# ---- fifo_monitor_flat ----
Figure 1. Sequential cells grouped by signal name (fifo_monitor_flat).
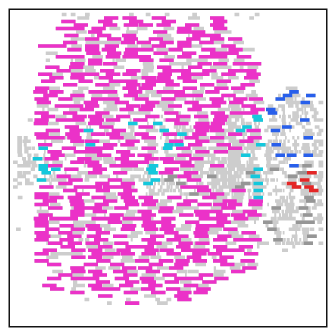
Figure 2. Clock wires, drivers and flops (fifo_monitor_flat).
Scale bar: 50 um.
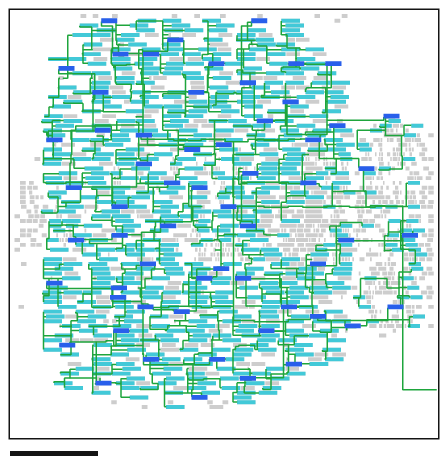
Figure 3. I/O pins on the die edge (fifo_monitor_flat).
Pins as bars across the die edge, other pins in gray.
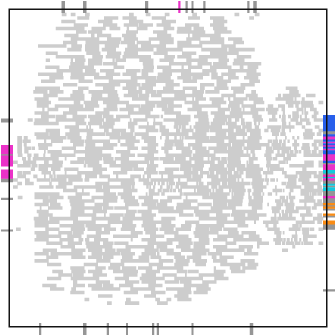
[src/rtl/fifo_monitor_if.sv]
// Observed FIFO handshake bundle: enables, data buses and status flags.
// The monitor only listens; the driving side (FIFO/stimulus) uses master.
interface fifo_monitor_if #(
    parameter int FIFO_WIDTH = 32
);
    logic                  wr_en;
    logic                  rd_en;
    logic [FIFO_WIDTH-1:0] data_in;
    logic [FIFO_WIDTH-1:0] data_out;
    logic                  empty;
    logic                  full;

    modport master (output wr_en, rd_en, data_in, data_out, empty, full);
    modport slave  (input  wr_en, rd_en, data_in, data_out, empty, full);
endinterface

[src/rtl/fifo_monitor.sv]
// FIFO protocol monitor: shadow FIFO model that checks flags, read data and
// enable legality, reporting per-cycle pulses, sticky bits and a saturating count.
module fifo_monitor #(
    parameter int FIFO_WIDTH   = 32,
    parameter int FIFO_DEPTH   = 16,
    parameter int READ_LATENCY = 1,
    parameter int ALLOW_SIMUL  = 0,
    parameter int CNT_WIDTH    = 16
) (
    input  logic                          clk,
    input  logic                          rst,
    fifo_monitor_if.slave                 bus,
    output logic [$clog2(FIFO_DEPTH):0]   occupancy,
    output logic [$clog2(FIFO_DEPTH):0]   peak_occupancy,
    output logic [5:0]                    err_pulse,
    output logic [5:0]                    err_sticky,
    output logic [CNT_WIDTH-1:0]          err_count
);
    localparam int AW = $clog2(FIFO_DEPTH);
    localparam int OW = AW + 1;

    logic [FIFO_WIDTH-1:0] r_mem [FIFO_DEPTH];
    logic [AW-1:0]         r_wr_ptr;
    logic [AW-1:0]         r_rd_ptr;
    logic [OW-1:0]         r_count;
    logic [OW-1:0]         r_peak;
    logic [FIFO_WIDTH-1:0] r_exp;
    logic                  r_pend;
    logic [5:0]            r_pulse;
    logic [5:0]            r_sticky;
    logic [CNT_WIDTH-1:0]  r_err_cnt;

    logic                  w_is_full;
    logic                  w_is_empty;
    logic                  w_push;
    logic                  w_pop;
    logic [OW-1:0]         w_next_count;
    logic                  w_data_err;
    logic [5:0]            w_err;

    // Acceptance follows the shadow count, never the observed flags.
    assign w_is_full  = (r_count == OW'(FIFO_DEPTH));
    assign w_is_empty = (r_count == '0);
    assign w_push     = bus.wr_en && !w_is_full;
    assign w_pop      = bus.rd_en && !w_is_empty;

    always_comb begin
        w_next_count = r_count;
        if (w_push && !w_pop)
            w_next_count = r_count + OW'(1);
        else if (w_pop && !w_push)
            w_next_count = r_count - OW'(1);
    end

    always_comb begin
        w_data_err = 1'b0;
        if (READ_LATENCY == 0)
            w_data_err = w_pop && (bus.data_out != r_mem[r_rd_ptr]);
        else
            w_data_err = r_pend && (bus.data_out != r_exp);
    end

    assign w_err = {
        (ALLOW_SIMUL == 0) && bus.wr_en && bus.rd_en,
        w_data_err,
        bus.empty != w_is_empty,
        bus.full  != w_is_full,
        bus.rd_en && w_is_empty,
        bus.wr_en && w_is_full
    };

    always_ff @(posedge clk) begin
        if (!rst && w_push)
            r_mem[r_wr_ptr] <= bus.data_in;
    end

    always_ff @(posedge clk) begin
        if (rst) begin
            r_wr_ptr  <= '0;
            r_rd_ptr  <= '0;
            r_count   <= '0;
            r_peak    <= '0;
            r_exp     <= '0;
            r_pend    <= 1'b0;
            r_pulse   <= '0;
            r_sticky  <= '0;
            r_err_cnt <= '0;
        end else begin
            if (w_push)
                r_wr_ptr <= r_wr_ptr + AW'(1);
            if (w_pop)
                r_rd_ptr <= r_rd_ptr + AW'(1);
            r_count <= w_next_count;
            if (w_next_count > r_peak)
                r_peak <= w_next_count;
            // Registered head word is only consulted in the one-cycle-latency build.
            r_pend <= w_pop;
            if (w_pop)
                r_exp <= r_mem[r_rd_ptr];
            r_pulse  <= w_err;
            r_sticky <= r_sticky | w_err;
            if (|w_err && (r_err_cnt != '1))
                r_err_cnt <= r_err_cnt + CNT_WIDTH'(1);
        end
    end

    assign occupancy      = r_count;
    assign peak_occupancy = r_peak;
    assign err_pulse      = r_pulse;
    assign err_sticky     = r_sticky;
    assign err_count      = r_err_cnt;
endmodule

[src/flat_wrapper.sv]
// flat-port wrapper written by rule: the top's interface ports become plain ports
module fifo_monitor_flat 
#(
    parameter int FIFO_WIDTH   = 32,
    parameter int FIFO_DEPTH   = 16,
    parameter int READ_LATENCY = 1,
    parameter int ALLOW_SIMUL  = 0,
    parameter int CNT_WIDTH    = 16
)
  (clk, rst, occupancy, peak_occupancy, err_pulse, err_sticky, err_count, bus_wr_en, bus_rd_en, bus_data_in, bus_data_out, bus_empty, bus_full);
  fifo_monitor_if #(.FIFO_WIDTH(FIFO_WIDTH)) bus_i ();
  input  logic clk;
  input  logic rst;
  output logic [$clog2(FIFO_DEPTH):0] occupancy;
  output logic [$clog2(FIFO_DEPTH):0] peak_occupancy;
  output logic [5:0] err_pulse;
  output logic [5:0] err_sticky;
  output logic [CNT_WIDTH-1:0] err_count;
  input wire logic [$bits(bus_i.wr_en)-1:0] bus_wr_en;
  input wire logic [$bits(bus_i.rd_en)-1:0] bus_rd_en;
  input wire logic [$bits(bus_i.data_in)-1:0] bus_data_in;
  input wire logic [$bits(bus_i.data_out)-1:0] bus_data_out;
  input wire logic [$bits(bus_i.empty)-1:0] bus_empty;
  input wire logic [$bits(bus_i.full)-1:0] bus_full;
  assign bus_i.wr_en = bus_wr_en;
  assign bus_i.rd_en = bus_rd_en;
  assign bus_i.data_in = bus_data_in;
  assign bus_i.data_out = bus_data_out;
  assign bus_i.empty = bus_empty;
  assign bus_i.full = bus_full;
  fifo_monitor #(.FIFO_WIDTH(FIFO_WIDTH), .FIFO_DEPTH(FIFO_DEPTH), .READ_LATENCY(READ_LATENCY), .ALLOW_SIMUL(ALLOW_SIMUL), .CNT_WIDTH(CNT_WIDTH)) u_core (.clk(clk), .rst(rst), .bus(bus_i), .occupancy(occupancy), .peak_occupancy(peak_occupancy), .err_pulse(err_pulse), .err_sticky(err_sticky), .err_count(err_count));
endmodule
[config.mk]
export PLATFORM = sky130hd
export DESIGN_NAME = fifo_monitor_flat
export DESIGN_NICKNAME = d
export VERILOG_FILES = /design/src/rtl/fifo_monitor_if.sv /design/src/rtl/fifo_monitor.sv /design/src/flat_wrapper.sv
export SDC_FILE = /design/constraint.sdc
export NUM_CORES = 1
export LEC_CHECK = 0
export CORE_MARGIN = 2
export CORE_UTILIZATION = 40
export DETAILED_ROUTE_END_ITERATION = 16
export GPL_TIMING_DRIVEN = 0
export PLACE_DENSITY = 0.62
export SLEW_MARGIN = 20
export SYNTH_ARGS = -nofsm -noshare
export SYNTH_HDL_FRONTEND = slang
export SYNTH_SLANG_ARGS = --single-unit
export TNS_END_PERCENT = 30
[constraint.sdc]
create_clock -name clk -period 8.5 [get_ports clk]
set_input_delay 1.275 -clock clk [delete_from_list [all_inputs] [get_ports clk]]
set_output_delay 1.275 -clock clk [all_outputs]
set_load 0.01 [all_outputs]
==> Changelog: implementation <==
### Implementation results

* Combinational Power at 1.23 mW
* Worst hold margin at 0.450 ns
* PnR worst setup slack at 3.81 ns
* Buffers & Inverters on Critical Path at 2
* Vias in the first global route at 12200
* Non-Filler Instances at 2199
* Status: completed
* Clk pin slew, worst setup/hold paths at 0.06 ns
* First-pass GRT wire length at 82800 um
* Crit start category: primary input
* RD Place Congestion at 0.818
* Yosys stat cell total at 1184
* Critical setup path kind: in -> reg
* Largest area contributor in the netlist: edfxtp_1
* Main power group: registers
* # Taps at 765
* Yosys synthesis chip area at 0.0231 mm2
* Synthesized net count at 1267
* Mux area share at 16.3%
* Postcts setup bufs at 0
* Clock network fraction of design power at 37.9%
* Peak VDD IR at 175 uV
* Max reg flops at 512
* Fmax at 213 MHz
* Hpwl dp at 36400 um
## Picture notes: Figure 1
legend:
  `u_core.r_mem`:
    color: magenta
    placed_flops: 512
  `u_core.err_count`:
    color: blue
    placed_flops: 16
  `u_core.err_pulse`:
    color: red
    placed_flops: 6
    where: middle right
  `u_core.r_exp`:
    color: cyan
    placed_flops: 32
    where: a horizontal strip, middle
not colored: 25

## Picture notes: Figure 2
legend:
  clock wires:
    color: green
    length: 6870 um
  cells driving clock nets:
    color: blue
    count: 60
  flip-flops:
    color: cyan
    count: 591
routed clock nets: 61

## Picture notes: Figure 3
legend:
  `err_count`:
    color: blue
    pins: 16
    direction: output
    edge: right
  `bus_data_out`:
    color: magenta
    pins: 32
    direction: input
    edge: 16 left, 15 right, 1 top
  `occupancy`:
    color: orange
    pins: 5
    direction: output
    edge: right
  `err_pulse`:
    color: cyan
    pins: 6
    direction: output
    edge: right
chip width: 244 um
count of input and output buffers: 107
die height: 244 um

## cell usage after synthesis (3+ instances only)
cell / number
edfxtp_1: 512
nor2b_1: 14
or3b_1: 3
xor2_1: 36
inv_1: 15
clkbuf_1: 40
buf_2: 13
nor2_1: 52
xnor2_1: 6
mux4_2: 160
a21oi_1: 48
nand2_1: 87
nor4_1: 8
a211oi_1: 7
o21ai_0: 8
and3_1: 3
a21o_1: 4
mux2_2: 13
nand3_1: 8
ha_1: 13
nor3_1: 6
nand4_1: 6
dfxtp_1: 79
buf_1: 4
and2_1: 4
## per-layer routing
| layer | wire, um | vias up |
|---|---|---|
| met5 | 12 | - |
| met4 | 964 | 2 |
| met3 | 4520 | 75 |
| met2 | 26300 | 435 |
| met1 | 24600 | 6304 |
| li1 | - | 5152 |
## final timing paths
| path | from | to | slack [ns] | cells past startpoint |
|---|---|---|---|---|
| setup / recovery | bus_data_out[1] | u_core.err_count[14] | 3.81 | 8 |
| setup reg to reg | u_core.occupancy[0] | u_core.peak_occupancy[1] | 4.38 | 14 |
| hold reg to reg | u_core.err_sticky[4] | u_core.err_sticky[4] | 0.45 | 2 |
| hold / removal | u_core.err_sticky[4] | u_core.err_sticky[4] | 0.45 | 2 |

# ---- rf_alu_sequencer ----
Figure 4. I/O pins on the die edge (rf_alu_sequencer).
Pins as bars across the die edge, other pins in gray.
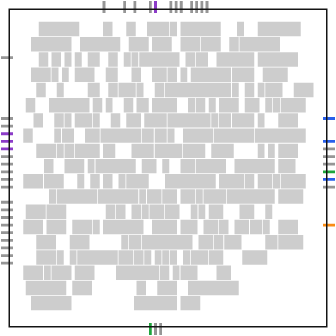
Figure 5. Clock wires, drivers and flops (rf_alu_sequencer).
Scale bar: 20 um.
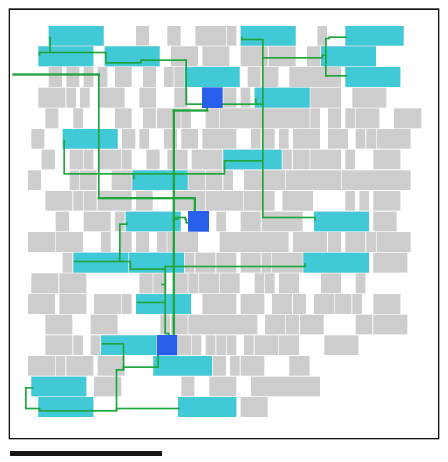
$ cat src/rtl/rf_alu_sequencer.sv
// rf_alu_sequencer: multi-cycle control sequencer for a 4-register file and ALU.
// Accepts one command at a time. Supported commands are an ALU operation, which
// can be iterated, and clear, increment-by-N or decrement-by-N of one register.
// The block drives only the register-file and ALU control signals and keeps the
// registered zcno flags. The ALU-result-to-register data path lives outside.
//
// Handshake: a command is transferred on a rising edge where CmdValid and
// CmdReady are both high. CmdReady is high only in IDLE and does not depend on
// CmdValid. All Cmd* fields are latched on that edge and ignored at all other
// times, so the producer may change them freely while Busy is high.
module rf_alu_sequencer #(
  parameter int CNT_W = 3
) (
  input  logic             Clk,
  input  logic             Reset,
  input  logic             CmdValid,
  output logic             CmdReady,
  input  logic [1:0]       CmdOp,
  input  logic [3:0]       CmdAluFun,
  input  logic [1:0]       CmdSrcA,
  input  logic [1:0]       CmdSrcB,
  input  logic [1:0]       CmdDst,
  input  logic [CNT_W-1:0] CmdCount,
  input  logic             CmdFlagWE,
  output logic [1:0]       OutASel,
  output logic [1:0]       OutBSel,
  output logic [1:0]       RFFunSel,
  output logic [3:0]       RegSel,
  output logic [3:0]       AluFunSel,
  input  logic [3:0]       AluFlags,
  output logic [3:0]       Flags,
  output logic             Busy,
  output logic             Done
);

  // Command opcodes
  localparam logic [1:0] OP_ALU = 2'b00;
  localparam logic [1:0] OP_CLR = 2'b01;
  localparam logic [1:0] OP_INC = 2'b10;
  localparam logic [1:0] OP_DEC = 2'b11;

  // Register-file function codes
  localparam logic [1:0] RF_DEC  = 2'b00;
  localparam logic [1:0] RF_INC  = 2'b01;
  localparam logic [1:0] RF_LOAD = 2'b10;
  localparam logic [1:0] RF_CLR  = 2'b11;

  localparam logic [CNT_W-1:0] ITER_ONE = {{(CNT_W-1){1'b0}}, 1'b1};

  typedef enum logic [1:0] {
    S_IDLE  = 2'b00,
    S_EXEC  = 2'b01,
    S_WRITE = 2'b10,
    S_DONE  = 2'b11
  } state_t;

  state_t state, state_next;

  // Latched command
  logic [1:0]       cmd_op;
  logic [3:0]       cmd_fun;
  logic [1:0]       cmd_src_a;
  logic [1:0]       cmd_src_b;
  logic [1:0]       cmd_dst;
  logic             cmd_flag_we;
  logic [CNT_W-1:0] iter;
  logic             first_iter;

  logic       accept;
  logic       write_last;
  logic [3:0] dst_wr_mask;
  logic [3:0] reg_sel_dec;

  assign accept      = CmdValid && (state == S_IDLE);
  // A clear is a single write no matter the count. Every other command stops
  // when the remaining count is already zero, so iter never goes below zero.
  assign write_last  = (cmd_op == OP_CLR) || (iter == '0);
  assign dst_wr_mask = ~(4'b0001 << cmd_dst);

  // State register, command latch, iteration counter and flag register
  always_ff @(posedge Clk) begin
    if (Reset) begin
      state       <= S_IDLE;
      cmd_op      <= '0;
      cmd_fun     <= '0;
      cmd_src_a   <= '0;
      cmd_src_b   <= '0;
      cmd_dst     <= '0;
      cmd_flag_we <= 1'b0;
      iter        <= '0;
      first_iter  <= 1'b0;
      Flags       <= 4'b0000;
    end else begin
      state <= state_next;
      if (accept) begin
        cmd_op      <= CmdOp;
        cmd_fun     <= CmdAluFun;
        cmd_src_a   <= CmdSrcA;
        cmd_src_b   <= CmdSrcB;
        cmd_dst     <= CmdDst;
        cmd_flag_we <= CmdFlagWE;
        iter        <= CmdCount;
        first_iter  <= 1'b1;
      end else if (state == S_WRITE) begin
        if (!write_last) begin
          iter <= iter - ITER_ONE;
        end
        // After the first write, later ALU iterations feed Dst back into port A
        first_iter <= 1'b0;
        if ((cmd_op == OP_ALU) && cmd_flag_we) begin
          Flags <= AluFlags;
        end
      end
    end
  end

  // Next-state logic
  always_comb begin
    state_next = state;
    case (state)
      S_IDLE: begin
        if (accept) begin
          state_next = (CmdOp == OP_ALU) ? S_EXEC : S_WRITE;
        end
      end
      S_EXEC: begin
        state_next = S_WRITE;
      end
      S_WRITE: begin
        if (write_last) begin
          state_next = S_DONE;
        end else if (cmd_op == OP_ALU) begin
          state_next = S_EXEC;
        end else begin
          state_next = S_WRITE;
        end
      end
      S_DONE: begin
        state_next = S_IDLE;
      end
      default: begin
        state_next = S_IDLE;
      end
    endcase
  end

  // Control outputs decoded from registered state and the latched command only
  always_comb begin
    OutASel     = 2'b00;
    OutBSel     = 2'b00;
    AluFunSel   = 4'h0;
    RFFunSel    = RF_LOAD;
    reg_sel_dec = 4'b1111;
    CmdReady    = 1'b0;
    Busy        = 1'b1;
    Done        = 1'b0;
    case (state)
      S_IDLE: begin
        CmdReady = 1'b1;
        Busy     = 1'b0;
      end
      S_EXEC: begin
        // Settle cycle: operands and function are presented, nothing is written
        OutASel   = first_iter ? cmd_src_a : cmd_dst;
        OutBSel   = cmd_src_b;
        AluFunSel = cmd_fun;
      end
      S_WRITE: begin
        reg_sel_dec = dst_wr_mask;
        case (cmd_op)
          OP_ALU: begin
            OutASel   = first_iter ? cmd_src_a : cmd_dst;
            OutBSel   = cmd_src_b;
            AluFunSel = cmd_fun;
            RFFunSel  = RF_LOAD;
          end
          OP_CLR: begin
            OutASel  = cmd_dst;
            OutBSel  = cmd_dst;
            RFFunSel = RF_CLR;
          end
          OP_INC: begin
            OutASel  = cmd_dst;
            OutBSel  = cmd_dst;
            RFFunSel = RF_INC;
          end
          OP_DEC: begin
            OutASel  = cmd_dst;
            OutBSel  = cmd_dst;
            RFFunSel = RF_DEC;
          end
          default: begin
            reg_sel_dec = 4'b1111;
          end
        endcase
      end
      S_DONE: begin
        Done = 1'b1;
      end
      default: begin
        reg_sel_dec = 4'b1111;
      end
    endcase
  end

  // Reset masks every write enable immediately, including in the middle of a command
  assign RegSel = Reset ? 4'b1111 : reg_sel_dec;

endmodule
$ cat config.mk
export PLATFORM = sky130hd
export DESIGN_NAME = rf_alu_sequencer
export DESIGN_NICKNAME = d
export VERILOG_FILES = /design/src/rtl/rf_alu_sequencer.sv
export SDC_FILE = /design/constraint.sdc
export NUM_CORES = 1
export LEC_CHECK = 0
export CORE_MARGIN = 2
export CORE_UTILIZATION = 44
export DETAILED_ROUTE_END_ITERATION = 10
export GPL_ROUTABILITY_DRIVEN = 0
export PLACE_DENSITY = 0.79
export RECOVER_POWER = 50
export SETUP_SLACK_MARGIN = 0.3
export SYNTH_ARGS = -nofsm -noshare
export SYNTH_HDL_FRONTEND = slang
export SYNTH_SLANG_ARGS = --single-unit
export TNS_END_PERCENT = 5
$ cat constraint.sdc
create_clock -name Clk -period 1.93 [get_ports Clk]
set_input_delay 0.2895 -clock Clk [delete_from_list [all_inputs] [get_ports Clk]]
set_output_delay 0.2895 -clock Clk [all_outputs]
set_load 0.01 [all_outputs]
==> Changelog: implementation <==
### Implementation results

* Status: complete, but fails checks
* Failing checks: negative setup slack
* WL/cell at 14.7 um
* DRT Pass-1 Iters at 4
* PnR worst setup slack at -0.0113 ns
* Tool warnings at 34
* Crit path max-delay cell type: dfxtp_2
* Clock-cell share at 1.45%
* Top cell excl fill/tap: nand2_1
* Ys flop type: dfxtp_1
* Distinct lib cells at 35
* Slew @ Worst Pin at 0.725 ns
* Seq. cell area at 469 um2
* Endpoints failing setup at 1
* Yosys stat cell total at 149
## Picture notes: Figure 4
legend:
  `CmdCount`:
    color: blue
    pins: 3
    direction: input
    edge: right
  `RFFunSel`:
    color: green
    pins: 2
    direction: output
    edge: 1 bottom, 1 right
  `RegSel`:
    color: purple
    pins: 4
    direction: output
    edge: 3 left, 1 top
  `Done`:
    color: orange
    pins: 1
    direction: output
    edge: right
all pins by edge: 20 left, 12 top, 9 right, 3 bottom

## Picture notes: Figure 5
legend:
  clock wires:
    color: green
    length: 313 um
  cells driving clock nets:
    color: blue
    count: 3
  flip-flops:
    color: cyan
    count: 23
flops lie: all over the die
routed clock nets: 4
P_clk: 238 uW
Skew-Pair Late Insertion Delay: 0.33 ns
clock network fraction of design power: 12.6%

==> state kept, by name, summed over array words and instances, names as in the netlist, 2 cells and up <==
register and flops:
Flags 4, cmd_dst 2, cmd_fun 4, cmd_op 2, cmd_src_a 2, cmd_src_b 2, iter 3, state 2
==> worst max-delay path by stage <==
stage	startpoint	to	slack, ns	cells after the start
6_report	state[0]	OutBSel[0]	-0.01	7
3_3_place_gp	Reset	RegSel[2]	-0.22	4
3_5_place_dp	Reset	RegSel[2]	-0.20	4
2_1_floorplan	state[0]	OutASel[0]	0.29	6
4_1_cts	state[0]	OutBSel[0]	0.006	7
5_1_grt	state[0]	OutBSel[0]	-0.08	7
==> cells by family (layout without fill, tap and decap cells) <==
| kind of cell | after synthesis | count (layout) | share of synthesized area [%] |
|---|---|---|---|
| and+or+nand+nor | 63 | 63 | 27.0 |
| xor gates and xnor gates | 1 | 1 | 0.724 |
| AOI/OAI and AO/OA | 31 | 31 | 15.6 |
| adders and majority gates | 9 | 9 | 9.31 |
| buffers and inverters | 18 | 76 | 6.00 |
| muxes | 4 | 4 | 3.31 |
| DFF | 23 | 23 | 38.1 |

# ---- mux21_arbiter ----
$ cat src/rtl/mux21_arbiter.sv
// Two-requester round-robin arbiter steering a 2:1 data mux into a one-entry
// registered output stage. Ownership is bounded by in_last or MAX_BURST beats.
module mux21_arbiter #(
  parameter int WIDTH     = 8,
  parameter int MAX_BURST = 4
) (
  input  logic             clk,
  input  logic             rst_n,
  input  logic [1:0]       req,
  input  logic [WIDTH-1:0] in_data0,
  input  logic [WIDTH-1:0] in_data1,
  input  logic [1:0]       in_last,
  output logic [1:0]       gnt,
  output logic             sel,
  output logic             out_valid,
  output logic [WIDTH-1:0] out_data,
  output logic             out_last,
  input  logic             out_ready,
  output logic             busy
);

  localparam logic [1:0] IDLE = 2'd0;
  localparam logic [1:0] OWN0 = 2'd1;
  localparam logic [1:0] OWN1 = 2'd2;

  logic [1:0] state;
  logic [1:0] state_next;
  logic       prio;
  logic [7:0] count;

  logic       own;
  logic       accept;
  logic       xfer;
  logic [8:0] count_inc;
  logic       beat_last;
  logic       own_end;
  logic       arbitrate;
  logic       prio_eff;

  assign busy = (state != IDLE);

  // Handshakes: a beat moves in when req[i] && gnt[i]; a beat moves out when
  // out_valid && out_ready. gnt depends only on registered state and out_ready.
  always_comb begin
    own       = (state == OWN1);
    accept    = !out_valid || out_ready;
    gnt       = 2'b00;
    if (state == OWN0) gnt[0] = accept;
    if (state == OWN1) gnt[1] = accept;
    xfer      = |(req & gnt);
    count_inc = {1'b0, count} + 9'd1;
    beat_last = in_last[own] || (count_inc == 9'(MAX_BURST));
    own_end   = busy && ((xfer && beat_last) || !req[own]);
    arbitrate = !busy || own_end;
    prio_eff  = own_end ? ~own : prio;

    state_next = state;
    if (arbitrate) begin
      unique case (req)
        2'b01:   state_next = OWN0;
        2'b10:   state_next = OWN1;
        2'b11:   state_next = prio_eff ? OWN1 : OWN0;
        default: state_next = IDLE;
      endcase
    end
  end

  always_ff @(posedge clk or negedge rst_n) begin
    if (!rst_n) begin
      state     <= IDLE;
      prio      <= 1'b0;
      sel       <= 1'b0;
      count     <= 8'd0;
      out_valid <= 1'b0;
      out_data  <= '0;
      out_last  <= 1'b0;
    end else begin
      state <= state_next;
      prio  <= prio_eff;

      // A fresh ownership restarts the beat count even when re-granted.
      if (arbitrate && (state_next != IDLE)) begin
        sel   <= (state_next == OWN1);
        count <= 8'd0;
      end else if (xfer) begin
        count <= count_inc[7:0];
      end

      if (xfer) begin
        out_valid <= 1'b1;
        out_data  <= sel ? in_data1 : in_data0;
        out_last  <= beat_last;
      end else if (out_valid && out_ready) begin
        out_valid <= 1'b0;
      end
    end
  end

endmodule
$ cat config.mk
export PLATFORM = sky130hd
export DESIGN_NAME = mux21_arbiter
export DESIGN_NICKNAME = d
export VERILOG_FILES = /design/src/rtl/mux21_arbiter.sv
export SDC_FILE = /design/constraint.sdc
export NUM_CORES = 1
export LEC_CHECK = 0
export CORE_AREA = 2 2 62 50
export CTS_BUF_LIST = sky130_fd_sc_hd__clkbuf_8
export CTS_CLUSTER_DIAMETER = 40
export DETAILED_ROUTE_END_ITERATION = 6
export DIE_AREA = 0 0 64 52
export GPL_ROUTABILITY_DRIVEN = 0
export HOLD_SLACK_MARGIN = 0.05
export PLACE_DENSITY = 0.78
export SLEW_MARGIN = 40
export SYNTH_ARGS = -nofsm -noshare
export SYNTH_HDL_FRONTEND = slang
export SYNTH_SLANG_ARGS = --single-unit
export TNS_END_PERCENT = 1
$ cat constraint.sdc
create_clock -name clk -period 2.4 [get_ports clk]
set_clock_uncertainty 0.05 [all_clocks]
set_input_delay 0.36 -clock clk [delete_from_list [all_inputs] [get_ports clk]]
set_output_delay 0.36 -clock clk [all_outputs]
set_load 0.05 [all_outputs]
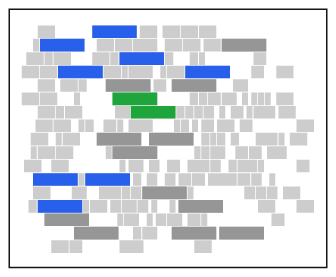
Figure 6: mux21_arbiter, sequential cells grouped by signal name.
legend:
  `state`:
    color: green
    placed_flops: 2
  `out_data`:
    color: blue
    placed_flops: 8

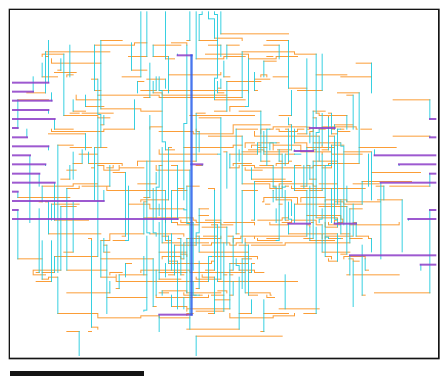
Figure 7: mux21_arbiter, metal layers overlaid.
Scale bar: 20 um.
legend:
  met2:
    color: cyan
    wire_length: 1270 um
  met1:
    color: orange
    wire_length: 1280 um
  met3:
    color: purple
    wire_length: 157 um
  met4:
    color: blue
    wire_length: 38.8 um
WL/cell: 13.1 um
Total GRT Usage: 19.0%

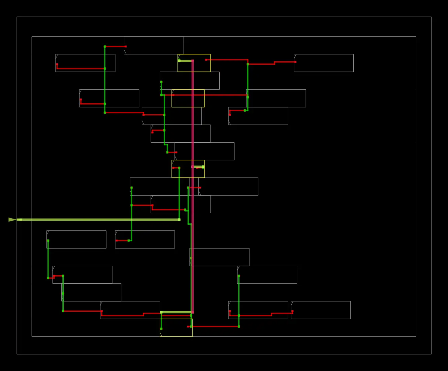
Figure 8: mux21_arbiter, clock wiring as the flow saved it.
CTS buffer count: 3
P_clk: 268 uW
clk_buf instances: 4

power by group through the flow:
| stage | Clock [mW] | Sequential [mW] | Combinational, mW |
|---|---|---|---|
| 4_1_cts | 0.275 | 0.583 | 1.15 |
| 3_5_place_dp | 0 | 0.587 | 1.14 |
| 6_report | 0.268 | 0.583 | 1.13 |
| 2_1_floorplan | 0 | 0.874 | 0.493 |
| 5_1_grt | 0.293 | 0.603 | 1.22 |
| 3_3_place_gp | 0 | 0.582 | 1.12 |
kinds of logic after synthesis:
group           after synthesis
compound gates               31
xor+xnor                      7
fa+ha+maj                     1
buf+inv                      13
flops                        22
mux                          10
simple gates                 48
worst max-delay path, delay by kind of cell (launching register included):
family,cells,cell delay (ns)
flops,1,0.50
buf+inv,2,0.77
simple gates,1,0.32
stage by stage:
stage / setup slack, ns / instances / total power [mW] / instance area (um2) / utilization [%]
floorplan: 0.404 / 132 / 1.37 / 1240 / -
global placement: 0.317 / 206 / 1.70 / 1660 / 60.6
detailed placement: 0.187 / 206 / 1.73 / 1660 / 60.6
CTS: 0.140 / 210 / 2.00 / 1720 / 62.6
global route: 0.0535 / 210 / 2.12 / 1720 / 62.6
finish: 0.143 / 210 / 1.99 / 1720 / 62.6
==> Changelog: implementation <==
### Implementation results

* Status: completed
* Largest area contributor in the netlist: dfrtp_1
* Layout Nets at 197
* Worst-path cell chain: nor2_1 > inv_1 > clkdlybuf4s50_1
* Syn_area_per_cell at 9.41 um2
* Die area at 0.00333 mm2
* Metal2 WL at 1270 um
* Area grow syn2layout at 38.2%
* Final wirelength at 2740 um
* M1 WL at 1280 um
* TritonCTS clock tree: built
* Crit start category: flip-flop
* Top cell excl fill/tap: clkdlybuf4s50_1
* Synthesized net count at 156
* Final min period at 2.26 ns
* Yosys synthesis chip area at 0.00124 mm2
* Tool warnings at 26

# ---- drawbridge_plant ----
<file path="config.mk">
export PLATFORM = sky130hd
export DESIGN_NAME = drawbridge_plant
export DESIGN_NICKNAME = d
export VERILOG_FILES = /design/src/rtl/drawbridge_plant.sv
export SDC_FILE = /design/constraint.sdc
export NUM_CORES = 1
export LEC_CHECK = 0
export CAP_MARGIN = 5
export CORE_MARGIN = 5
export CORE_UTILIZATION = 40
export CTS_BUF_LIST = sky130_fd_sc_hd__clkbuf_4 sky130_fd_sc_hd__clkbuf_8
export DETAILED_ROUTE_END_ITERATION = 6
export GPL_ROUTABILITY_DRIVEN = 0
export PLACE_DENSITY_LB_ADDON = 0.2
export SETUP_SLACK_MARGIN = 0.2
export SYNTH_ARGS = -nofsm -noshare
export SYNTH_HDL_FRONTEND = slang
export SYNTH_SLANG_ARGS = --single-unit
</file>
<file path="constraint.sdc">
create_clock -name Clk -period 2.2 [get_ports Clk]
set_input_delay 0.44 -clock Clk [delete_from_list [all_inputs] [get_ports Clk]]
set_output_delay 0.44 -clock Clk [all_outputs]
set_load 0.02 [all_outputs]
</file>
<file path="src/rtl/drawbridge_plant.sv">
// Closed-loop plant model for the DrawBridge controller: bridge travel, car crossing,
// sensor generation and a sticky safety-violation flag.
module drawbridge_plant #(
    parameter int unsigned TRAVEL = 8,
    parameter int unsigned CROSS  = 4,
    parameter int unsigned CW     = 4
) (
    input  logic          Clk,
    input  logic          Reset,
    input  logic          MT,
    input  logic          MDIR,
    input  logic          TFL,
    input  logic          CAR_REQ,
    input  logic          FAULT_H,
    output logic          H,
    output logic          L,
    output logic          CAIN,
    output logic          CAO,
    output logic [CW-1:0] Pos,
    output logic          OnBridge,
    output logic          COLL
);

    localparam int unsigned     CntW    = (CROSS > 1) ? $clog2(CROSS) : 1;
    localparam logic [CW-1:0]   PosMax  = CW'(TRAVEL);
    localparam logic [CntW-1:0] CntLoad = CntW'(CROSS - 1);

    typedef enum logic [1:0] {StIdle, StEnter, StCross, StExit} car_state_e;

    car_state_e      state_q, state_d;
    logic [CW-1:0]   pos_q, pos_d;
    logic [CntW-1:0] cnt_q, cnt_d;
    logic            cain_q, cain_d;
    logic            cao_q, cao_d;
    logic            coll_q, coll_d;
    logic            moving;
    logic            on_bridge;

    always_comb begin
        // Motion saturates at both ends; "moving" means Pos actually changes this edge.
        moving = MT & (MDIR ? (pos_q < PosMax) : (pos_q != '0));
        pos_d  = pos_q;
        if (moving) begin
            pos_d = MDIR ? pos_q + CW'(1) : pos_q - CW'(1);
        end

        on_bridge = (state_q != StIdle);
        state_d   = state_q;
        cnt_d     = cnt_q;
        unique case (state_q)
            StIdle: begin
                if (TFL && CAR_REQ) begin
                    state_d = StEnter;
                end
            end
            StEnter: begin
                state_d = StCross;
                cnt_d   = CntLoad;
            end
            StCross: begin
                if (cnt_q == '0) begin
                    state_d = StExit;
                end else begin
                    cnt_d = cnt_q - CntW'(1);
                end
            end
            StExit: begin
                state_d = StIdle;
            end
            default: begin
                state_d = StIdle;
            end
        endcase

        cain_d = (state_d == StEnter);
        cao_d  = (state_d == StExit);
        coll_d = coll_q | ((state_q == StEnter) & (pos_q != '0)) | (on_bridge & moving);
    end

    always_ff @(posedge Clk) begin
        if (Reset) begin
            state_q <= StIdle;
            pos_q   <= '0;
            cnt_q   <= '0;
            cain_q  <= 1'b0;
            cao_q   <= 1'b0;
            coll_q  <= 1'b0;
        end else begin
            state_q <= state_d;
            pos_q   <= pos_d;
            cnt_q   <= cnt_d;
            cain_q  <= cain_d;
            cao_q   <= cao_d;
            coll_q  <= coll_d;
        end
    end

    assign Pos      = pos_q;
    assign H        = (pos_q == PosMax) | FAULT_H;
    assign L        = (pos_q == '0);
    assign CAIN     = cain_q;
    assign CAO      = cao_q;
    assign OnBridge = on_bridge;
    assign COLL     = coll_q;

endmodule

</file>
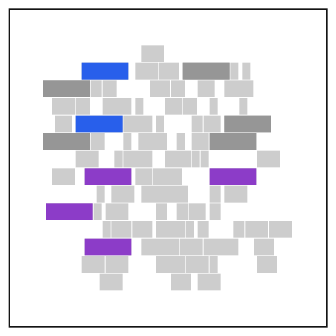
Figure 9: drawbridge_plant, sequential cells grouped by signal name.
legend:
  `Pos`:
    color: purple
    placed_flops: 4
  `state_q`:
    color: blue
    placed_flops: 2

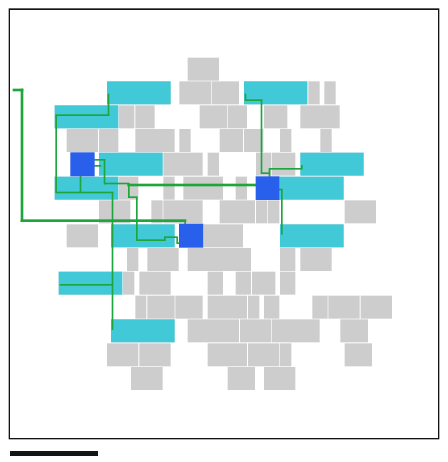
Figure 10: drawbridge_plant, clock wires, drivers and flops.
Scale bar: 10 um.
legend:
  cells driving clock nets:
    color: blue
    count: 3
  clock wires:
    color: green
    length: 148 um
  flip-flops:
    color: cyan
    count: 11
routed clock nets: 4

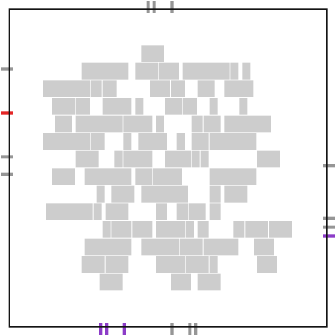
Figure 11: drawbridge_plant, I/O pins on the die edge.
Pins as bars across the die edge, other pins in gray.
legend:
  `Pos`:
    color: purple
    pins: 4
    direction: output
    edge: 3 bottom, 1 right
  `CAIN`:
    color: red
    pins: 1
    direction: output
    edge: left
all pins by edge: 6 bottom, 4 left, 4 right, 3 top

==> Changelog: implementation <==
### Implementation results

* Worst hold margin at 0.473 ns
* Worst hold start: cnt_q[0]
* Crit path max-delay cell type: clkdlybuf4s50_1
* Initial core utilization at 41.2%
* CP Depth at 1
* Non-Filler Instances at 99
* DP Worst Slack at 0.129 ns
* Antenna diode count at 0
* Die height at 48.9 um
* Buffers & Inverters on Critical Path at 1
* Kind of end point of the critical path: output port
* Postcts setup bufs at 0
* Seq share, synth at 36.4%
* CTS root buffer: clkbuf_4
* Yosys stat cell total at 64
* Status: completed
* Largest area contributor in the netlist: dfxtp_1
* Critical setup path kind: reg -> out
* Clock Skew at 0.00778 ns
* Via-to-Cell Ratio at 4.83
* Crit-path max cell delay at 0.67 ns
* RSZ-0062 raised after global routing: no
* Class of the worst hold path: reg -> reg
* Count of input and output buffers at 16
* CP arrival at 1.45 ns
## logic make-up after synthesis
family                   synth area share (%)
AND-OR/OR-AND                            16.3
XOR/XNOR                                 2.89
adder cells (fa/ha/maj)                  17.8
buffers and inverters                    5.58
flip-flops                               36.4
multiplexers                             4.96
AND/OR/NAND/NOR                          16.1
## repair_timing
item                                   CTS  global route
endpoints found under the hold margin    0             0
resized                                  5             0
setup endpoints to repair                3             0
## power by group
| group | leakage (nW) | total [mW] | internal (mW) | switching (mW) |
|---|---|---|---|---|
| registers | 0.0904 | 0.350 | 0.276 | 0.0738 |
| clock network | 0.0177 | 0.134 | 0.0673 | 0.0671 |
| logic | 0.249 | 0.601 | 0.293 | 0.308 |
## layer usage
| metal | vias to the layer above | track usage, % | routed length, um |
|---|---|---|---|
| li1 | 260 | - | - |
| met1 | 206 | 12.4 | 538 |
| met2 | 10 | 13.9 | 456 |
| met3 | 2 | 4.89 | 65 |
| met4 | 0 | 4.04 | 14 |
| met5 | - | 0 | 0 |
## final cells by class
type,count,area share (%)
repair buffers,16,19.1
clock buffers,3,2.75
clock inverters,1,0.612
inverters,8,3.67
multi-input cells,44,44.5
flip-flops and latches,11,26.9
well taps,16,2.45

# ---- w5300_init_seq_flat ----
Figure 12. Sequential cells grouped by signal name (w5300_init_seq_flat).
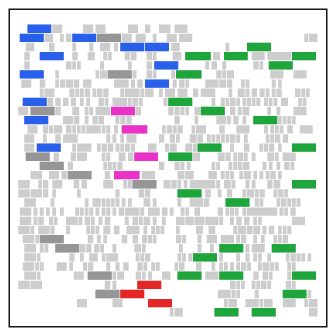
## config.mk

```make
export PLATFORM = sky130hd
export DESIGN_NAME = w5300_init_seq_flat
export DESIGN_NICKNAME = d
export VERILOG_FILES = /design/src/rtl/w5300_init_seq_if.sv /design/src/rtl/w5300_init_seq.sv /design/src/flat_wrapper.sv
export SDC_FILE = /design/constraint.sdc
export NUM_CORES = 1
export LEC_CHECK = 0
export ABC_AREA = 1
export ABC_CLOCK_PERIOD_IN_PS = 2400
export CAP_MARGIN = 10
export CORE_MARGIN = 2
export CORE_UTILIZATION = 45
export CTS_BUF_LIST = sky130_fd_sc_hd__clkbuf_2
export DETAILED_ROUTE_END_ITERATION = 8
export GPL_TIMING_DRIVEN = 0
export PLACE_DENSITY = 0.68
export SETUP_SLACK_MARGIN = 0.3
export SLEW_MARGIN = 20
export SYNTH_ARGS = -nofsm -noshare
export SYNTH_HDL_FRONTEND = slang
export SYNTH_SLANG_ARGS = --single-unit
```

## constraint.sdc

```tcl
create_clock -name clk -period 2.4 [get_ports clk]
set_input_delay 0.24 -clock clk [delete_from_list [all_inputs] [get_ports clk]]
set_output_delay 0.24 -clock clk [all_outputs]
set_load 0.1 [all_outputs]
```

## src/rtl/w5300_init_seq_if.sv

```systemverilog
// rtl/w5300_init_seq_if.sv - single-transaction handshake between the init sequencer and the W5300 rw engine
interface w5300_init_seq_if;
    logic        req;
    logic        wr;
    logic [9:0]  addr;
    logic [15:0] wdata;
    logic [15:0] rdata;
    logic        ack;

    modport master (
        output req,
        output wr,
        output addr,
        output wdata,
        input  rdata,
        input  ack
    );

    modport slave (
        input  req,
        input  wr,
        input  addr,
        input  wdata,
        output rdata,
        output ack
    );
endinterface

```

## src/rtl/w5300_init_seq.sv

```systemverilog
// rtl/w5300_init_seq.sv - W5300 power-up reset, PLL-lock wait, register programming and IP read-back check
module w5300_init_seq #(
    parameter int          CLK_FREQ    = 100,
    parameter int          RST_LOW_US  = 2,
    parameter int          LOCK_US     = 10000,
    parameter int          ACK_TIMEOUT = 1024,
    parameter logic [47:0] MAC         = 48'h00_08_DC_01_02_03,
    parameter logic [31:0] GATEWAY     = 32'hC0A8_0101,
    parameter logic [31:0] SUBNET      = 32'hFFFF_FF00,
    parameter logic [31:0] IP          = 32'hC0A8_0164
) (
    input  logic                    clk,
    input  logic                    rst,
    input  logic                    start,
    output logic                    chip_rst_n,
    w5300_init_seq_if.master        bus,
    output logic                    ready,
    output logic                    err,
    output logic [1:0]              err_code
);

    typedef enum logic [2:0] {
        S_RST_LOW,
        S_LOCK_WAIT,
        S_ISSUE,
        S_WAIT_ACK,
        S_DONE,
        S_FAULT
    } state_t;

    localparam logic [23:0] RST_CYC   = 24'(CLK_FREQ * RST_LOW_US);
    localparam logic [23:0] LOCK_CYC  = 24'(CLK_FREQ * LOCK_US);
    localparam logic [23:0] TO_CYC    = 24'(ACK_TIMEOUT);
    localparam logic [3:0]  LAST_STEP = 4'd12;

    localparam logic [1:0] ERR_BUS_WIDTH = 2'd1;
    localparam logic [1:0] ERR_READBACK  = 2'd2;
    localparam logic [1:0] ERR_TIMEOUT   = 2'd3;

    // Returns {wr, addr, wdata} for one step of the configuration program.
    function automatic logic [26:0] step_rom(input logic [3:0] idx);
        logic [26:0] s;
        case (idx)
            4'd0:    s = {1'b0, 10'h000, 16'h0000};
            4'd1:    s = {1'b1, 10'h004, 16'h0000};
            4'd2:    s = {1'b1, 10'h008, MAC[47:32]};
            4'd3:    s = {1'b1, 10'h00A, MAC[31:16]};
            4'd4:    s = {1'b1, 10'h00C, MAC[15:0]};
            4'd5:    s = {1'b1, 10'h010, GATEWAY[31:16]};
            4'd6:    s = {1'b1, 10'h012, GATEWAY[15:0]};
            4'd7:    s = {1'b1, 10'h014, SUBNET[31:16]};
            4'd8:    s = {1'b1, 10'h016, SUBNET[15:0]};
            4'd9:    s = {1'b1, 10'h018, IP[31:16]};
            4'd10:   s = {1'b1, 10'h01A, IP[15:0]};
            4'd11:   s = {1'b0, 10'h018, 16'h0000};
            4'd12:   s = {1'b0, 10'h01A, 16'h0000};
            default: s = 27'd0;
        endcase
        return s;
    endfunction

    state_t      state_q, state_d;
    logic [23:0] cnt_q, cnt_d;
    logic [3:0]  step_q, step_d;
    logic        chip_rst_n_q, chip_rst_n_d;
    logic        req_q, req_d;
    logic        wr_q, wr_d;
    logic [9:0]  addr_q, addr_d;
    logic [15:0] wdata_q, wdata_d;
    logic        ready_q, ready_d;
    logic        err_q, err_d;
    logic [1:0]  err_code_q, err_code_d;

    always_comb begin
        state_d      = state_q;
        cnt_d        = cnt_q;
        step_d       = step_q;
        chip_rst_n_d = chip_rst_n_q;
        req_d        = req_q;
        wr_d         = wr_q;
        addr_d       = addr_q;
        wdata_d      = wdata_q;
        ready_d      = ready_q;
        err_d        = err_q;
        err_code_d   = err_code_q;

        case (state_q)
            S_RST_LOW: begin
                chip_rst_n_d = 1'b0;
                if (cnt_q == RST_CYC - 24'd1) begin
                    state_d      = S_LOCK_WAIT;
                    cnt_d        = 24'd0;
                    chip_rst_n_d = 1'b1;
                end else begin
                    cnt_d = cnt_q + 24'd1;
                end
            end
            S_LOCK_WAIT: begin
                if (cnt_q == LOCK_CYC - 24'd1) begin
                    state_d = S_ISSUE;
                    cnt_d   = 24'd0;
                    step_d  = 4'd0;
                end else begin
                    cnt_d = cnt_q + 24'd1;
                end
            end
            S_ISSUE: begin
                {wr_d, addr_d, wdata_d} = step_rom(step_q);
                req_d   = 1'b1;
                cnt_d   = 24'd0;
                state_d = S_WAIT_ACK;
            end
            S_WAIT_ACK: begin
                // An ack in the timeout cycle itself still completes the step.
                if (bus.ack) begin
                    req_d = 1'b0;
                    if (step_q == 4'd0 && !bus.rdata[15]) begin
                        state_d    = S_FAULT;
                        err_d      = 1'b1;
                        err_code_d = ERR_BUS_WIDTH;
                    end else if ((step_q == 4'd11 && bus.rdata != IP[31:16]) ||
                                 (step_q == 4'd12 && bus.rdata != IP[15:0])) begin
                        state_d    = S_FAULT;
                        err_d      = 1'b1;
                        err_code_d = ERR_READBACK;
                    end else if (step_q == LAST_STEP) begin
                        state_d = S_DONE;
                        ready_d = 1'b1;
                    end else begin
                        step_d  = step_q + 4'd1;
                        state_d = S_ISSUE;
                    end
                end else if (cnt_q == TO_CYC - 24'd1) begin
                    req_d      = 1'b0;
                    state_d    = S_FAULT;
                    err_d      = 1'b1;
                    err_code_d = ERR_TIMEOUT;
                end else begin
                    cnt_d = cnt_q + 24'd1;
                end
            end
            S_DONE, S_FAULT: begin
                if (start) begin
                    state_d      = S_RST_LOW;
                    cnt_d        = 24'd0;
                    step_d       = 4'd0;
                    chip_rst_n_d = 1'b0;
                    ready_d      = 1'b0;
                    err_d        = 1'b0;
                    err_code_d   = 2'd0;
                end
            end
            default: state_d = S_RST_LOW;
        endcase
    end

    always_ff @(posedge clk) begin
        if (rst) begin
            state_q      <= S_RST_LOW;
            cnt_q        <= 24'd0;
            step_q       <= 4'd0;
            chip_rst_n_q <= 1'b0;
            req_q        <= 1'b0;
            wr_q         <= 1'b0;
            addr_q       <= 10'd0;
            wdata_q      <= 16'd0;
            ready_q      <= 1'b0;
            err_q        <= 1'b0;
            err_code_q   <= 2'd0;
        end else begin
            state_q      <= state_d;
            cnt_q        <= cnt_d;
            step_q       <= step_d;
            chip_rst_n_q <= chip_rst_n_d;
            req_q        <= req_d;
            wr_q         <= wr_d;
            addr_q       <= addr_d;
            wdata_q      <= wdata_d;
            ready_q      <= ready_d;
            err_q        <= err_d;
            err_code_q   <= err_code_d;
        end
    end

    assign chip_rst_n = chip_rst_n_q;
    assign bus.req    = req_q;
    assign bus.wr     = wr_q;
    assign bus.addr   = addr_q;
    assign bus.wdata  = wdata_q;
    assign ready      = ready_q;
    assign err        = err_q;
    assign err_code   = err_code_q;

endmodule

```

## src/flat_wrapper.sv

```systemverilog
// flat-port wrapper written by rule: the top's interface ports become plain ports
module w5300_init_seq_flat 
#(
    parameter int          CLK_FREQ    = 100,
    parameter int          RST_LOW_US  = 2,
    parameter int          LOCK_US     = 10000,
    parameter int          ACK_TIMEOUT = 1024,
    parameter logic [47:0] MAC         = 48'h00_08_DC_01_02_03,
    parameter logic [31:0] GATEWAY     = 32'hC0A8_0101,
    parameter logic [31:0] SUBNET      = 32'hFFFF_FF00,
    parameter logic [31:0] IP          = 32'hC0A8_0164
)
  (clk, rst, start, chip_rst_n, ready, err, err_code, bus_req, bus_wr, bus_addr, bus_wdata, bus_rdata, bus_ack);
  w5300_init_seq_if bus_i ();
  input  logic clk;
  input  logic rst;
  input  logic start;
  output logic chip_rst_n;
  output logic ready;
  output logic err;
  output logic [1:0] err_code;
  output wire logic [$bits(bus_i.req)-1:0] bus_req;
  output wire logic [$bits(bus_i.wr)-1:0] bus_wr;
  output wire logic [$bits(bus_i.addr)-1:0] bus_addr;
  output wire logic [$bits(bus_i.wdata)-1:0] bus_wdata;
  input wire logic [$bits(bus_i.rdata)-1:0] bus_rdata;
  input wire logic [$bits(bus_i.ack)-1:0] bus_ack;
  assign bus_req = bus_i.req;
  assign bus_wr = bus_i.wr;
  assign bus_addr = bus_i.addr;
  assign bus_wdata = bus_i.wdata;
  assign bus_i.rdata = bus_rdata;
  assign bus_i.ack = bus_ack;
  w5300_init_seq #(.CLK_FREQ(CLK_FREQ), .RST_LOW_US(RST_LOW_US), .LOCK_US(LOCK_US), .ACK_TIMEOUT(ACK_TIMEOUT), .MAC(MAC), .GATEWAY(GATEWAY), .SUBNET(SUBNET), .IP(IP)) u_core (.clk(clk), .rst(rst), .start(start), .chip_rst_n(chip_rst_n), .bus(bus_i), .ready(ready), .err(err), .err_code(err_code));
endmodule
```

==> Changelog: implementation <==
### Implementation results

* Status: completed
* Combinational Power Share at 54.1%
* Max reg flops at 24
* Chip width at 94.0 um
* Worst hold start: rst
* H-tree levels at 2
* Kind of end point of the critical path: output port
* Peak VDD IR at 647 uV
* CP required at 2.16 ns
* Yosys stat cell total at 577
* Most numerous logic cells after layout: nand2_1, nor2_1, inv_1
* Leakage power at 1.92 nW
* Final Core Density at 55.5%
* Crit path max-delay cell type: dlygate4sd2_1
* Worst hold margin at 0.408 ns
* Tool warnings at 32
* CTS resizes at 32
* Final Hold Fails at 0
* Syn_area_per_cell at 6.31 um2
* Skew-Pair Late Insertion Delay at 0.48 ns
* R2r setup slk at 0.44 ns
* Layout Nets at 667
* PnR Total Power at 3.40 mW
* Fmax at 501 MHz
Notes on Figure 12 above:
legend:
  `u_core.step_q`:
    color: magenta
    placed_flops: 4
  `u_core.bus.wdata`:
    color: blue
    placed_flops: 12
  `u_core.cnt_q`:
    color: green
    placed_flops: 24
  `u_core.state_q`:
    color: red
    placed_flops: 3
not colored: 11

[worst register-to-register path: stages, from the launching register on]
cell	delay, ns
dfxtp_2	0.43
ha_1	0.21
nand2_2	0.10
inv_2	0.07
nand2_2	0.07
nor2_1	0.12
nand3_1	0.14
nand2_2	0.13
nand2_1	0.09
nand2_1	0.11
nand2_4	0.09
nand2_4	0.14
clkbuf_16	0.19
nor2_4	0.04
[Yosys cell counts, types with 4 or more instances]
cell      instances  area (um2)
nand2_1         146         548
nor2_1           84         315
inv_1            66         248
nand3_1          56         280
dfxtp_1          54        1080
a21oi_1          33         165
o21ai_0          24         120
nor2_4           13         146
buf_4            12        90.1
nor3_1           10        50.1
ha_1              8         100
nand4_1           8        50.1
clkbuf_1          6        22.5
nand2_2           6        37.5
nor2_2            6        37.5
a31oi_1           5        31.3
inv_2             5        18.8
xor2_1            4        35.0
[cell type report]
class / instances / area (um2) / share of cell area, %
multi-input cells: 431 / 2140 / 49.5
inverters: 73 / 277 / 6.41
plain buffers: 24 / 170 / 3.94
clock buffers: 5 / 25.0 / 0.580
well taps: 102 / 128 / 2.96
flip-flops and latches: 54 / 1090 / 25.2
clock inverters: 3 / 28.8 / 0.667
repair buffers: 50 / 464 / 10.8

# ---- a2d_resp ----
Figure 13. Clock wiring as the flow saved it (a2d_resp).
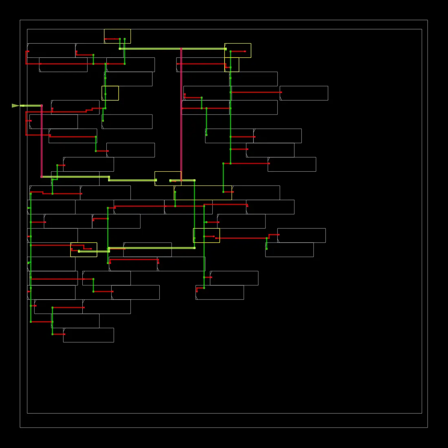
Figure 14. Metal layers overlaid (a2d_resp).
Scale bar: 20 um.
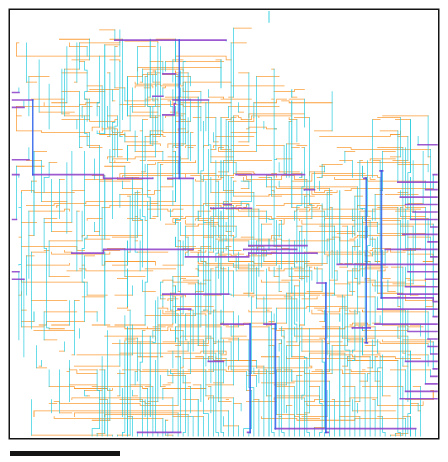
`src/rtl/a2d_pkg.sv`:
```
// Shared types and frame geometry for the A2D SPI responder model.
package a2d_pkg;

    typedef enum logic {IDLE, SHIFT} state_t;

    localparam int FRAME_BITS = 16;
    localparam int ADDR_MSB   = 13;
    localparam int ADDR_LSB   = 11;
    localparam int RES_W      = 12;
    localparam int PAD_W      = FRAME_BITS - RES_W;
    localparam int NUM_CH     = 8;
    localparam int CNT_W      = 5;

    localparam logic [CNT_W-1:0] CNT_MAX   = 5'd31;
    localparam logic [CNT_W-1:0] FRAME_CNT = 5'd16;

endpackage

```
`src/rtl/spi_sync_edge.sv`:
```
// Two-flop synchroniser for one asynchronous pin, plus a delay flop for edge pulses.
module spi_sync_edge #(
    parameter logic RST_VAL = 1'b1
) (
    input  logic clk,
    input  logic rst_n,
    input  logic d,
    output logic lvl,
    output logic rise,
    output logic fall
);

    logic ff1, ff2, ff3;

    // Reset to the pin's idle level so release of reset never fakes an edge.
    always_ff @(posedge clk or negedge rst_n) begin
        if (!rst_n) begin
            ff1 <= RST_VAL;
            ff2 <= RST_VAL;
            ff3 <= RST_VAL;
        end else begin
            ff1 <= d;
            ff2 <= ff1;
            ff3 <= ff2;
        end
    end

    assign lvl  = ff2;
    assign rise = ff2 & ~ff3;
    assign fall = ~ff2 & ff3;

endmodule

```
`src/rtl/a2d_resp.sv`:
```
// SPI responder for an 8-channel 12-bit A2D: decodes a channel address from each
// 16-bit command frame and returns that channel's value in the following frame.
module a2d_resp
    import a2d_pkg::*;
#(
    parameter logic [2:0] RESET_ADDR = 3'd0
) (
    input  logic                         clk,
    input  logic                         rst_n,
    input  logic                         SS_n,
    input  logic                         SCLK,
    input  logic                         MOSI,
    output logic                         MISO,
    input  logic [NUM_CH-1:0][RES_W-1:0] ch_data,
    output logic                         frame_done,
    output logic                         frame_err,
    output logic [2:0]                   last_chnnl
);

    logic ss_lvl_unused, ss_rise, ss_fall;
    logic sclk_lvl_unused, sclk_rise, sclk_fall;
    logic mosi_s, mosi_rise_unused, mosi_fall_unused;

    spi_sync_edge #(.RST_VAL(1'b1)) u_ss (
        .clk(clk), .rst_n(rst_n), .d(SS_n),
        .lvl(ss_lvl_unused), .rise(ss_rise), .fall(ss_fall)
    );

    spi_sync_edge #(.RST_VAL(1'b1)) u_sclk (
        .clk(clk), .rst_n(rst_n), .d(SCLK),
        .lvl(sclk_lvl_unused), .rise(sclk_rise), .fall(sclk_fall)
    );

    spi_sync_edge #(.RST_VAL(1'b0)) u_mosi (
        .clk(clk), .rst_n(rst_n), .d(MOSI),
        .lvl(mosi_s), .rise(mosi_rise_unused), .fall(mosi_fall_unused)
    );

    state_t                 state_q, state_d;
    logic [FRAME_BITS-1:0]  tx_q, tx_d;
    logic [FRAME_BITS-1:0]  rx_q, rx_d;
    logic [CNT_W-1:0]       cnt_q, cnt_d;
    logic [2:0]             addr_q, addr_d;
    logic                   done_q, done_d;
    logic                   err_q, err_d;

    always_ff @(posedge clk or negedge rst_n) begin
        if (!rst_n) begin
            state_q <= IDLE;
            tx_q    <= '0;
            rx_q    <= '0;
            cnt_q   <= '0;
            addr_q  <= RESET_ADDR;
            done_q  <= 1'b0;
            err_q   <= 1'b0;
        end else begin
            state_q <= state_d;
            tx_q    <= tx_d;
            rx_q    <= rx_d;
            cnt_q   <= cnt_d;
            addr_q  <= addr_d;
            done_q  <= done_d;
            err_q   <= err_d;
        end
    end

    always_comb begin
        state_d = state_q;
        tx_d    = tx_q;
        rx_d    = rx_q;
        cnt_d   = cnt_q;
        addr_d  = addr_q;
        done_d  = 1'b0;
        err_d   = 1'b0;
        case (state_q)
            IDLE: begin
                // ch_data is captured here only; later changes don't reach this frame.
                if (ss_fall) begin
                    tx_d    = {{PAD_W{1'b0}}, ch_data[addr_q]};
                    cnt_d   = '0;
                    state_d = SHIFT;
                end
            end
            SHIFT: begin
                if (ss_rise) begin
                    if (cnt_q == FRAME_CNT) begin
                        addr_d = rx_q[ADDR_MSB:ADDR_LSB];
                        done_d = 1'b1;
                    end else begin
                        err_d = 1'b1;
                    end
                    state_d = IDLE;
                end else begin
                    if (sclk_rise) begin
                        rx_d = {rx_q[FRAME_BITS-2:0], mosi_s};
                        if (cnt_q != CNT_MAX) cnt_d = cnt_q + 1'b1;
                    end
                    // The leading fall (before any rise) keeps the MSB on the wire.
                    if (sclk_fall && cnt_q != '0) tx_d = {tx_q[FRAME_BITS-2:0], 1'b0};
                end
            end
            default: state_d = IDLE;
        endcase
    end

    assign MISO       = (state_q == SHIFT) ? tx_q[FRAME_BITS-1] : 1'b0;
    assign frame_done = done_q;
    assign frame_err  = err_q;
    assign last_chnnl = addr_q;

endmodule
```
`config.mk`:
```
export PLATFORM = sky130hd
export DESIGN_NAME = a2d_resp
export DESIGN_NICKNAME = d
export VERILOG_FILES = /design/src/rtl/a2d_pkg.sv /design/src/rtl/spi_sync_edge.sv /design/src/rtl/a2d_resp.sv
export SDC_FILE = /design/constraint.sdc
export NUM_CORES = 1
export LEC_CHECK = 0
export CORE_UTILIZATION = 48
export CTS_CLUSTER_SIZE = 40
export DETAILED_ROUTE_END_ITERATION = 8
export PLACE_DENSITY = 0.93
export SLEW_MARGIN = 20
export SYNTH_ARGS = -nofsm -noshare
export SYNTH_HDL_FRONTEND = slang
export SYNTH_SLANG_ARGS = --single-unit
export TNS_END_PERCENT = 20
```
`constraint.sdc`:
```
create_clock -name clk -period 3.85 [get_ports clk]
set_input_delay 0.77 -clock clk [delete_from_list [all_inputs] [get_ports clk]]
set_output_delay 0.77 -clock clk [all_outputs]
set_load 0.02 [all_outputs]
```
==> Changelog: implementation <==
### Implementation results

* Status: completed
* Seq share, synth at 44.6%
* Final Hold Fails at 0
* Syn. warnings at 0
* Total grt overflow at 0
* Top area cell types: dfrtp_1, mux2i_1, dfstp_2, mux2_1, nand2_1
* CTS root buffer: clkbuf_8
* Iteration-0 DRC Markers at 133
* Hpwl dp at 5750 um
* Via-to-Cell Ratio at 5.64
* Chip width at 77.9 um
* Critical path fanouts, max at 31
* Top cell excl fill/tap: clkdlybuf4s50_1
* First-pass GRT wire length at 12200 um
* PnR Total Power at 1.39 mW
* Crit-path max cell delay at 0.98 ns
* Tool warnings at 27
* CTS Buffer Depth at 2
* RD Place Congestion at 0.774
* Count of input and output buffers at 106
* Syn_area_per_cell at 10.8 um2
* IO Pins at 107
* Clock Skew at 0.00653 ns
Notes on Figure 13 above:
clk_buf instances: 5
Skew-Pair Late Insertion Delay: 0.30 ns
CTS buffer count: 5

Notes on Figure 14 above:
legend:
  met4:
    color: blue
    wire_length: 158 um
  met1:
    color: orange
    wire_length: 3120 um
  met3:
    color: purple
    wire_length: 390 um
  met2:
    color: cyan
    wire_length: 3910 um

[area by class of cell]
class | instances | area (um2)
Tap cell | 72 | 90.1
Clock inverter | 3 | 46.3
Fill cell | 416 | 1580
Inverter | 5 | 18.8
Sequential cell | 49 | 1230
Clock buffer | 5 | 68.8
Multi-Input combinational cell | 185 | 1430
Timing Repair Buffer | 108 | 1070
[kinds of logic after synthesis]
kind of cell,Yosys count,synth area share [%]
fa+ha+maj,3,1.36
flops,49,44.6
mux,65,25.3
buf+inv,22,3.84
compound gates,48,11.5
simple gates,69,13.4
[worst paths after layout]
path                                 endpoint      from
worst min register to register       u_ss.lvl  u_ss.ff1
min in group asynchronous             rx_q[5]     rst_n
max in group asynchronous       last_chnnl[0]     rst_n
worst max register to register       tx_q[10]   state_q
worst max-delay path                     MISO   state_q
worst min-delay path                 u_ss.lvl  u_ss.ff1
[per-layer routing]
metal / global-route usage, % / wire, um / vias up / part of all wire [%]
met4: 7.78 / 157 / 0 / 2.1
met2: 47.3 / 3910 / 89 / 52
met5: 0 / 0 / - / 0
li1: - / - / 1141 / -
met1: 30.7 / 3120 / 1164 / 41
met3: 4.71 / 389 / 14 / 5.1

# ---- conv_window_sched ----
Figure 15. Metal layers overlaid (conv_window_sched).
Scale bar: 50 um.
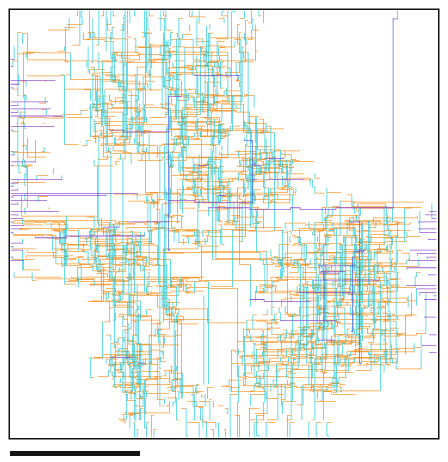
Figure 16. I/O pins on the die edge (conv_window_sched).
Pins as bars across the die edge, other pins in gray.
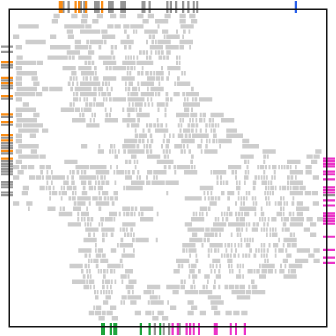
==> config.mk <==
export PLATFORM = sky130hd
export DESIGN_NAME = conv_window_sched
export DESIGN_NICKNAME = d
export VERILOG_FILES = /design/src/rtl/conv_pkg.sv /design/src/rtl/conv_win_counter.sv /design/src/rtl/conv_window_sched.sv
export SDC_FILE = /design/constraint.sdc
export NUM_CORES = 1
export LEC_CHECK = 0
export ABC_AREA = 1
export CAP_MARGIN = 20
export CORE_UTILIZATION = 25
export CTS_BUF_LIST = sky130_fd_sc_hd__clkbuf_16
export DETAILED_ROUTE_END_ITERATION = 12
export GPL_ROUTABILITY_DRIVEN = 0
export GPL_TIMING_DRIVEN = 0
export PLACE_DENSITY_LB_ADDON = 0.3
export SETUP_SLACK_MARGIN = 0.1
export SLEW_MARGIN = 20
export SYNTH_ARGS = -nofsm -noshare
export SYNTH_HDL_FRONTEND = slang
export SYNTH_SLANG_ARGS = --single-unit
==> constraint.sdc <==
create_clock -name clock -period 7.37 [get_ports clock]
set_clock_uncertainty 0.2 [all_clocks]
set_input_delay 0.737 -clock clock [delete_from_list [all_inputs] [get_ports clock]]
set_output_delay 0.737 -clock clock [all_outputs]
set_load 0.01 [all_outputs]
==> src/rtl/conv_pkg.sv <==
// Shared types and sizing helpers for the convolution window scheduler.
package conv_pkg;

  typedef enum logic [1:0] {
    IDLE  = 2'd0,
    RUN   = 2'd1,
    DRAIN = 2'd2,
    DONE  = 2'd3
  } state_t;

  localparam int CYCLES_W = 32;

  // Number of valid output positions along one side.
  function automatic int outs_f(input int size, input int ker);
    return size - ker + 1;
  endfunction

  // Index width for n distinct values, never narrower than one bit.
  function automatic int width_f(input int n);
    return (n <= 2) ? 1 : $clog2(n);
  endfunction

endpackage

==> src/rtl/conv_win_counter.sv <==
// Nested out_r/out_c/kr/kc window counter with tap flags and image address sums.
module conv_win_counter
  import conv_pkg::*;
#(
  parameter int SIZE    = 256,
  parameter int SIZEKer = 3
) (
  input  logic                                clock,
  input  logic                                clear,
  input  logic                                enable,
  output logic [width_f(SIZE)-1:0]            img_row,
  output logic [width_f(SIZE)-1:0]            img_col,
  output logic [width_f(SIZEKer*SIZEKer)-1:0] ker_idx,
  output logic                                first,
  output logic                                last,
  output logic                                wrap
);

  localparam int OUTS = outs_f(SIZE, SIZEKer);
  localparam int RW   = width_f(SIZE);
  localparam int KW   = width_f(SIZEKer * SIZEKer);
  localparam int OW   = width_f(OUTS);
  localparam int CW   = width_f(SIZEKer);
  localparam logic [OW-1:0] OMAX = OW'(OUTS - 1);
  localparam logic [CW-1:0] KMAX = CW'(SIZEKer - 1);

  logic [OW-1:0] out_r, out_c;
  logic [CW-1:0] kr, kc;

  // Advance kc innermost on each accepted tap; hold once the final tap has gone.
  always_ff @(posedge clock) begin
    if (clear) begin
      out_r <= '0;
      out_c <= '0;
      kr    <= '0;
      kc    <= '0;
    end else if (enable && !wrap) begin
      if (kc == KMAX) begin
        kc <= '0;
        if (kr == KMAX) begin
          kr <= '0;
          if (out_c == OMAX) begin
            out_c <= '0;
            out_r <= out_r + 1'b1;
          end else begin
            out_c <= out_c + 1'b1;
          end
        end else begin
          kr <= kr + 1'b1;
        end
      end else begin
        kc <= kc + 1'b1;
      end
    end
  end

  // Flags and addresses are pure functions of the held counter state.
  always_comb begin
    first   = (kr == '0) && (kc == '0);
    last    = (kr == KMAX) && (kc == KMAX);
    wrap    = last && (out_r == OMAX) && (out_c == OMAX);
    img_row = RW'(out_r) + RW'(kr);
    img_col = RW'(out_c) + RW'(kc);
    ker_idx = KW'(kr) * KW'(SIZEKer) + KW'(kc);
  end

endmodule

==> src/rtl/conv_window_sched.sv <==
// Convolution tap sequencer: issues window taps to a shared MAC with an
// in-flight limit, and turns returning MAC results into raster-order writes.
module conv_window_sched
  import conv_pkg::*;
#(
  parameter int SIZE         = 256,
  parameter int SIZEKer      = 3,
  parameter int WIDTH_BIT    = 16,
  parameter int MAX_INFLIGHT = 4
) (
  input  logic                                   clock,
  input  logic                                   reset,
  input  logic                                   start,
  output logic                                   tap_valid,
  input  logic                                   tap_ready,
  output logic [width_f(SIZE)-1:0]               img_row,
  output logic [width_f(SIZE)-1:0]               img_col,
  output logic [width_f(SIZEKer*SIZEKer)-1:0]    ker_idx,
  output logic                                   tap_first,
  output logic                                   tap_last,
  input  logic                                   res_valid,
  input  logic signed [WIDTH_BIT-1:0]            res_data,
  output logic                                   out_we,
  output logic [width_f(outs_f(SIZE,SIZEKer))-1:0] out_row,
  output logic [width_f(outs_f(SIZE,SIZEKer))-1:0] out_col,
  output logic signed [WIDTH_BIT-1:0]            out_data,
  output logic                                   busy,
  output logic                                   done,
  output logic [CYCLES_W-1:0]                    cycles
);

  localparam int OUTS = outs_f(SIZE, SIZEKer);
  localparam int OW   = width_f(OUTS);
  localparam int IW   = width_f(MAX_INFLIGHT + 1);
  localparam int NW   = width_f(OUTS * OUTS + 1);
  localparam logic [OW-1:0] OMAX = OW'(OUTS - 1);
  localparam logic [IW-1:0] IMAX = IW'(MAX_INFLIGHT);
  localparam logic [NW-1:0] NWR  = NW'(OUTS * OUTS);

  state_t state_q, state_d;
  logic go, hs, res_ok, win_wrap, err_sticky;
  logic [IW-1:0] inflight_q;
  logic [OW-1:0] wr_r, wr_c;
  logic [NW-1:0] wr_cnt;
  logic [CYCLES_W-1:0] cyc_q;
  logic vld_p1;
  logic [OW-1:0] row_p1, col_p1;
  logic signed [WIDTH_BIT-1:0] data_p1;

  conv_win_counter #(
    .SIZE   (SIZE),
    .SIZEKer(SIZEKer)
  ) u_win (
    .clock  (clock),
    .clear  (reset || go),
    .enable (hs),
    .img_row(img_row),
    .img_col(img_col),
    .ker_idx(ker_idx),
    .first  (tap_first),
    .last   (tap_last),
    .wrap   (win_wrap)
  );

  // FSM state register.
  always_ff @(posedge clock) begin
    if (reset) state_q <= IDLE;
    else       state_q <= state_d;
  end

  // Next state and status outputs; a new output is held back while the MAC is full.
  always_comb begin
    state_d   = state_q;
    go        = 1'b0;
    tap_valid = 1'b0;
    busy      = 1'b0;
    done      = 1'b0;
    case (state_q)
      IDLE: begin
        if (start) begin
          state_d = RUN;
          go      = 1'b1;
        end
      end
      RUN: begin
        busy      = 1'b1;
        tap_valid = !(tap_first && (inflight_q == IMAX));
        if (tap_valid && tap_ready && win_wrap) state_d = DRAIN;
      end
      DRAIN: begin
        busy = 1'b1;
        if (wr_cnt == NWR) state_d = DONE;
      end
      DONE: begin
        done = 1'b1;
        if (start) begin
          state_d = RUN;
          go      = 1'b1;
        end
      end
      default: state_d = IDLE;
    endcase
  end

  assign hs     = tap_valid && tap_ready;
  assign res_ok = res_valid && busy && (inflight_q != '0);

  // Outputs issued to the MAC but not yet returned.
  always_ff @(posedge clock) begin
    if (reset || go) begin
      inflight_q <= '0;
    end else begin
      case ({hs && tap_last, res_ok})
        2'b10:   inflight_q <= inflight_q + 1'b1;
        2'b01:   inflight_q <= inflight_q - 1'b1;
        default: inflight_q <= inflight_q;
      endcase
    end
  end

  // Raster-order write position, independent of the issue counters.
  always_ff @(posedge clock) begin
    if (reset || go) begin
      wr_r   <= '0;
      wr_c   <= '0;
      wr_cnt <= '0;
    end else if (res_ok) begin
      wr_cnt <= wr_cnt + 1'b1;
      if (wr_c == OMAX) begin
        wr_c <= '0;
        if (wr_r != OMAX) wr_r <= wr_r + 1'b1;
      end else begin
        wr_c <= wr_c + 1'b1;
      end
    end
  end

  // Stage p1: write strobe and address one cycle after an accepted result.
  always_ff @(posedge clock) begin
    if (reset) begin
      vld_p1 <= 1'b0;
      row_p1 <= '0;
      col_p1 <= '0;
    end else begin
      vld_p1 <= res_ok;
      if (res_ok) begin
        row_p1 <= wr_r;
        col_p1 <= wr_c;
      end
    end
  end

  // Stage p1 data: captured with the strobe, no reset on the data path.
  always_ff @(posedge clock) begin
    if (res_ok) data_p1 <= res_data;
  end

  assign out_we   = vld_p1;
  assign out_row  = row_p1;
  assign out_col  = col_p1;
  assign out_data = data_p1;

  // Saturating count of RUN+DRAIN cycles for the current pass.
  always_ff @(posedge clock) begin
    if (reset || go)                  cyc_q <= '0;
    else if (busy && (cyc_q != '1))   cyc_q <= cyc_q + 1'b1;
  end

  assign cycles = cyc_q;

  // Sticky flag for a result arriving with nothing outstanding.
  always_ff @(posedge clock) begin
    if (reset)                                           err_sticky <= 1'b0;
    else if (res_valid && busy && (inflight_q == '0))    err_sticky <= 1'b1;
  end

  assert property (@(posedge clock) disable iff (reset) !err_sticky);

endmodule

==> Changelog: implementation <==
### Implementation results

* Status: completed
* Layout Nets at 1089
* PnR Total Power at 1.94 mW
* Async set-reset flop share out of synthesis at 0%
* CTS resizes at 0
* Hpwl dp at 13100 um
* R2R depth at 13
* Seq. cell area at 0.00260 mm2
* Row Count at 59
* Crit start category: flip-flop
* Crit path max-delay cell type: clkdlybuf4s50_1
* CP Depth at 6
* Top area cell types: dfxtp_1, nand2_1, edfxtp_1, nor2_1, a21oi_1
* TritonCTS Sinks at 122
* CTS buffer count at 17
* Fmax at 276 MHz
* Non-Filler Cell Area, Final at 0.00876 mm2
* CTS Buffer Depth at 2
* Aoi share at 10.4%
* DP Worst Slack at 3.45 ns
* Kind of end point of the critical path: output port
* Clk pin slew, worst setup/hold paths at 0.06 ns
* Commonest cells in the netlist: nand2_1, nor2_1, dfxtp_1
About Figure 15:
legend:
  met1:
    color: orange
    wire_length: 8280 um
  met4:
    color: blue
    wire_length: 275 um
  met2:
    color: cyan
    wire_length: 8370 um
  met3:
    color: purple
    wire_length: 807 um
WL/cell: 12.8 um
final wirelength: 17700 um

About Figure 16:
legend:
  `clock`:
    color: blue
    pins: 1
    direction: input
    edge: top
  `out_data`:
    color: orange
    pins: 16
    direction: output
    edge: 10 left, 6 top
  `cycles`:
    color: magenta
    pins: 32
    direction: output
    edge: 21 right, 11 bottom
  `img_col`:
    color: green
    pins: 8
    direction: output
    edge: bottom
all pins by edge: 36 left, 30 top, 23 bottom, 22 right
die height: 165 um
count of input and output buffers: 110
chip width: 165 um

[worst max path at each step]
stage,to,startpoint,slack (ns)
finish,img_row[6],u_win.kr[0],3.74
CTS,img_row[6],u_win.kr[0],3.70
detailed placement,inflight_q[2],res_valid,3.45
global placement,inflight_q[2],res_valid,2.88
floorplan,inflight_q[2],state_q[0],4.12
global route,inflight_q[2],state_q[0],3.55
[report_power, final]
part | switching, mW | internal, mW
registers | 0.0148 | 0.684
logic | 0.252 | 0.140
clock network | 0.365 | 0.484
total | 0.632 | 1.31
[cell type report]
type	count	area share, %
multi-input combinational	661	40.1
sequential	122	29.7
timing repair buffer	110	12.6
clock buffer	17	4.86
tap	335	4.79
inverter	99	4.24
clock inverter	15	1.94
buffer	27	1.80
[registers in the layout, summed over array words and instances (netlist names), 2 cells and up]
| signal | flops |
|---|---|
| out_data | 16 |
| u_win.out_r | 8 |
| wr_cnt | 16 |
| out_row | 8 |
| u_win.out_c | 8 |
| inflight_q | 3 |
| cycles | 32 |
| wr_r | 8 |
| wr_c | 8 |
| u_win.kr | 2 |
| u_win.kc | 2 |
| state_q | 2 |
| out_col | 8 |

# ---- pipe_ctrl ----
`src/rtl/pipe_ctrl.sv`:
```
// Pipeline hazard/stall controller: combines ID, EX and MEM stall requests into
// a per-stage stall vector, tracks data-memory waits with a timeout FSM, kills
// wrong-path fetch on taken branches and counts PC-stall cycles.
module pipe_ctrl #(
  parameter int TIMEOUT = 16,
  parameter int CNT_W   = 32
) (
  input  logic             clk,
  input  logic             rst,
  input  logic             ld_hazard_i,
  input  logic             ex_busy_i,
  input  logic             mem_req_i,
  input  logic             dmem_ack_i,
  input  logic             br_taken_i,
  output logic [5:0]       stall_o,
  output logic             flush_o,
  output logic             bus_err_o,
  output logic [CNT_W-1:0] stall_cnt_o
);

  typedef enum logic [1:0] {
    ST_IDLE = 2'd0,
    ST_WAIT = 2'd1,
    ST_ERR  = 2'd2
  } state_t;

  localparam logic [5:0] STALL_NONE = 6'b000000;
  localparam logic [5:0] STALL_ID   = 6'b000111;
  localparam logic [5:0] STALL_EX   = 6'b001111;
  localparam logic [5:0] STALL_MEM  = 6'b011111;

  // Last wait-counter value before the access is declared timed out.
  localparam logic [7:0] WAIT_LAST = 8'(TIMEOUT - 1);

  state_t           r_state;
  state_t           w_state_nxt;
  logic [7:0]       r_wait_cnt;
  logic [7:0]       w_wait_cnt_nxt;
  logic             w_mem_stall;
  logic [5:0]       w_stall;
  logic [CNT_W-1:0] r_stall_cnt;

  // Memory-wait FSM next state, wait counter update and MEM-level stall request.
  always_comb begin
    w_state_nxt    = r_state;
    w_wait_cnt_nxt = r_wait_cnt;
    w_mem_stall    = 1'b0;
    case (r_state)
      ST_IDLE: begin
        if (mem_req_i && !dmem_ack_i) begin
          w_mem_stall    = 1'b1;
          w_state_nxt    = ST_WAIT;
          w_wait_cnt_nxt = 8'd1;
        end else begin
          w_wait_cnt_nxt = 8'd0;
        end
      end
      ST_WAIT: begin
        if (dmem_ack_i) begin
          w_state_nxt    = ST_IDLE;
          w_wait_cnt_nxt = 8'd0;
        end else if (r_wait_cnt == WAIT_LAST) begin
          // Final stalled cycle of this access; the error cycle follows.
          w_mem_stall    = 1'b1;
          w_state_nxt    = ST_ERR;
          w_wait_cnt_nxt = 8'd0;
        end else begin
          w_mem_stall    = 1'b1;
          w_wait_cnt_nxt = r_wait_cnt + 8'd1;
        end
      end
      ST_ERR: begin
        // Any ack arriving here belongs to the abandoned access and is ignored.
        w_state_nxt    = ST_IDLE;
        w_wait_cnt_nxt = 8'd0;
      end
      default: begin
        w_state_nxt    = ST_IDLE;
        w_wait_cnt_nxt = 8'd0;
      end
    endcase
  end

  // Stall priority MEM > EX > ID; everything forced quiet while reset is high.
  always_comb begin
    w_stall = STALL_NONE;
    if (rst) begin
      w_stall = STALL_NONE;
    end else if (w_mem_stall) begin
      w_stall = STALL_MEM;
    end else if (ex_busy_i) begin
      w_stall = STALL_EX;
    end else if (ld_hazard_i) begin
      w_stall = STALL_ID;
    end else begin
      w_stall = STALL_NONE;
    end
  end

  assign stall_o     = w_stall;
  // A branch seen while ID is stalled is re-presented once ID advances.
  assign flush_o     = !rst && br_taken_i && !w_stall[2];
  assign bus_err_o   = !rst && (r_state == ST_ERR);
  assign stall_cnt_o = r_stall_cnt;

  // FSM state and wait counter registers.
  always_ff @(posedge clk) begin
    if (rst) begin
      r_state    <= ST_IDLE;
      r_wait_cnt <= 8'd0;
    end else begin
      r_state    <= w_state_nxt;
      r_wait_cnt <= w_wait_cnt_nxt;
    end
  end

  // Saturating count of cycles in which the PC is held.
  always_ff @(posedge clk) begin
    if (rst) begin
      r_stall_cnt <= '0;
    end else if (w_stall[0] && (r_stall_cnt != {CNT_W{1'b1}})) begin
      r_stall_cnt <= r_stall_cnt + CNT_W'(1);
    end else begin
      r_stall_cnt <= r_stall_cnt;
    end
  end

endmodule

```
`config.mk`:
```
export PLATFORM = sky130hd
export DESIGN_NAME = pipe_ctrl
export DESIGN_NICKNAME = d
export VERILOG_FILES = /design/src/rtl/pipe_ctrl.sv
export SDC_FILE = /design/constraint.sdc
export NUM_CORES = 1
export LEC_CHECK = 0
export CORE_MARGIN = 2
export CORE_UTILIZATION = 55
export CTS_CLUSTER_SIZE = 14
export DETAILED_ROUTE_END_ITERATION = 8
export PLACE_DENSITY = 0.85
export SYNTH_ARGS = -nofsm -noshare
export SYNTH_HDL_FRONTEND = slang
export SYNTH_SLANG_ARGS = --single-unit
```
`constraint.sdc`:
```
create_clock -name clk -period 5.2 [get_ports clk]
set_input_delay 1.56 -clock clk [delete_from_list [all_inputs] [get_ports clk]]
set_output_delay 1.56 -clock clk [all_outputs]
set_load 0.05 [all_outputs]
```
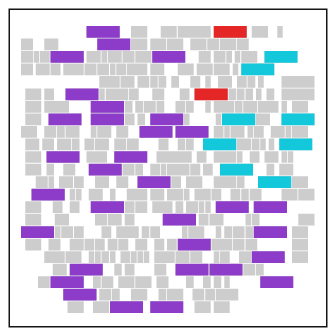
Figure 17: pipe_ctrl, sequential cells grouped by signal name.
legend:
  `r_wait_cnt`:
    color: cyan
    placed_flops: 8
  `stall_cnt_o`:
    color: purple
    placed_flops: 32
    where: all over the die
  `r_state`:
    color: red
    placed_flops: 2
Seq. cell area: 841 um2
fraction of area in registers: 29.7%
seq pwr: 331 uW

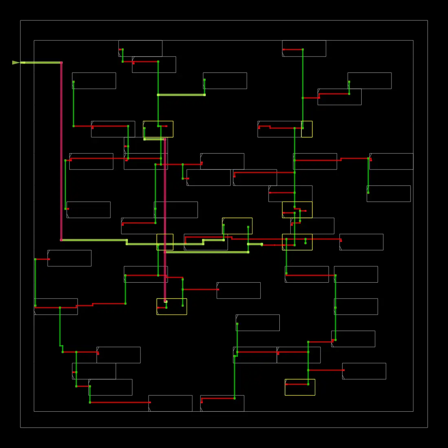
Figure 18: pipe_ctrl, clock wiring as the flow saved it.
clk_buf instances: 6
TritonCTS Sinks: 42

==> Changelog: implementation <==
### Implementation results

* Row Count at 23
* Final Core Density at 70.8%
* Chip width at 68.7 um
* Class of the worst hold path: reg -> reg
* Initial core utilization at 57.5%
* Via Count at 2157
* Distinct lib cells at 46
* Netlist Area Pre-Place at 0.00230 mm2
* Iteration-0 DRC Markers at 138
* Hpwl dp at 3660 um
* CP arrival at 3.07 ns
* Status: completed
* Critical setup path kind: in -> out
* GR Util met3 at 4.22%
* Die area at 0.00471 mm2
* RD Place Congestion at 0.819
## power breakdown
part | switching [mW] | internal (mW)
registers | 0.00560 | 0.325
clock network | 0.117 | 0.107
logic | 0.0427 | 0.0235
## how the worst max path moves through the flow
stage,from,to,cells after the start
CTS,dmem_ack_i,stall_o[2],5
detailed placement,dmem_ack_i,stall_o[2],5
global route,dmem_ack_i,stall_o[0],5
finish,dmem_ack_i,stall_o[2],5
global placement,mem_req_i,stall_o[1],6
floorplan,rst,stall_o[4],3
## registers in the layout, summed over array words and instances, names as in the netlist
| signal | count |
|---|---|
| r_state | 2 |
| stall_cnt_o | 32 |
| r_wait_cnt | 8 |
## final cells by class
class	count	area, um2	share of cell area, %
multi-input cells	196	1320	46.4
clock inverters	2	12.5	0.442
repair buffers	48	493	17.4
well taps	50	62.6	2.21
flip-flops and latches	42	841	29.7
clock buffers	6	82.6	2.91
inverters	7	26.3	0.927
## worst reg2reg max path, delay by kind of cell (launching register included)
| kind | cells | cell delay [ns] |
|---|---|---|
| mux | 1 | 0.29 |
| buf+inv | 1 | 0.32 |
| flops | 1 | 0.46 |
| simple gates | 4 | 2.01 |

# ---- cfg_issuer ----
$ cat src/rtl/cfg_issuer_pkg.sv
// Shared types for the configuration issuer: default field widths,
// issue FSM states and the packed descriptor layout.
package cfg_issuer_pkg;

  localparam int unsigned WICP_CWIDTH_DEF = 32;
  localparam int unsigned TMPC_CWIDTH_DEF = 32;
  localparam int unsigned POST_CWIDTH_DEF = 16;
  localparam int unsigned DATA_CWIDTH_DEF = 32;

  typedef enum logic [1:0] {
    IDLE,
    ISSUE,
    WAIT_ACK,
    WAIT_DONE
  } issuer_state_t;

  typedef struct packed {
    logic [WICP_CWIDTH_DEF-1:0] wicp;
    logic [TMPC_CWIDTH_DEF-1:0] tmpc;
    logic [POST_CWIDTH_DEF-1:0] post;
    logic [DATA_CWIDTH_DEF-1:0] data;
  } cfg_desc_t;

endpackage

$ cat src/rtl/cfg_desc_fifo.sv
// Synchronous descriptor FIFO; pointers carry one extra wrap bit so full and
// empty are told apart without a separate counter.
module cfg_desc_fifo
  import cfg_issuer_pkg::*;
#(
  parameter int unsigned DEPTH  = 8,
  parameter type         desc_t = cfg_desc_t
) (
  input  logic                   clk,
  input  logic                   rst,
  input  logic                   push,
  input  logic                   pop,
  input  desc_t                  wdata,
  output desc_t                  rdata,
  output logic                   full,
  output logic                   empty,
  output logic [$clog2(DEPTH):0] level
);

  localparam int unsigned AW = $clog2(DEPTH);

  desc_t        mem_q [DEPTH];
  logic [AW:0]  wr_ptr_q, wr_ptr_d;
  logic [AW:0]  rd_ptr_q, rd_ptr_d;
  logic         do_push;
  logic         do_pop;

  assign empty   = (wr_ptr_q == rd_ptr_q);
  assign full    = (wr_ptr_q[AW] != rd_ptr_q[AW]) &&
                   (wr_ptr_q[AW-1:0] == rd_ptr_q[AW-1:0]);
  assign level   = wr_ptr_q - rd_ptr_q;
  assign rdata   = mem_q[rd_ptr_q[AW-1:0]];
  assign do_push = push && !full;
  assign do_pop  = pop && !empty;

  always_comb begin
    wr_ptr_d = wr_ptr_q + {{AW{1'b0}}, do_push};
    rd_ptr_d = rd_ptr_q + {{AW{1'b0}}, do_pop};
  end

  always_ff @(posedge clk or posedge rst) begin
    if (rst) begin
      wr_ptr_q <= '0;
      rd_ptr_q <= '0;
    end else begin
      wr_ptr_q <= wr_ptr_d;
      rd_ptr_q <= rd_ptr_d;
    end
  end

  always_ff @(posedge clk) begin
    if (do_push) begin
      mem_q[wr_ptr_q[AW-1:0]] <= wdata;
    end
  end

endmodule

$ cat src/rtl/cfg_issuer.sv
// Buffers configuration descriptors and issues them one at a time on cfg_*,
// tracking cfg_busy to completion. Define CFG_ISSUER_WATCHDOG_EN for the ack/done timeout.
module cfg_issuer
  import cfg_issuer_pkg::*;
#(
  parameter int unsigned WICP_CWIDTH = WICP_CWIDTH_DEF,
  parameter int unsigned TMPC_CWIDTH = TMPC_CWIDTH_DEF,
  parameter int unsigned POST_CWIDTH = POST_CWIDTH_DEF,
  parameter int unsigned DATA_CWIDTH = DATA_CWIDTH_DEF,
  parameter int unsigned DEPTH       = 8,
  parameter int unsigned TO_CYCLES   = 64
) (
  input  logic                   clk,
  input  logic                   rst,
  input  logic                   desc_valid,
  output logic                   desc_ready,
  input  logic [WICP_CWIDTH-1:0] desc_wicp,
  input  logic [TMPC_CWIDTH-1:0] desc_tmpc,
  input  logic [POST_CWIDTH-1:0] desc_post,
  input  logic [DATA_CWIDTH-1:0] desc_data,
  output logic                   cfg_valid,
  output logic [WICP_CWIDTH-1:0] cfg_wicp_data,
  output logic [TMPC_CWIDTH-1:0] cfg_tmpc_data,
  output logic [POST_CWIDTH-1:0] cfg_post_data,
  output logic [DATA_CWIDTH-1:0] cfg_data_data,
  input  logic                   cfg_busy,
  output logic                   issue_done,
  output logic [15:0]            issue_cnt,
  output logic [$clog2(DEPTH):0] fifo_level,
  output logic                   cfg_err
);

  typedef struct packed {
    logic [WICP_CWIDTH-1:0] wicp;
    logic [TMPC_CWIDTH-1:0] tmpc;
    logic [POST_CWIDTH-1:0] post;
    logic [DATA_CWIDTH-1:0] data;
  } issue_desc_t;

  issuer_state_t state_q, state_d;
  issue_desc_t   data_q, data_d;
  issue_desc_t   fifo_wdata;
  issue_desc_t   fifo_head;
  logic          valid_q, valid_d;
  logic          done_q, done_d;
  logic [15:0]   cnt_q, cnt_d;
  logic          fifo_pop;
  logic          fifo_full;
  logic          fifo_empty;
  logic          wd_abort;

  assign fifo_wdata = '{wicp: desc_wicp, tmpc: desc_tmpc, post: desc_post, data: desc_data};

  cfg_desc_fifo #(
    .DEPTH  (DEPTH),
    .desc_t (issue_desc_t)
  ) u_fifo (
    .clk   (clk),
    .rst   (rst),
    .push  (desc_valid),
    .pop   (fifo_pop),
    .wdata (fifo_wdata),
    .rdata (fifo_head),
    .full  (fifo_full),
    .empty (fifo_empty),
    .level (fifo_level)
  );

`ifdef CFG_ISSUER_WATCHDOG_EN
  localparam int unsigned WDW = $clog2(TO_CYCLES + 1);

  logic [WDW-1:0] wd_q, wd_d;
  logic           err_q, err_d;
  logic           wd_expired;

  assign wd_expired = (wd_q == WDW'(TO_CYCLES - 1));
  assign wd_abort   = wd_expired &&
                      (((state_q == WAIT_ACK) && !cfg_busy) ||
                       ((state_q == WAIT_DONE) && cfg_busy));

  // Restarts on entry to each wait state, so ACK and DONE each get the full budget.
  always_comb begin
    wd_d  = '0;
    err_d = err_q | wd_abort;
    if (state_q == WAIT_ACK) begin
      wd_d = cfg_busy ? '0 : wd_q + WDW'(1);
    end else if (state_q == WAIT_DONE) begin
      wd_d = wd_q + WDW'(1);
    end
  end

  always_ff @(posedge clk or posedge rst) begin
    if (rst) begin
      wd_q  <= '0;
      err_q <= 1'b0;
    end else begin
      wd_q  <= wd_d;
      err_q <= err_d;
    end
  end

  assign cfg_err = err_q;
`else
  assign wd_abort = 1'b0;
  assign cfg_err  = 1'b0;
`endif

  always_comb begin
    state_d  = state_q;
    valid_d  = 1'b0;
    data_d   = data_q;
    done_d   = 1'b0;
    cnt_d    = cnt_q;
    fifo_pop = 1'b0;
    unique case (state_q)
      // The completion cycle is spent idle, giving the 4-cycle issue spacing.
      IDLE: begin
        if (!fifo_empty && !cfg_busy && !done_q) begin
          fifo_pop = 1'b1;
          data_d   = fifo_head;
          valid_d  = 1'b1;
          state_d  = ISSUE;
        end
      end
      ISSUE: begin
        state_d = cfg_busy ? WAIT_DONE : WAIT_ACK;
      end
      WAIT_ACK: begin
        if (cfg_busy) begin
          state_d = WAIT_DONE;
        end else if (wd_abort) begin
          state_d = IDLE;
        end
      end
      WAIT_DONE: begin
        if (!cfg_busy) begin
          done_d  = 1'b1;
          cnt_d   = cnt_q + 16'd1;
          state_d = IDLE;
        end else if (wd_abort) begin
          state_d = IDLE;
        end
      end
      default: state_d = IDLE;
    endcase
  end

  always_ff @(posedge clk or posedge rst) begin
    if (rst) begin
      state_q <= IDLE;
      valid_q <= 1'b0;
      data_q  <= '0;
      done_q  <= 1'b0;
      cnt_q   <= '0;
    end else begin
      state_q <= state_d;
      valid_q <= valid_d;
      data_q  <= data_d;
      done_q  <= done_d;
      cnt_q   <= cnt_d;
    end
  end

  assign desc_ready    = !fifo_full;
  assign cfg_valid     = valid_q;
  assign cfg_wicp_data = data_q.wicp;
  assign cfg_tmpc_data = data_q.tmpc;
  assign cfg_post_data = data_q.post;
  assign cfg_data_data = data_q.data;
  assign issue_done    = done_q;
  assign issue_cnt     = cnt_q;

endmodule

$ cat config.mk
export PLATFORM = sky130hd
export DESIGN_NAME = cfg_issuer
export DESIGN_NICKNAME = d
export VERILOG_FILES = /design/src/rtl/cfg_issuer_pkg.sv /design/src/rtl/cfg_desc_fifo.sv /design/src/rtl/cfg_issuer.sv
export SDC_FILE = /design/constraint.sdc
export NUM_CORES = 1
export LEC_CHECK = 0
export ABC_AREA = 0
export CAP_MARGIN = 10
export CORE_UTILIZATION = 44
export CTS_CLUSTER_DIAMETER = 120
export CTS_CLUSTER_SIZE = 30
export DETAILED_ROUTE_END_ITERATION = 16
export SLEW_MARGIN = 20
export SYNTH_ARGS = -nofsm -noshare
export SYNTH_HDL_FRONTEND = slang
export SYNTH_SLANG_ARGS = --single-unit
$ cat constraint.sdc
create_clock -name clk -period 10.7 [get_ports clk]
set_clock_uncertainty 0.05 [all_clocks]
set_input_delay 2.14 -clock clk [delete_from_list [all_inputs] [get_ports clk]]
set_output_delay 2.14 -clock clk [all_outputs]
set_load 0.005 [all_outputs]
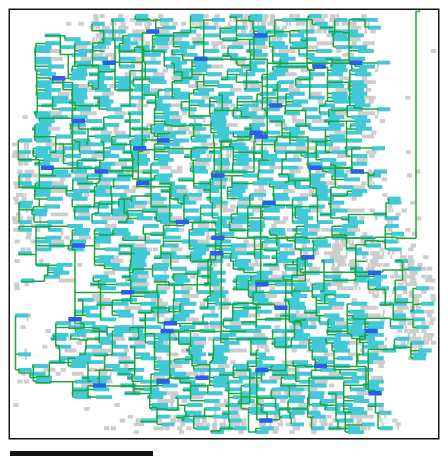
Figure 19: cfg_issuer, clock wires, drivers and flops.
Scale bar: 100 um.
legend:
  cells driving clock nets:
    color: blue
    count: 40
  flip-flops:
    color: cyan
    count: 1036
  clock wires:
    color: green
    length: 10600 um
flops lie: all over the die
P_clk: 1.90 mW
Skew-Pair Late Insertion Delay: 0.61 ns
clock network fraction of design power: 17.6%

## cells in the mapped netlist, drive strengths merged (5+ instances only)
| library cell | instances | area [um2] |
|---|---|---|
| edfxtp | 896 | 26900 |
| mux4 | 224 | 5040 |
| dfrtp | 140 | 3500 |
| nand2 | 121 | 454 |
| o21ai | 113 | 566 |
| mux2i | 112 | 1120 |
| buf | 70 | 490 |
| clkbuf | 18 | 67.6 |
| inv | 14 | 52.6 |
| xnor2 | 14 | 123 |
| ha | 13 | 163 |
| nor2 | 12 | 45.0 |
| xor2 | 8 | 77.6 |
| nand3 | 7 | 35.0 |
| nand4 | 5 | 31.3 |
## worst max path at each step
stage	endpoint	slack, ns	depth (start not counted)
floorplan	u_fifo.mem_q[4][0]	2.83	4
global placement	u_fifo.mem_q[7][21]	5.14	6
detailed placement	u_fifo.mem_q[7][16]	5.15	6
CTS	fifo_level[3]	5.29	6
global route	fifo_level[3]	5.19	6
finish	fifo_level[3]	5.44	6
## cell type report
class                      instances  area, um2
timing repair buffer             273       2760
clock buffer                      69       1130
antenna                            1       2.50
tap                             1155       1450
sequential                      1036      30400
inverter                          14       62.6
fill                            6952      43400
clock inverter                     2       20.0
multi-input combinational        655       7940
==> Changelog: implementation <==
### Implementation results

* EDFF count, synth at 896
* Netlist Area Pre-Place at 0.0389 mm2
* CP arrival at 3.07 ns
* Ys flop type: edfxtp_1
* Non-Filler Cell Area, Final at 0.0438 mm2
* Reg-to-reg endpoint: u_fifo.mem_q[7][101]
* Crit path max-delay cell type: dfrtp_4
* Met3 wire length at 3980 um
* Flops after synth at 1036
* Placed Area at 0.0426 mm2
* Mux area share at 15.9%
* CTS Buffer Depth at 3
* Count of input and output buffers at 250
* Net Sw Frac at 29.8%
* Switching power at 3.22 mW
* Status: completed
* Vias in the first global route at 18300
* Main power group: registers
* First-pass GRT wire length at 118000 um
* Worst hold margin at 0.427 ns
* DRC at 0
* CP top delay family: flip-flops

# ---- lossy_fifo ----
Figure 20. Clock wiring as the flow saved it (lossy_fifo).
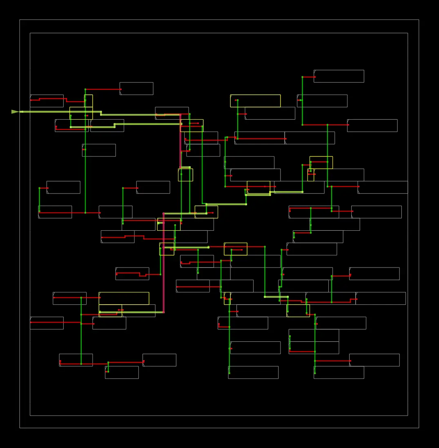
Figure 21. Clock wires, drivers and flops (lossy_fifo).
Scale bar: 20 um.
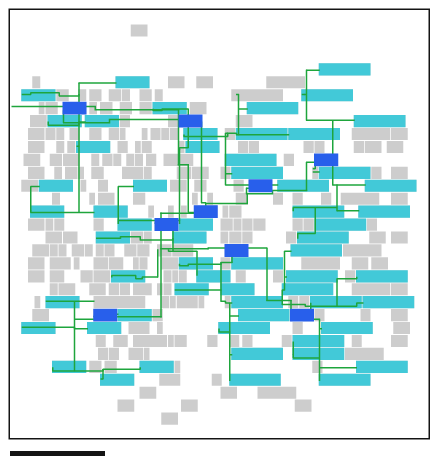
Figure 22. Metal layers overlaid (lossy_fifo).
Scale bar: 20 um.
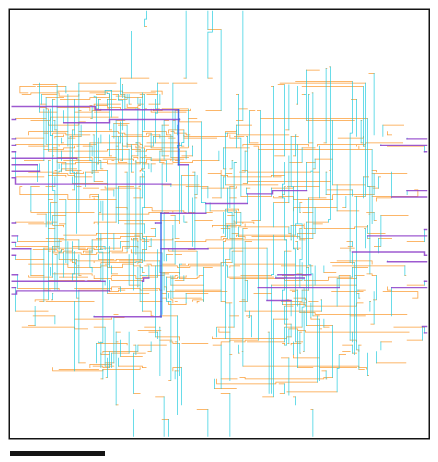
<file path="config.mk">
export PLATFORM = sky130hd
export DESIGN_NAME = lossy_fifo
export DESIGN_NICKNAME = d
export VERILOG_FILES = /design/src/rtl/lossy_fifo_pkg.sv /design/src/rtl/lossy_fifo.sv
export SDC_FILE = /design/constraint.sdc
export NUM_CORES = 1
export LEC_CHECK = 0
export CAP_MARGIN = 10
export CORE_AREA = 2 2 86 88
export DETAILED_ROUTE_END_ITERATION = 12
export DIE_AREA = 0 0 88 90
export PLACE_DENSITY = 0.72
export REMOVE_ABC_BUFFERS = 1
export SETUP_SLACK_MARGIN = 0.15
export SLEW_MARGIN = 10
export SYNTH_ARGS = -nofsm -noshare
export SYNTH_HDL_FRONTEND = slang
export SYNTH_SLANG_ARGS = --single-unit
</file>
<file path="constraint.sdc">
create_clock -name clk -period 3.21 [get_ports clk]
set_clock_uncertainty 0.1 [all_clocks]
set_input_delay 0.642 -clock clk [delete_from_list [all_inputs] [get_ports clk]]
set_output_delay 0.642 -clock clk [all_outputs]
set_load 0.005 [all_outputs]
</file>
<file path="src/rtl/lossy_fifo_pkg.sv">
// Shared types and helpers for the lossy FIFO: full-policy encoding and
// a wrap-around pointer increment.
package lossy_fifo_pkg;

  // Policy applied when a write arrives while the FIFO is full and no pop
  // frees a slot in the same cycle.
  typedef enum logic {
    FIFO_OVERWRITE = 1'b0,  // evict the oldest entry, keep the new one
    FIFO_DROP_NEW  = 1'b1   // keep the stored entries, discard the new one
  } fifo_mode_e;

  // Increment a ring pointer, wrapping from depth-1 back to 0.
  function automatic int unsigned ptr_inc(input int unsigned ptr, input int unsigned depth);
    return (ptr == depth - 1) ? 0 : ptr + 1;
  endfunction

endpackage

</file>
<file path="src/rtl/lossy_fifo.sv">
// Single-clock FIFO for producers that cannot be stalled. A write while
// full either evicts the oldest entry or discards the new data, depending
// on MODE; every lost entry raises a one-cycle drop pulse and bumps a
// saturating loss counter. dout is show-ahead (head entry, no read latency).
module lossy_fifo
  import lossy_fifo_pkg::*;
#(
  parameter int DATA_WIDTH = 8,
  parameter int DEPTH      = 4,
  parameter int MODE       = 0,
  parameter int DROP_W     = 16
) (
  input  logic                       clk,
  input  logic                       resetn,
  input  logic [DATA_WIDTH-1:0]      din,
  input  logic                       wr,
  input  logic                       rd,
  output logic [DATA_WIDTH-1:0]      dout,
  output logic                       full,
  output logic                       empty,
  output logic [$clog2(DEPTH+1)-1:0] count,
  output logic                       drop,
  output logic [DROP_W-1:0]          drop_cnt
);

  localparam int PTR_W = $clog2(DEPTH);
  localparam int CNT_W = $clog2(DEPTH + 1);
  localparam bit OVERWRITE = (MODE == int'(FIFO_OVERWRITE));

  // Reject configurations the pointer arithmetic cannot support.
  if ((DEPTH < 2) || ((DEPTH & (DEPTH - 1)) != 0)) begin : g_bad_depth
    $error("lossy_fifo: DEPTH must be a power of two and at least 2");
  end
  if ((MODE != int'(FIFO_OVERWRITE)) && (MODE != int'(FIFO_DROP_NEW))) begin : g_bad_mode
    $error("lossy_fifo: MODE must be 0 (overwrite) or 1 (drop new)");
  end

  logic [DATA_WIDTH-1:0] mem_reg [DEPTH];
  logic [PTR_W-1:0]      rd_ptr_reg, rd_ptr_next;
  logic [PTR_W-1:0]      wr_ptr_reg, wr_ptr_next;
  logic [CNT_W-1:0]      count_reg, count_next;
  logic                  full_reg, full_next;
  logic                  empty_reg, empty_next;
  logic                  drop_reg, drop_next;
  logic [DROP_W-1:0]     drop_cnt_reg, drop_cnt_next;

  logic eff_rd;
  logic overflow;
  logic do_write;
  logic do_pop;

  // Next-state: decide write/pop for this cycle, then derive pointers,
  // occupancy, flags and loss accounting from that decision.
  always_comb begin
    eff_rd        = rd & ~empty_reg;
    // A write is lossy only when full and nothing leaves in the same cycle.
    overflow      = wr & full_reg & ~eff_rd;
    do_write      = wr & (~overflow | OVERWRITE);
    // In overwrite mode the eviction is just a pop of the oldest entry.
    do_pop        = eff_rd | (overflow & OVERWRITE);

    wr_ptr_next   = do_write ? PTR_W'(ptr_inc(32'(wr_ptr_reg), DEPTH)) : wr_ptr_reg;
    rd_ptr_next   = do_pop   ? PTR_W'(ptr_inc(32'(rd_ptr_reg), DEPTH)) : rd_ptr_reg;
    count_next    = count_reg + CNT_W'(do_write) - CNT_W'(do_pop);
    full_next     = (count_next == CNT_W'(DEPTH));
    empty_next    = (count_next == '0);

    drop_next     = overflow;
    drop_cnt_next = drop_cnt_reg;
    if (overflow && (drop_cnt_reg != '1)) begin
      drop_cnt_next = drop_cnt_reg + DROP_W'(1);
    end
  end

  // State register and storage; reset clears content so dout reads 0.
  always_ff @(posedge clk) begin
    if (!resetn) begin
      rd_ptr_reg   <= '0;
      wr_ptr_reg   <= '0;
      count_reg    <= '0;
      full_reg     <= 1'b0;
      empty_reg    <= 1'b1;
      drop_reg     <= 1'b0;
      drop_cnt_reg <= '0;
      for (int i = 0; i < DEPTH; i++) begin
        mem_reg[i] <= '0;
      end
    end else begin
      rd_ptr_reg   <= rd_ptr_next;
      wr_ptr_reg   <= wr_ptr_next;
      count_reg    <= count_next;
      full_reg     <= full_next;
      empty_reg    <= empty_next;
      drop_reg     <= drop_next;
      drop_cnt_reg <= drop_cnt_next;
      if (do_write) begin
        mem_reg[wr_ptr_reg] <= din;
      end
    end
  end

  assign dout     = mem_reg[rd_ptr_reg];
  assign full     = full_reg;
  assign empty    = empty_reg;
  assign count    = count_reg;
  assign drop     = drop_reg;
  assign drop_cnt = drop_cnt_reg;

endmodule
</file>
==> Changelog: implementation <==
### Implementation results

* Non-Filler Instances at 380
* Seq. cell area at 0.00152 mm2
* Internal power at 1.57 mW
* Tool warnings at 25
* TritonCTS Sinks at 60
* Combinational Power Share at 20.1%
* M1 WL at 2490 um
* Max reg flops at 32
* Iteration-0 DRC Markers at 80
* WL/cell at 14.6 um
* Met3 wire length at 339 um
* Clk pin slew, worst setup/hold paths at 0.06 ns
* CTS Buffer Depth at 2
* Total GRT Usage at 15.3%
* Metal2 WL at 2690 um
* R2r setup slk at 0.78 ns
* Most numerous logic cells after layout: clkdlybuf4s50_1, edfxtp_1, and2_1
* Status: completed
* RSZ-0062 raised after global routing: no
* Fin crit share at 88.0%
* Yosys top cell by instances: edfxtp_1
Notes on Figure 20 above:
CTS buffer count: 9
clk_buf instances: 9
P_clk: 736 uW
FFs & Latches: 60

Notes on Figure 21 above:
legend:
  clock wires:
    color: green
    length: 774 um
  cells driving clock nets:
    color: blue
    count: 9
  flip-flops:
    color: cyan
    count: 60
routed clock nets: 10
clock network fraction of design power: 34.9%
Skew-Pair Late Insertion Delay: 0.34 ns

Notes on Figure 22 above:
legend:
  met1:
    color: orange
    wire_length: 2490 um
  met2:
    color: cyan
    wire_length: 2690 um
  met3:
    color: purple
    wire_length: 340 um
  met4:
    color: blue
    wire_length: 33.3 um

==> through the flow <==
stage	worst slack (ns)	instance area [um2]
2_1_floorplan	0.408	2650
3_3_place_gp	0.233	3230
3_5_place_dp	0.0875	3230
4_1_cts	0.319	3450
5_1_grt	0.254	3450
6_report	0.385	3450
==> worst min-delay path by stage <==
stage                              from       endpoint  slack [ns]  cells after the start
after floorplan           rd_ptr_reg[1]      flip-flop        0.36                      2
after global routing      rd_ptr_reg[1]  rd_ptr_reg[1]        0.44                      2
after CTS                 rd_ptr_reg[1]      flip-flop        0.40                      2
final                     rd_ptr_reg[1]  rd_ptr_reg[1]        0.40                      2
after detailed placement  rd_ptr_reg[1]  rd_ptr_reg[1]        0.39                      2
after global placement    rd_ptr_reg[1]  rd_ptr_reg[1]        0.39                      2
==> power by group through the flow <==
stage                     sequential [mW]  combinational, mW  clock, mW
after floorplan                     0.953              0.234          0
after global placement              0.966              0.418          0
after detailed placement            0.969              0.432          0
after CTS                           0.953              0.433      0.753
after global routing                0.962              0.473      0.786
final                               0.950              0.425      0.736

# ---- clken_seq ----
Figure 23. Metal layers overlaid (clken_seq).
Scale bar: 50 um.
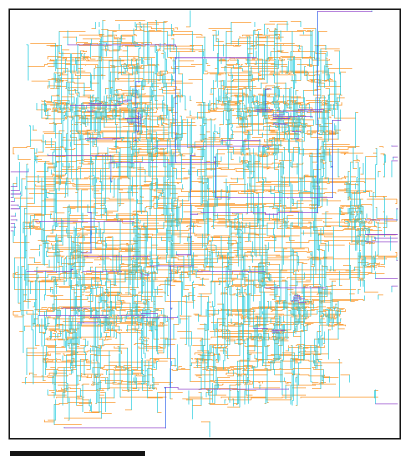
Figure 24. Clock wiring as the flow saved it (clken_seq).
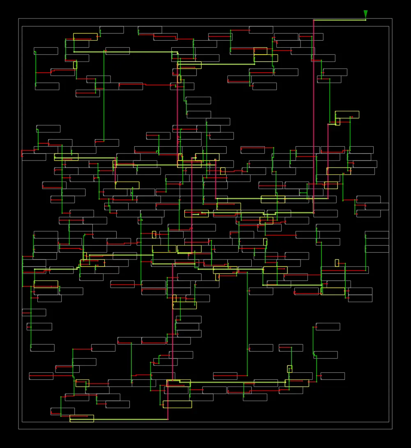
--- src/rtl/clken_seq.sv ---
// clken_seq: PLL-lock-qualified reset sequencer plus CHANNELS programmable
// clock-enable strobes. Divide values take effect only at each channel's
// period boundary, so ratio changes never produce a runt enable.
module clken_seq #(
  parameter int unsigned CHANNELS      = 4,
  parameter int unsigned DIV_W         = 16,
  parameter int unsigned STABLE_CYCLES = 256,
  parameter int unsigned DEFAULT_DIV   = 1,
  localparam int unsigned SelW         = (CHANNELS > 1) ? $clog2(CHANNELS) : 1
) (
  input  logic                clk_clk,
  input  logic                reset_reset_n,
  input  logic                pll_locked,
  input  logic                div_wr,
  input  logic [SelW-1:0]     div_sel,
  input  logic [DIV_W-1:0]    div_val,
  output logic [CHANNELS-1:0] ce,
  output logic                sys_reset_n,
  output logic                running
);

  localparam int unsigned StabW = (STABLE_CYCLES > 1) ? $clog2(STABLE_CYCLES) : 1;
  localparam logic [StabW-1:0] StabLast = StabW'(STABLE_CYCLES - 1);
  localparam logic [DIV_W-1:0] DivReset = DIV_W'(DEFAULT_DIV);

  typedef enum logic [1:0] {
    StWaitLock,
    StStable,
    StRun
  } state_e;

  // Lock synchroniser
  logic s1_q;
  logic lock_s_q;

  // Sequencer state
  state_e           state_q, state_d;
  logic [StabW-1:0] stab_cnt_q, stab_cnt_d;
  logic             running_q;
  logic             sys_reset_n_q;

  // Per-channel divider state
  logic [DIV_W-1:0]    cnt_q     [CHANNELS];
  logic [DIV_W-1:0]    cnt_d     [CHANNELS];
  logic [DIV_W-1:0]    div_reg_q [CHANNELS];
  logic [DIV_W-1:0]    div_reg_d [CHANNELS];
  logic [DIV_W-1:0]    pend_q    [CHANNELS];
  logic [DIV_W-1:0]    pend_d    [CHANNELS];
  logic [CHANNELS-1:0] pend_valid_q, pend_valid_d;
  logic [CHANNELS-1:0] ce_q, ce_d;
  logic [CHANNELS-1:0] load;
  logic [CHANNELS-1:0] wr_hit;

  // Channels count only while the sequencer is in RUN and stays there on this
  // edge; the entry edge and the abort edge both leave counters cleared.
  logic run_act;

  // Two-flop synchroniser for the asynchronous PLL lock
  always_ff @(posedge clk_clk or negedge reset_reset_n) begin
    if (!reset_reset_n) begin
      s1_q     <= 1'b0;
      lock_s_q <= 1'b0;
    end else begin
      s1_q     <= pll_locked;
      lock_s_q <= s1_q;
    end
  end

  // Sequencer next-state: wait for lock, require it stable, then run
  always_comb begin
    state_d    = state_q;
    stab_cnt_d = stab_cnt_q;
    unique case (state_q)
      StWaitLock: begin
        if (lock_s_q) begin
          state_d    = StStable;
          stab_cnt_d = '0;
        end
      end
      StStable: begin
        if (!lock_s_q) begin
          state_d = StWaitLock;
        end else if (stab_cnt_q == StabLast) begin
          state_d = StRun;
        end else begin
          stab_cnt_d = stab_cnt_q + 1'b1;
        end
      end
      StRun: begin
        if (!lock_s_q) begin
          state_d = StWaitLock;
        end
      end
      default: begin
        state_d = StWaitLock;
      end
    endcase
  end

  // Sequencer state and registered run/reset outputs
  always_ff @(posedge clk_clk or negedge reset_reset_n) begin
    if (!reset_reset_n) begin
      state_q       <= StWaitLock;
      stab_cnt_q    <= '0;
      running_q     <= 1'b0;
      sys_reset_n_q <= 1'b0;
    end else begin
      state_q       <= state_d;
      stab_cnt_q    <= stab_cnt_d;
      running_q     <= (state_d == StRun);
      sys_reset_n_q <= (state_d == StRun);
    end
  end

  assign run_act = (state_q == StRun) && (state_d == StRun);

  // Decode the write target; out-of-range selects match no channel
  always_comb begin
    wr_hit = '0;
    for (int i = 0; i < CHANNELS; i++) begin
      wr_hit[i] = div_wr && (div_sel == SelW'(i));
    end
  end

  // Channel next-state: count, strobe at terminal, load pending at load points
  always_comb begin
    cnt_d        = cnt_q;
    div_reg_d    = div_reg_q;
    pend_d       = pend_q;
    pend_valid_d = pend_valid_q;
    ce_d         = '0;
    load         = '0;
    for (int i = 0; i < CHANNELS; i++) begin
      if (!run_act) begin
        // Idle: discard the in-flight period, pending value loads at once
        cnt_d[i] = '0;
        load[i]  = pend_valid_q[i];
      end else if (div_reg_q[i] == '0) begin
        cnt_d[i] = '0;
        load[i]  = pend_valid_q[i];
      end else if (cnt_q[i] == (div_reg_q[i] - 1'b1)) begin
        cnt_d[i] = '0;
        ce_d[i]  = 1'b1;
        load[i]  = pend_valid_q[i];
      end else begin
        cnt_d[i] = cnt_q[i] + 1'b1;
      end

      if (load[i]) begin
        div_reg_d[i]    = pend_q[i];
        pend_valid_d[i] = 1'b0;
      end

      // A write coinciding with a load wins the pending slot; the load above
      // already consumed the old value.
      if (wr_hit[i]) begin
        pend_d[i]       = div_val;
        pend_valid_d[i] = 1'b1;
      end
    end
  end

  // Channel state registers
  always_ff @(posedge clk_clk or negedge reset_reset_n) begin
    if (!reset_reset_n) begin
      for (int i = 0; i < CHANNELS; i++) begin
        cnt_q[i]     <= '0;
        div_reg_q[i] <= DivReset;
        pend_q[i]    <= '0;
      end
      pend_valid_q <= '0;
      ce_q         <= '0;
    end else begin
      for (int i = 0; i < CHANNELS; i++) begin
        cnt_q[i]     <= cnt_d[i];
        div_reg_q[i] <= div_reg_d[i];
        pend_q[i]    <= pend_d[i];
      end
      pend_valid_q <= pend_valid_d;
      ce_q         <= ce_d;
    end
  end

  assign ce          = ce_q;
  assign running     = running_q;
  assign sys_reset_n = sys_reset_n_q;

endmodule

--- config.mk ---
export PLATFORM = sky130hd
export DESIGN_NAME = clken_seq
export DESIGN_NICKNAME = d
export VERILOG_FILES = /design/src/rtl/clken_seq.sv
export SDC_FILE = /design/constraint.sdc
export NUM_CORES = 1
export LEC_CHECK = 0
export CAP_MARGIN = 10
export CORE_ASPECT_RATIO = 1.1
export CORE_UTILIZATION = 50
export DETAILED_ROUTE_END_ITERATION = 16
export GPL_TIMING_DRIVEN = 0
export MAX_ROUTING_LAYER = met4
export PLACE_DENSITY = 0.73
export SYNTH_ARGS = -nofsm -noshare
export SYNTH_HDL_FRONTEND = slang
export SYNTH_SLANG_ARGS = --single-unit
export TNS_END_PERCENT = 50
--- constraint.sdc ---
create_clock -name clk_clk -period 3.8 [get_ports clk_clk]
set_input_delay 0.76 -clock clk_clk [delete_from_list [all_inputs] [get_ports clk_clk]]
set_output_delay 0.76 -clock clk_clk [all_outputs]
set_load 0.01 [all_outputs]
==> Changelog: implementation <==
### Implementation results

* Status: completed
* Switching power at 1.95 mW
* Chip width at 144 um
* Antenna diode count at 0
* Aoi share at 8.31%
* GR Util met3 at 2.72%
* GRT Max-Usage Layer: met2
* Internal power at 4.61 mW
* Syn Inst Count at 1023
* Flops after synth at 213
* Net Sw Frac at 29.7%
* Count of input and output buffers at 27
* Met1 usage at 30.7%
* Die area at 0.0227 mm2
* Met3 wire length at 893 um
* Synthesized net count at 1054
* Critical setup path kind: reg -> reg
* Top area cell types: dfrtp_1, mux2_2, xnor2_1, xor2_1, nor2_1
* Row Count at 56
* Critical path fanouts, max at 10
* PnR Total Power at 6.56 mW
* Yosys stat cell total at 1023
* Largest net degree at the start of global routing at 123
* Netlist Area Pre-Place at 0.0111 mm2
* Synth Area in Adders at 1.02%
* Flop pwr share at 45.2%
* CP required at 4.18 ns
* EDFF count, synth at 0
* H-tree levels at 1
Notes on Figure 23 above:
legend:
  met1:
    color: orange
    wire_length: 11000 um
  met2:
    color: cyan
    wire_length: 11100 um
  met3:
    color: purple
    wire_length: 894 um
  met4:
    color: blue
    wire_length: 314 um
final wirelength: 23300 um
WL/cell: 16.9 um
Total GRT Usage: 22.2%
Via Count: 7837

Notes on Figure 24 above:
Skew-Pair Late Insertion Delay: 0.50 ns
P_clk: 2.13 mW

==> sequential cells by signal, indices dropped and copies added (netlist names) <==
signal,count
cnt_q,64
s1_q,1
sys_reset_n,1
ce,4
pend_valid_q,4
lock_s_q,1
stab_cnt_q,8
div_reg_q,64
pend_q,64
state_q,2
==> synthesized netlist by cell type, drive strengths merged, types with 13 or more instances <==
cell,instances
dfrtp,209
o21ai,27
xnor2,69
nor3,22
nand4,16
a32o,19
a21oi,24
clkbuf,24
mux2,107
or3,13
nand3,56
and3,18
nor2,105
inv,34
nand2,47
nor4,16
xor2,63
and2,17
==> layout make-up <==
class                   instances  area share [%]
plain buffers                  36            1.40
inverters                      34            1.02
clock buffers                  37            5.35
flip-flops and latches        213            42.7
clock inverters                 4           0.361
multi-input cells             740            43.6
repair buffers                 29            2.64
well taps                     290            2.90
==> per-stage QoR <==
| stage | TNS (ns) | instance area (um2) |
|---|---|---|
| finish | 0 | 12500 |
| global route | 0 | 12500 |
| CTS | 0 | 12500 |
| detailed placement | 0 | 11800 |
| global placement | -1469.24 | 11700 |
| floorplan | 0 | 11100 |

# ---- unary_popcount_accumulator ----
Figure 25. Metal layers overlaid (unary_popcount_accumulator).
Scale bar: 20 um.
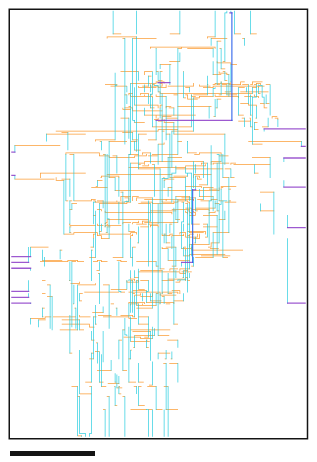
Figure 26. Sequential cells grouped by signal name (unary_popcount_accumulator).
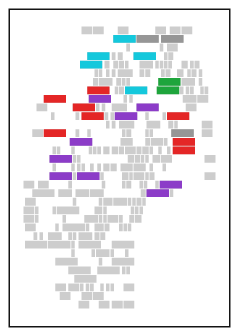
==> config.mk <==
export PLATFORM = sky130hd
export DESIGN_NAME = unary_popcount_accumulator
export DESIGN_NICKNAME = d
export VERILOG_FILES = /design/src/rtl/unary_popcount_accumulator.sv
export SDC_FILE = /design/constraint.sdc
export NUM_CORES = 1
export LEC_CHECK = 0
export ABC_AREA = 1
export ABC_CLOCK_PERIOD_IN_PS = 6100
export CORE_ASPECT_RATIO = 1.5
export CORE_MARGIN = 4
export CORE_UTILIZATION = 30
export DETAILED_ROUTE_END_ITERATION = 10
export SETUP_SLACK_MARGIN = 0.05
export SYNTH_ARGS = -nofsm -noshare
export SYNTH_HDL_FRONTEND = slang
export SYNTH_SLANG_ARGS = --single-unit
==> constraint.sdc <==
create_clock -name clk -period 6.1 [get_ports clk]
set_clock_uncertainty 0.05 [all_clocks]
set_input_delay 1.525 -clock clk [delete_from_list [all_inputs] [get_ports clk]]
set_output_delay 1.525 -clock clk [all_outputs]
set_load 0.1 [all_outputs]
==> src/rtl/unary_popcount_accumulator.sv <==
// Unary-to-binary reduction stage of the unary-binary MAC.
// Each accepted beat adds popcount(unary_bits) to a saturating accumulator.
// After WINDOW accepted beats the sum is offered on a valid/ready output.
module unary_popcount_accumulator #(
    parameter int unsigned SIZE   = 4,
    parameter int unsigned LANES  = 1 << SIZE,
    parameter int unsigned WINDOW = 1 << SIZE,
    parameter int unsigned OUT_W  = SIZE << 1
) (
    input  logic             clk,
    input  logic             reset,
    input  logic             start,
    input  logic             in_valid,
    input  logic [LANES-1:0] unary_bits,
    input  logic             out_ready,
    output logic             out_valid,
    output logic [OUT_W-1:0] result,
    output logic             overflow,
    output logic             busy
);

    localparam int unsigned POP_W = $clog2(LANES + 1);
    localparam int unsigned ACC_W = OUT_W + 1;
    localparam int unsigned SUM_W = ((ACC_W > POP_W) ? ACC_W : POP_W) + 1;
    localparam int unsigned CNT_W = $clog2(WINDOW) + 1;

    // acc clamps at 2^OUT_W once saturated, so its MSB alone flags saturation
    localparam logic [ACC_W-1:0] ACC_SAT   = ACC_W'(1) << OUT_W;
    localparam logic [SUM_W-1:0] SAT_LIMIT = SUM_W'(ACC_SAT) - SUM_W'(1);
    localparam logic [CNT_W-1:0] LAST_BEAT = CNT_W'(WINDOW - 1);

    typedef enum logic [1:0] {
        IDLE  = 2'd0,
        ACCUM = 2'd1,
        DONE  = 2'd2
    } state_t;

    state_t             state;
    state_t             state_next;
    logic [ACC_W-1:0]   acc;
    logic [ACC_W-1:0]   acc_next;
    logic [CNT_W-1:0]   cnt;
    logic [CNT_W-1:0]   cnt_next;
    logic               ovf_next;
    logic [OUT_W-1:0]   res_next;
    logic [POP_W-1:0]   pop;
    logic [SUM_W-1:0]   sum;

    // Population count of the current beat
    always_comb begin
        pop = '0;
        for (int i = 0; i < int'(LANES); i++) begin
            pop = pop + POP_W'(unary_bits[i]);
        end
    end

    assign sum = SUM_W'(acc) + SUM_W'(pop);

    // Next-state and next datapath values; start overrides everything but reset
    always_comb begin
        state_next = state;
        acc_next   = acc;
        cnt_next   = cnt;
        ovf_next   = overflow;
        if (start) begin
            state_next = ACCUM;
            acc_next   = '0;
            cnt_next   = '0;
            ovf_next   = 1'b0;
        end else begin
            case (state)
                IDLE: begin
                    state_next = IDLE;
                end
                ACCUM: begin
                    if (in_valid) begin
                        if (sum > SAT_LIMIT) begin
                            acc_next = ACC_SAT;
                            ovf_next = 1'b1;
                        end else begin
                            acc_next = ACC_W'(sum);
                        end
                        cnt_next = cnt + CNT_W'(1);
                        if (cnt == LAST_BEAT) begin
                            state_next = DONE;
                        end
                    end
                end
                DONE: begin
                    if (out_ready) begin
                        state_next = IDLE;
                    end
                end
                default: begin
                    state_next = IDLE;
                end
            endcase
        end
        res_next = acc_next[OUT_W] ? '1 : acc_next[OUT_W-1:0];
    end

    // State register
    always_ff @(posedge clk) begin
        if (reset) begin
            state <= IDLE;
        end else begin
            state <= state_next;
        end
    end

    // Accumulator, beat counter and registered outputs
    always_ff @(posedge clk) begin
        if (reset) begin
            acc       <= '0;
            cnt       <= '0;
            result    <= '0;
            overflow  <= 1'b0;
            out_valid <= 1'b0;
            busy      <= 1'b0;
        end else begin
            acc       <= acc_next;
            cnt       <= cnt_next;
            result    <= res_next;
            overflow  <= ovf_next;
            out_valid <= (state_next == DONE);
            busy      <= (state_next == ACCUM);
        end
    end

endmodule

==> Changelog: implementation <==
### Implementation results

* Status: completed
* Worst hold start: overflow
* Vias in the first global route at 1354
* Total GRT Usage at 9.13%
* Most frequent CP cell: fa_1
* PnR worst setup slack at 0.741 ns
* Async set-reset flop share out of synthesis at 0%
* EDFF count, synth at 0
* RSZ-0062 raised after global routing: no
* Crit start category: primary input
* DRC at 0
* IO Pins at 32
* Via Count at 1355
* Iteration-0 DRC Markers at 24
* Layout cells sized above 1 at 7.57%
* Core area at 0.00549 mm2
* Hold_buf cts at 0
* Non-Filler Instances at 321
* Fmax at 187 MHz
* Worst hold margin at 0.406 ns
* Syn_area_per_cell at 7.78 um2
* Row Count at 33
* CTS resizes at 0
## Picture notes: Figure 25
legend:
  met2:
    color: cyan
    wire_length: 1620 um
  met3:
    color: purple
    wire_length: 78.6 um
  met1:
    color: orange
    wire_length: 1290 um
  met4:
    color: blue
    wire_length: 42.2 um

## Picture notes: Figure 26
legend:
  `state`:
    color: green
    placed_flops: 2
  `acc`:
    color: purple
    placed_flops: 9
  `cnt`:
    color: cyan
    placed_flops: 5
    where: top center
  `result`:
    color: red
    placed_flops: 8
not colored: 3
seq pwr: 185 uW
fraction of area in registers: 25.3%
Seq. cell area: 541 um2

## cell type report
type                       count  area, um2
multi-input combinational    131        931
tap                           70       87.6
clock buffer                   3       41.3
inverter                      58        218
sequential                    27        541
timing repair buffer          31        310
clock inverter                 1       5.00
fill                         551       3360
## routing by layer
metal  GRT usage, %  up-vias
met5              0        -
met4           3.01        0
met3           1.50        4
met2           17.7       20
met1           9.90      608
li1               -      723
## kinds of logic after synthesis
family	share of synthesized area, %
buf+inv	13.7
compound gates	4.85
fa+ha+maj	22.9
simple gates	25.8
flops	31.7
xor+xnor	1.03
## power by group
| group | switching (mW) | total (mW) | leakage [nW] | internal, mW |
|---|---|---|---|---|
| clock | 0.0525 | 0.0981 | 0.0255 | 0.0456 |
| combinational | 0.127 | 0.211 | 0.883 | 0.0836 |
| sequential | 0.00287 | 0.185 | 0.219 | 0.182 |
| total | 0.183 | 0.494 | 1.13 | 0.311 |
## registers in the layout, indices dropped and copies added (netlist names)
signal / cells
state: 2
cnt: 5
busy: 1
acc: 9
overflow: 1
result: 8
out_valid: 1


==> gallery <==
Clock wiring as the flow saved it.
shot_01.png
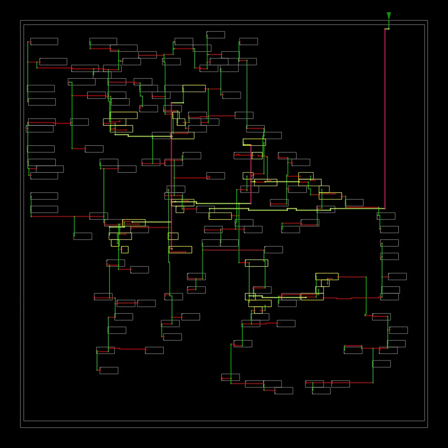
shot_02.png
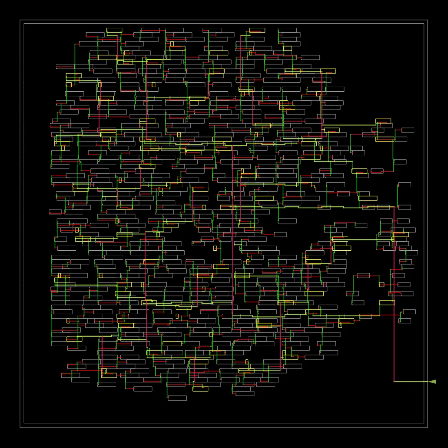
shot_03.png
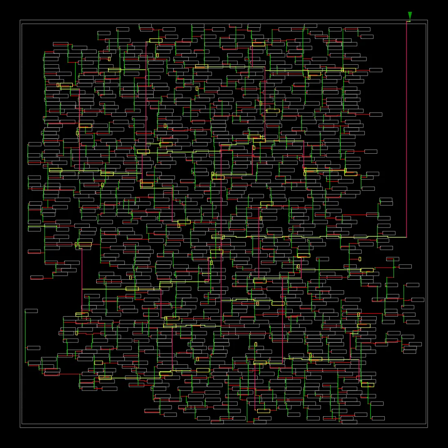
shot_04.png
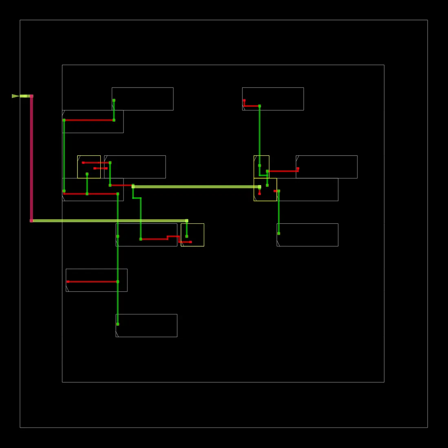
shot_05.png
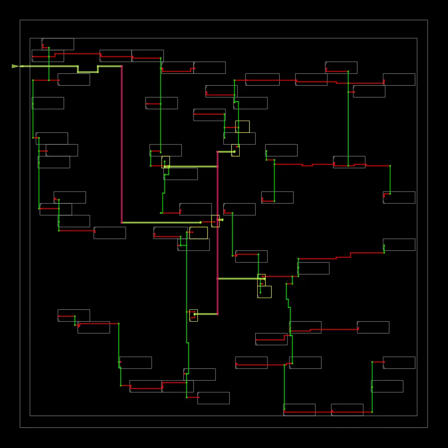
shot_06.png
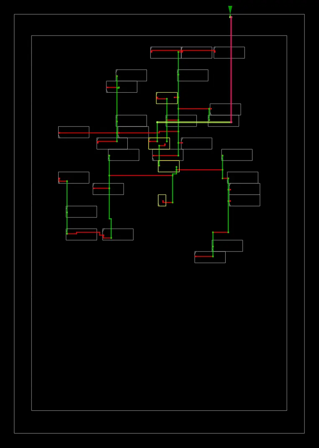
w5300_init_seq_flat -> shot_05.png
unary_popcount_accumulator -> shot_06.png
conv_window_sched -> shot_01.png
drawbridge_plant -> shot_04.png
fifo_monitor_flat -> shot_02.png
cfg_issuer -> shot_03.png


## Gallery

I/O pins on the die edge.
Pins as bars across the die edge, other pins in gray.
picture 1
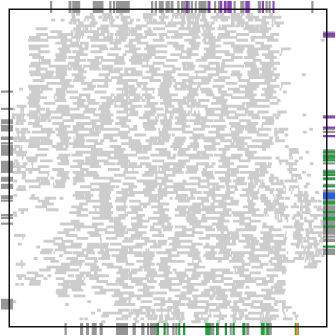
picture 2
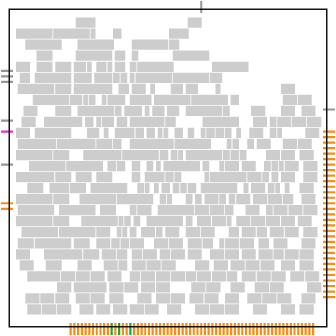
picture 3
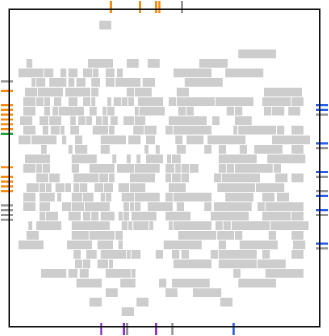
picture 4
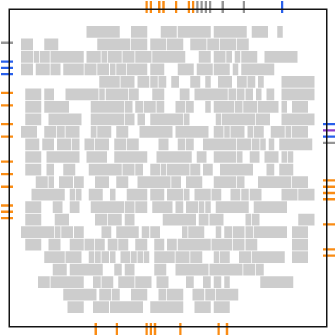
picture 5
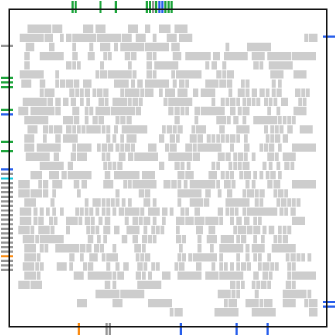
picture 6
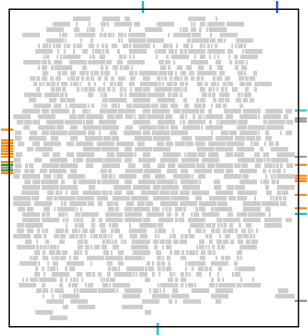
picture 4 -> pipe_ctrl
picture 1 -> cfg_issuer
picture 3 -> lossy_fifo
picture 5 -> w5300_init_seq_flat
picture 2 -> a2d_resp
picture 6 -> clken_seq
The one with the fewest pins is picture 6.
The one with the most pins is picture 1.

Power and IR drop assume default switching activity.
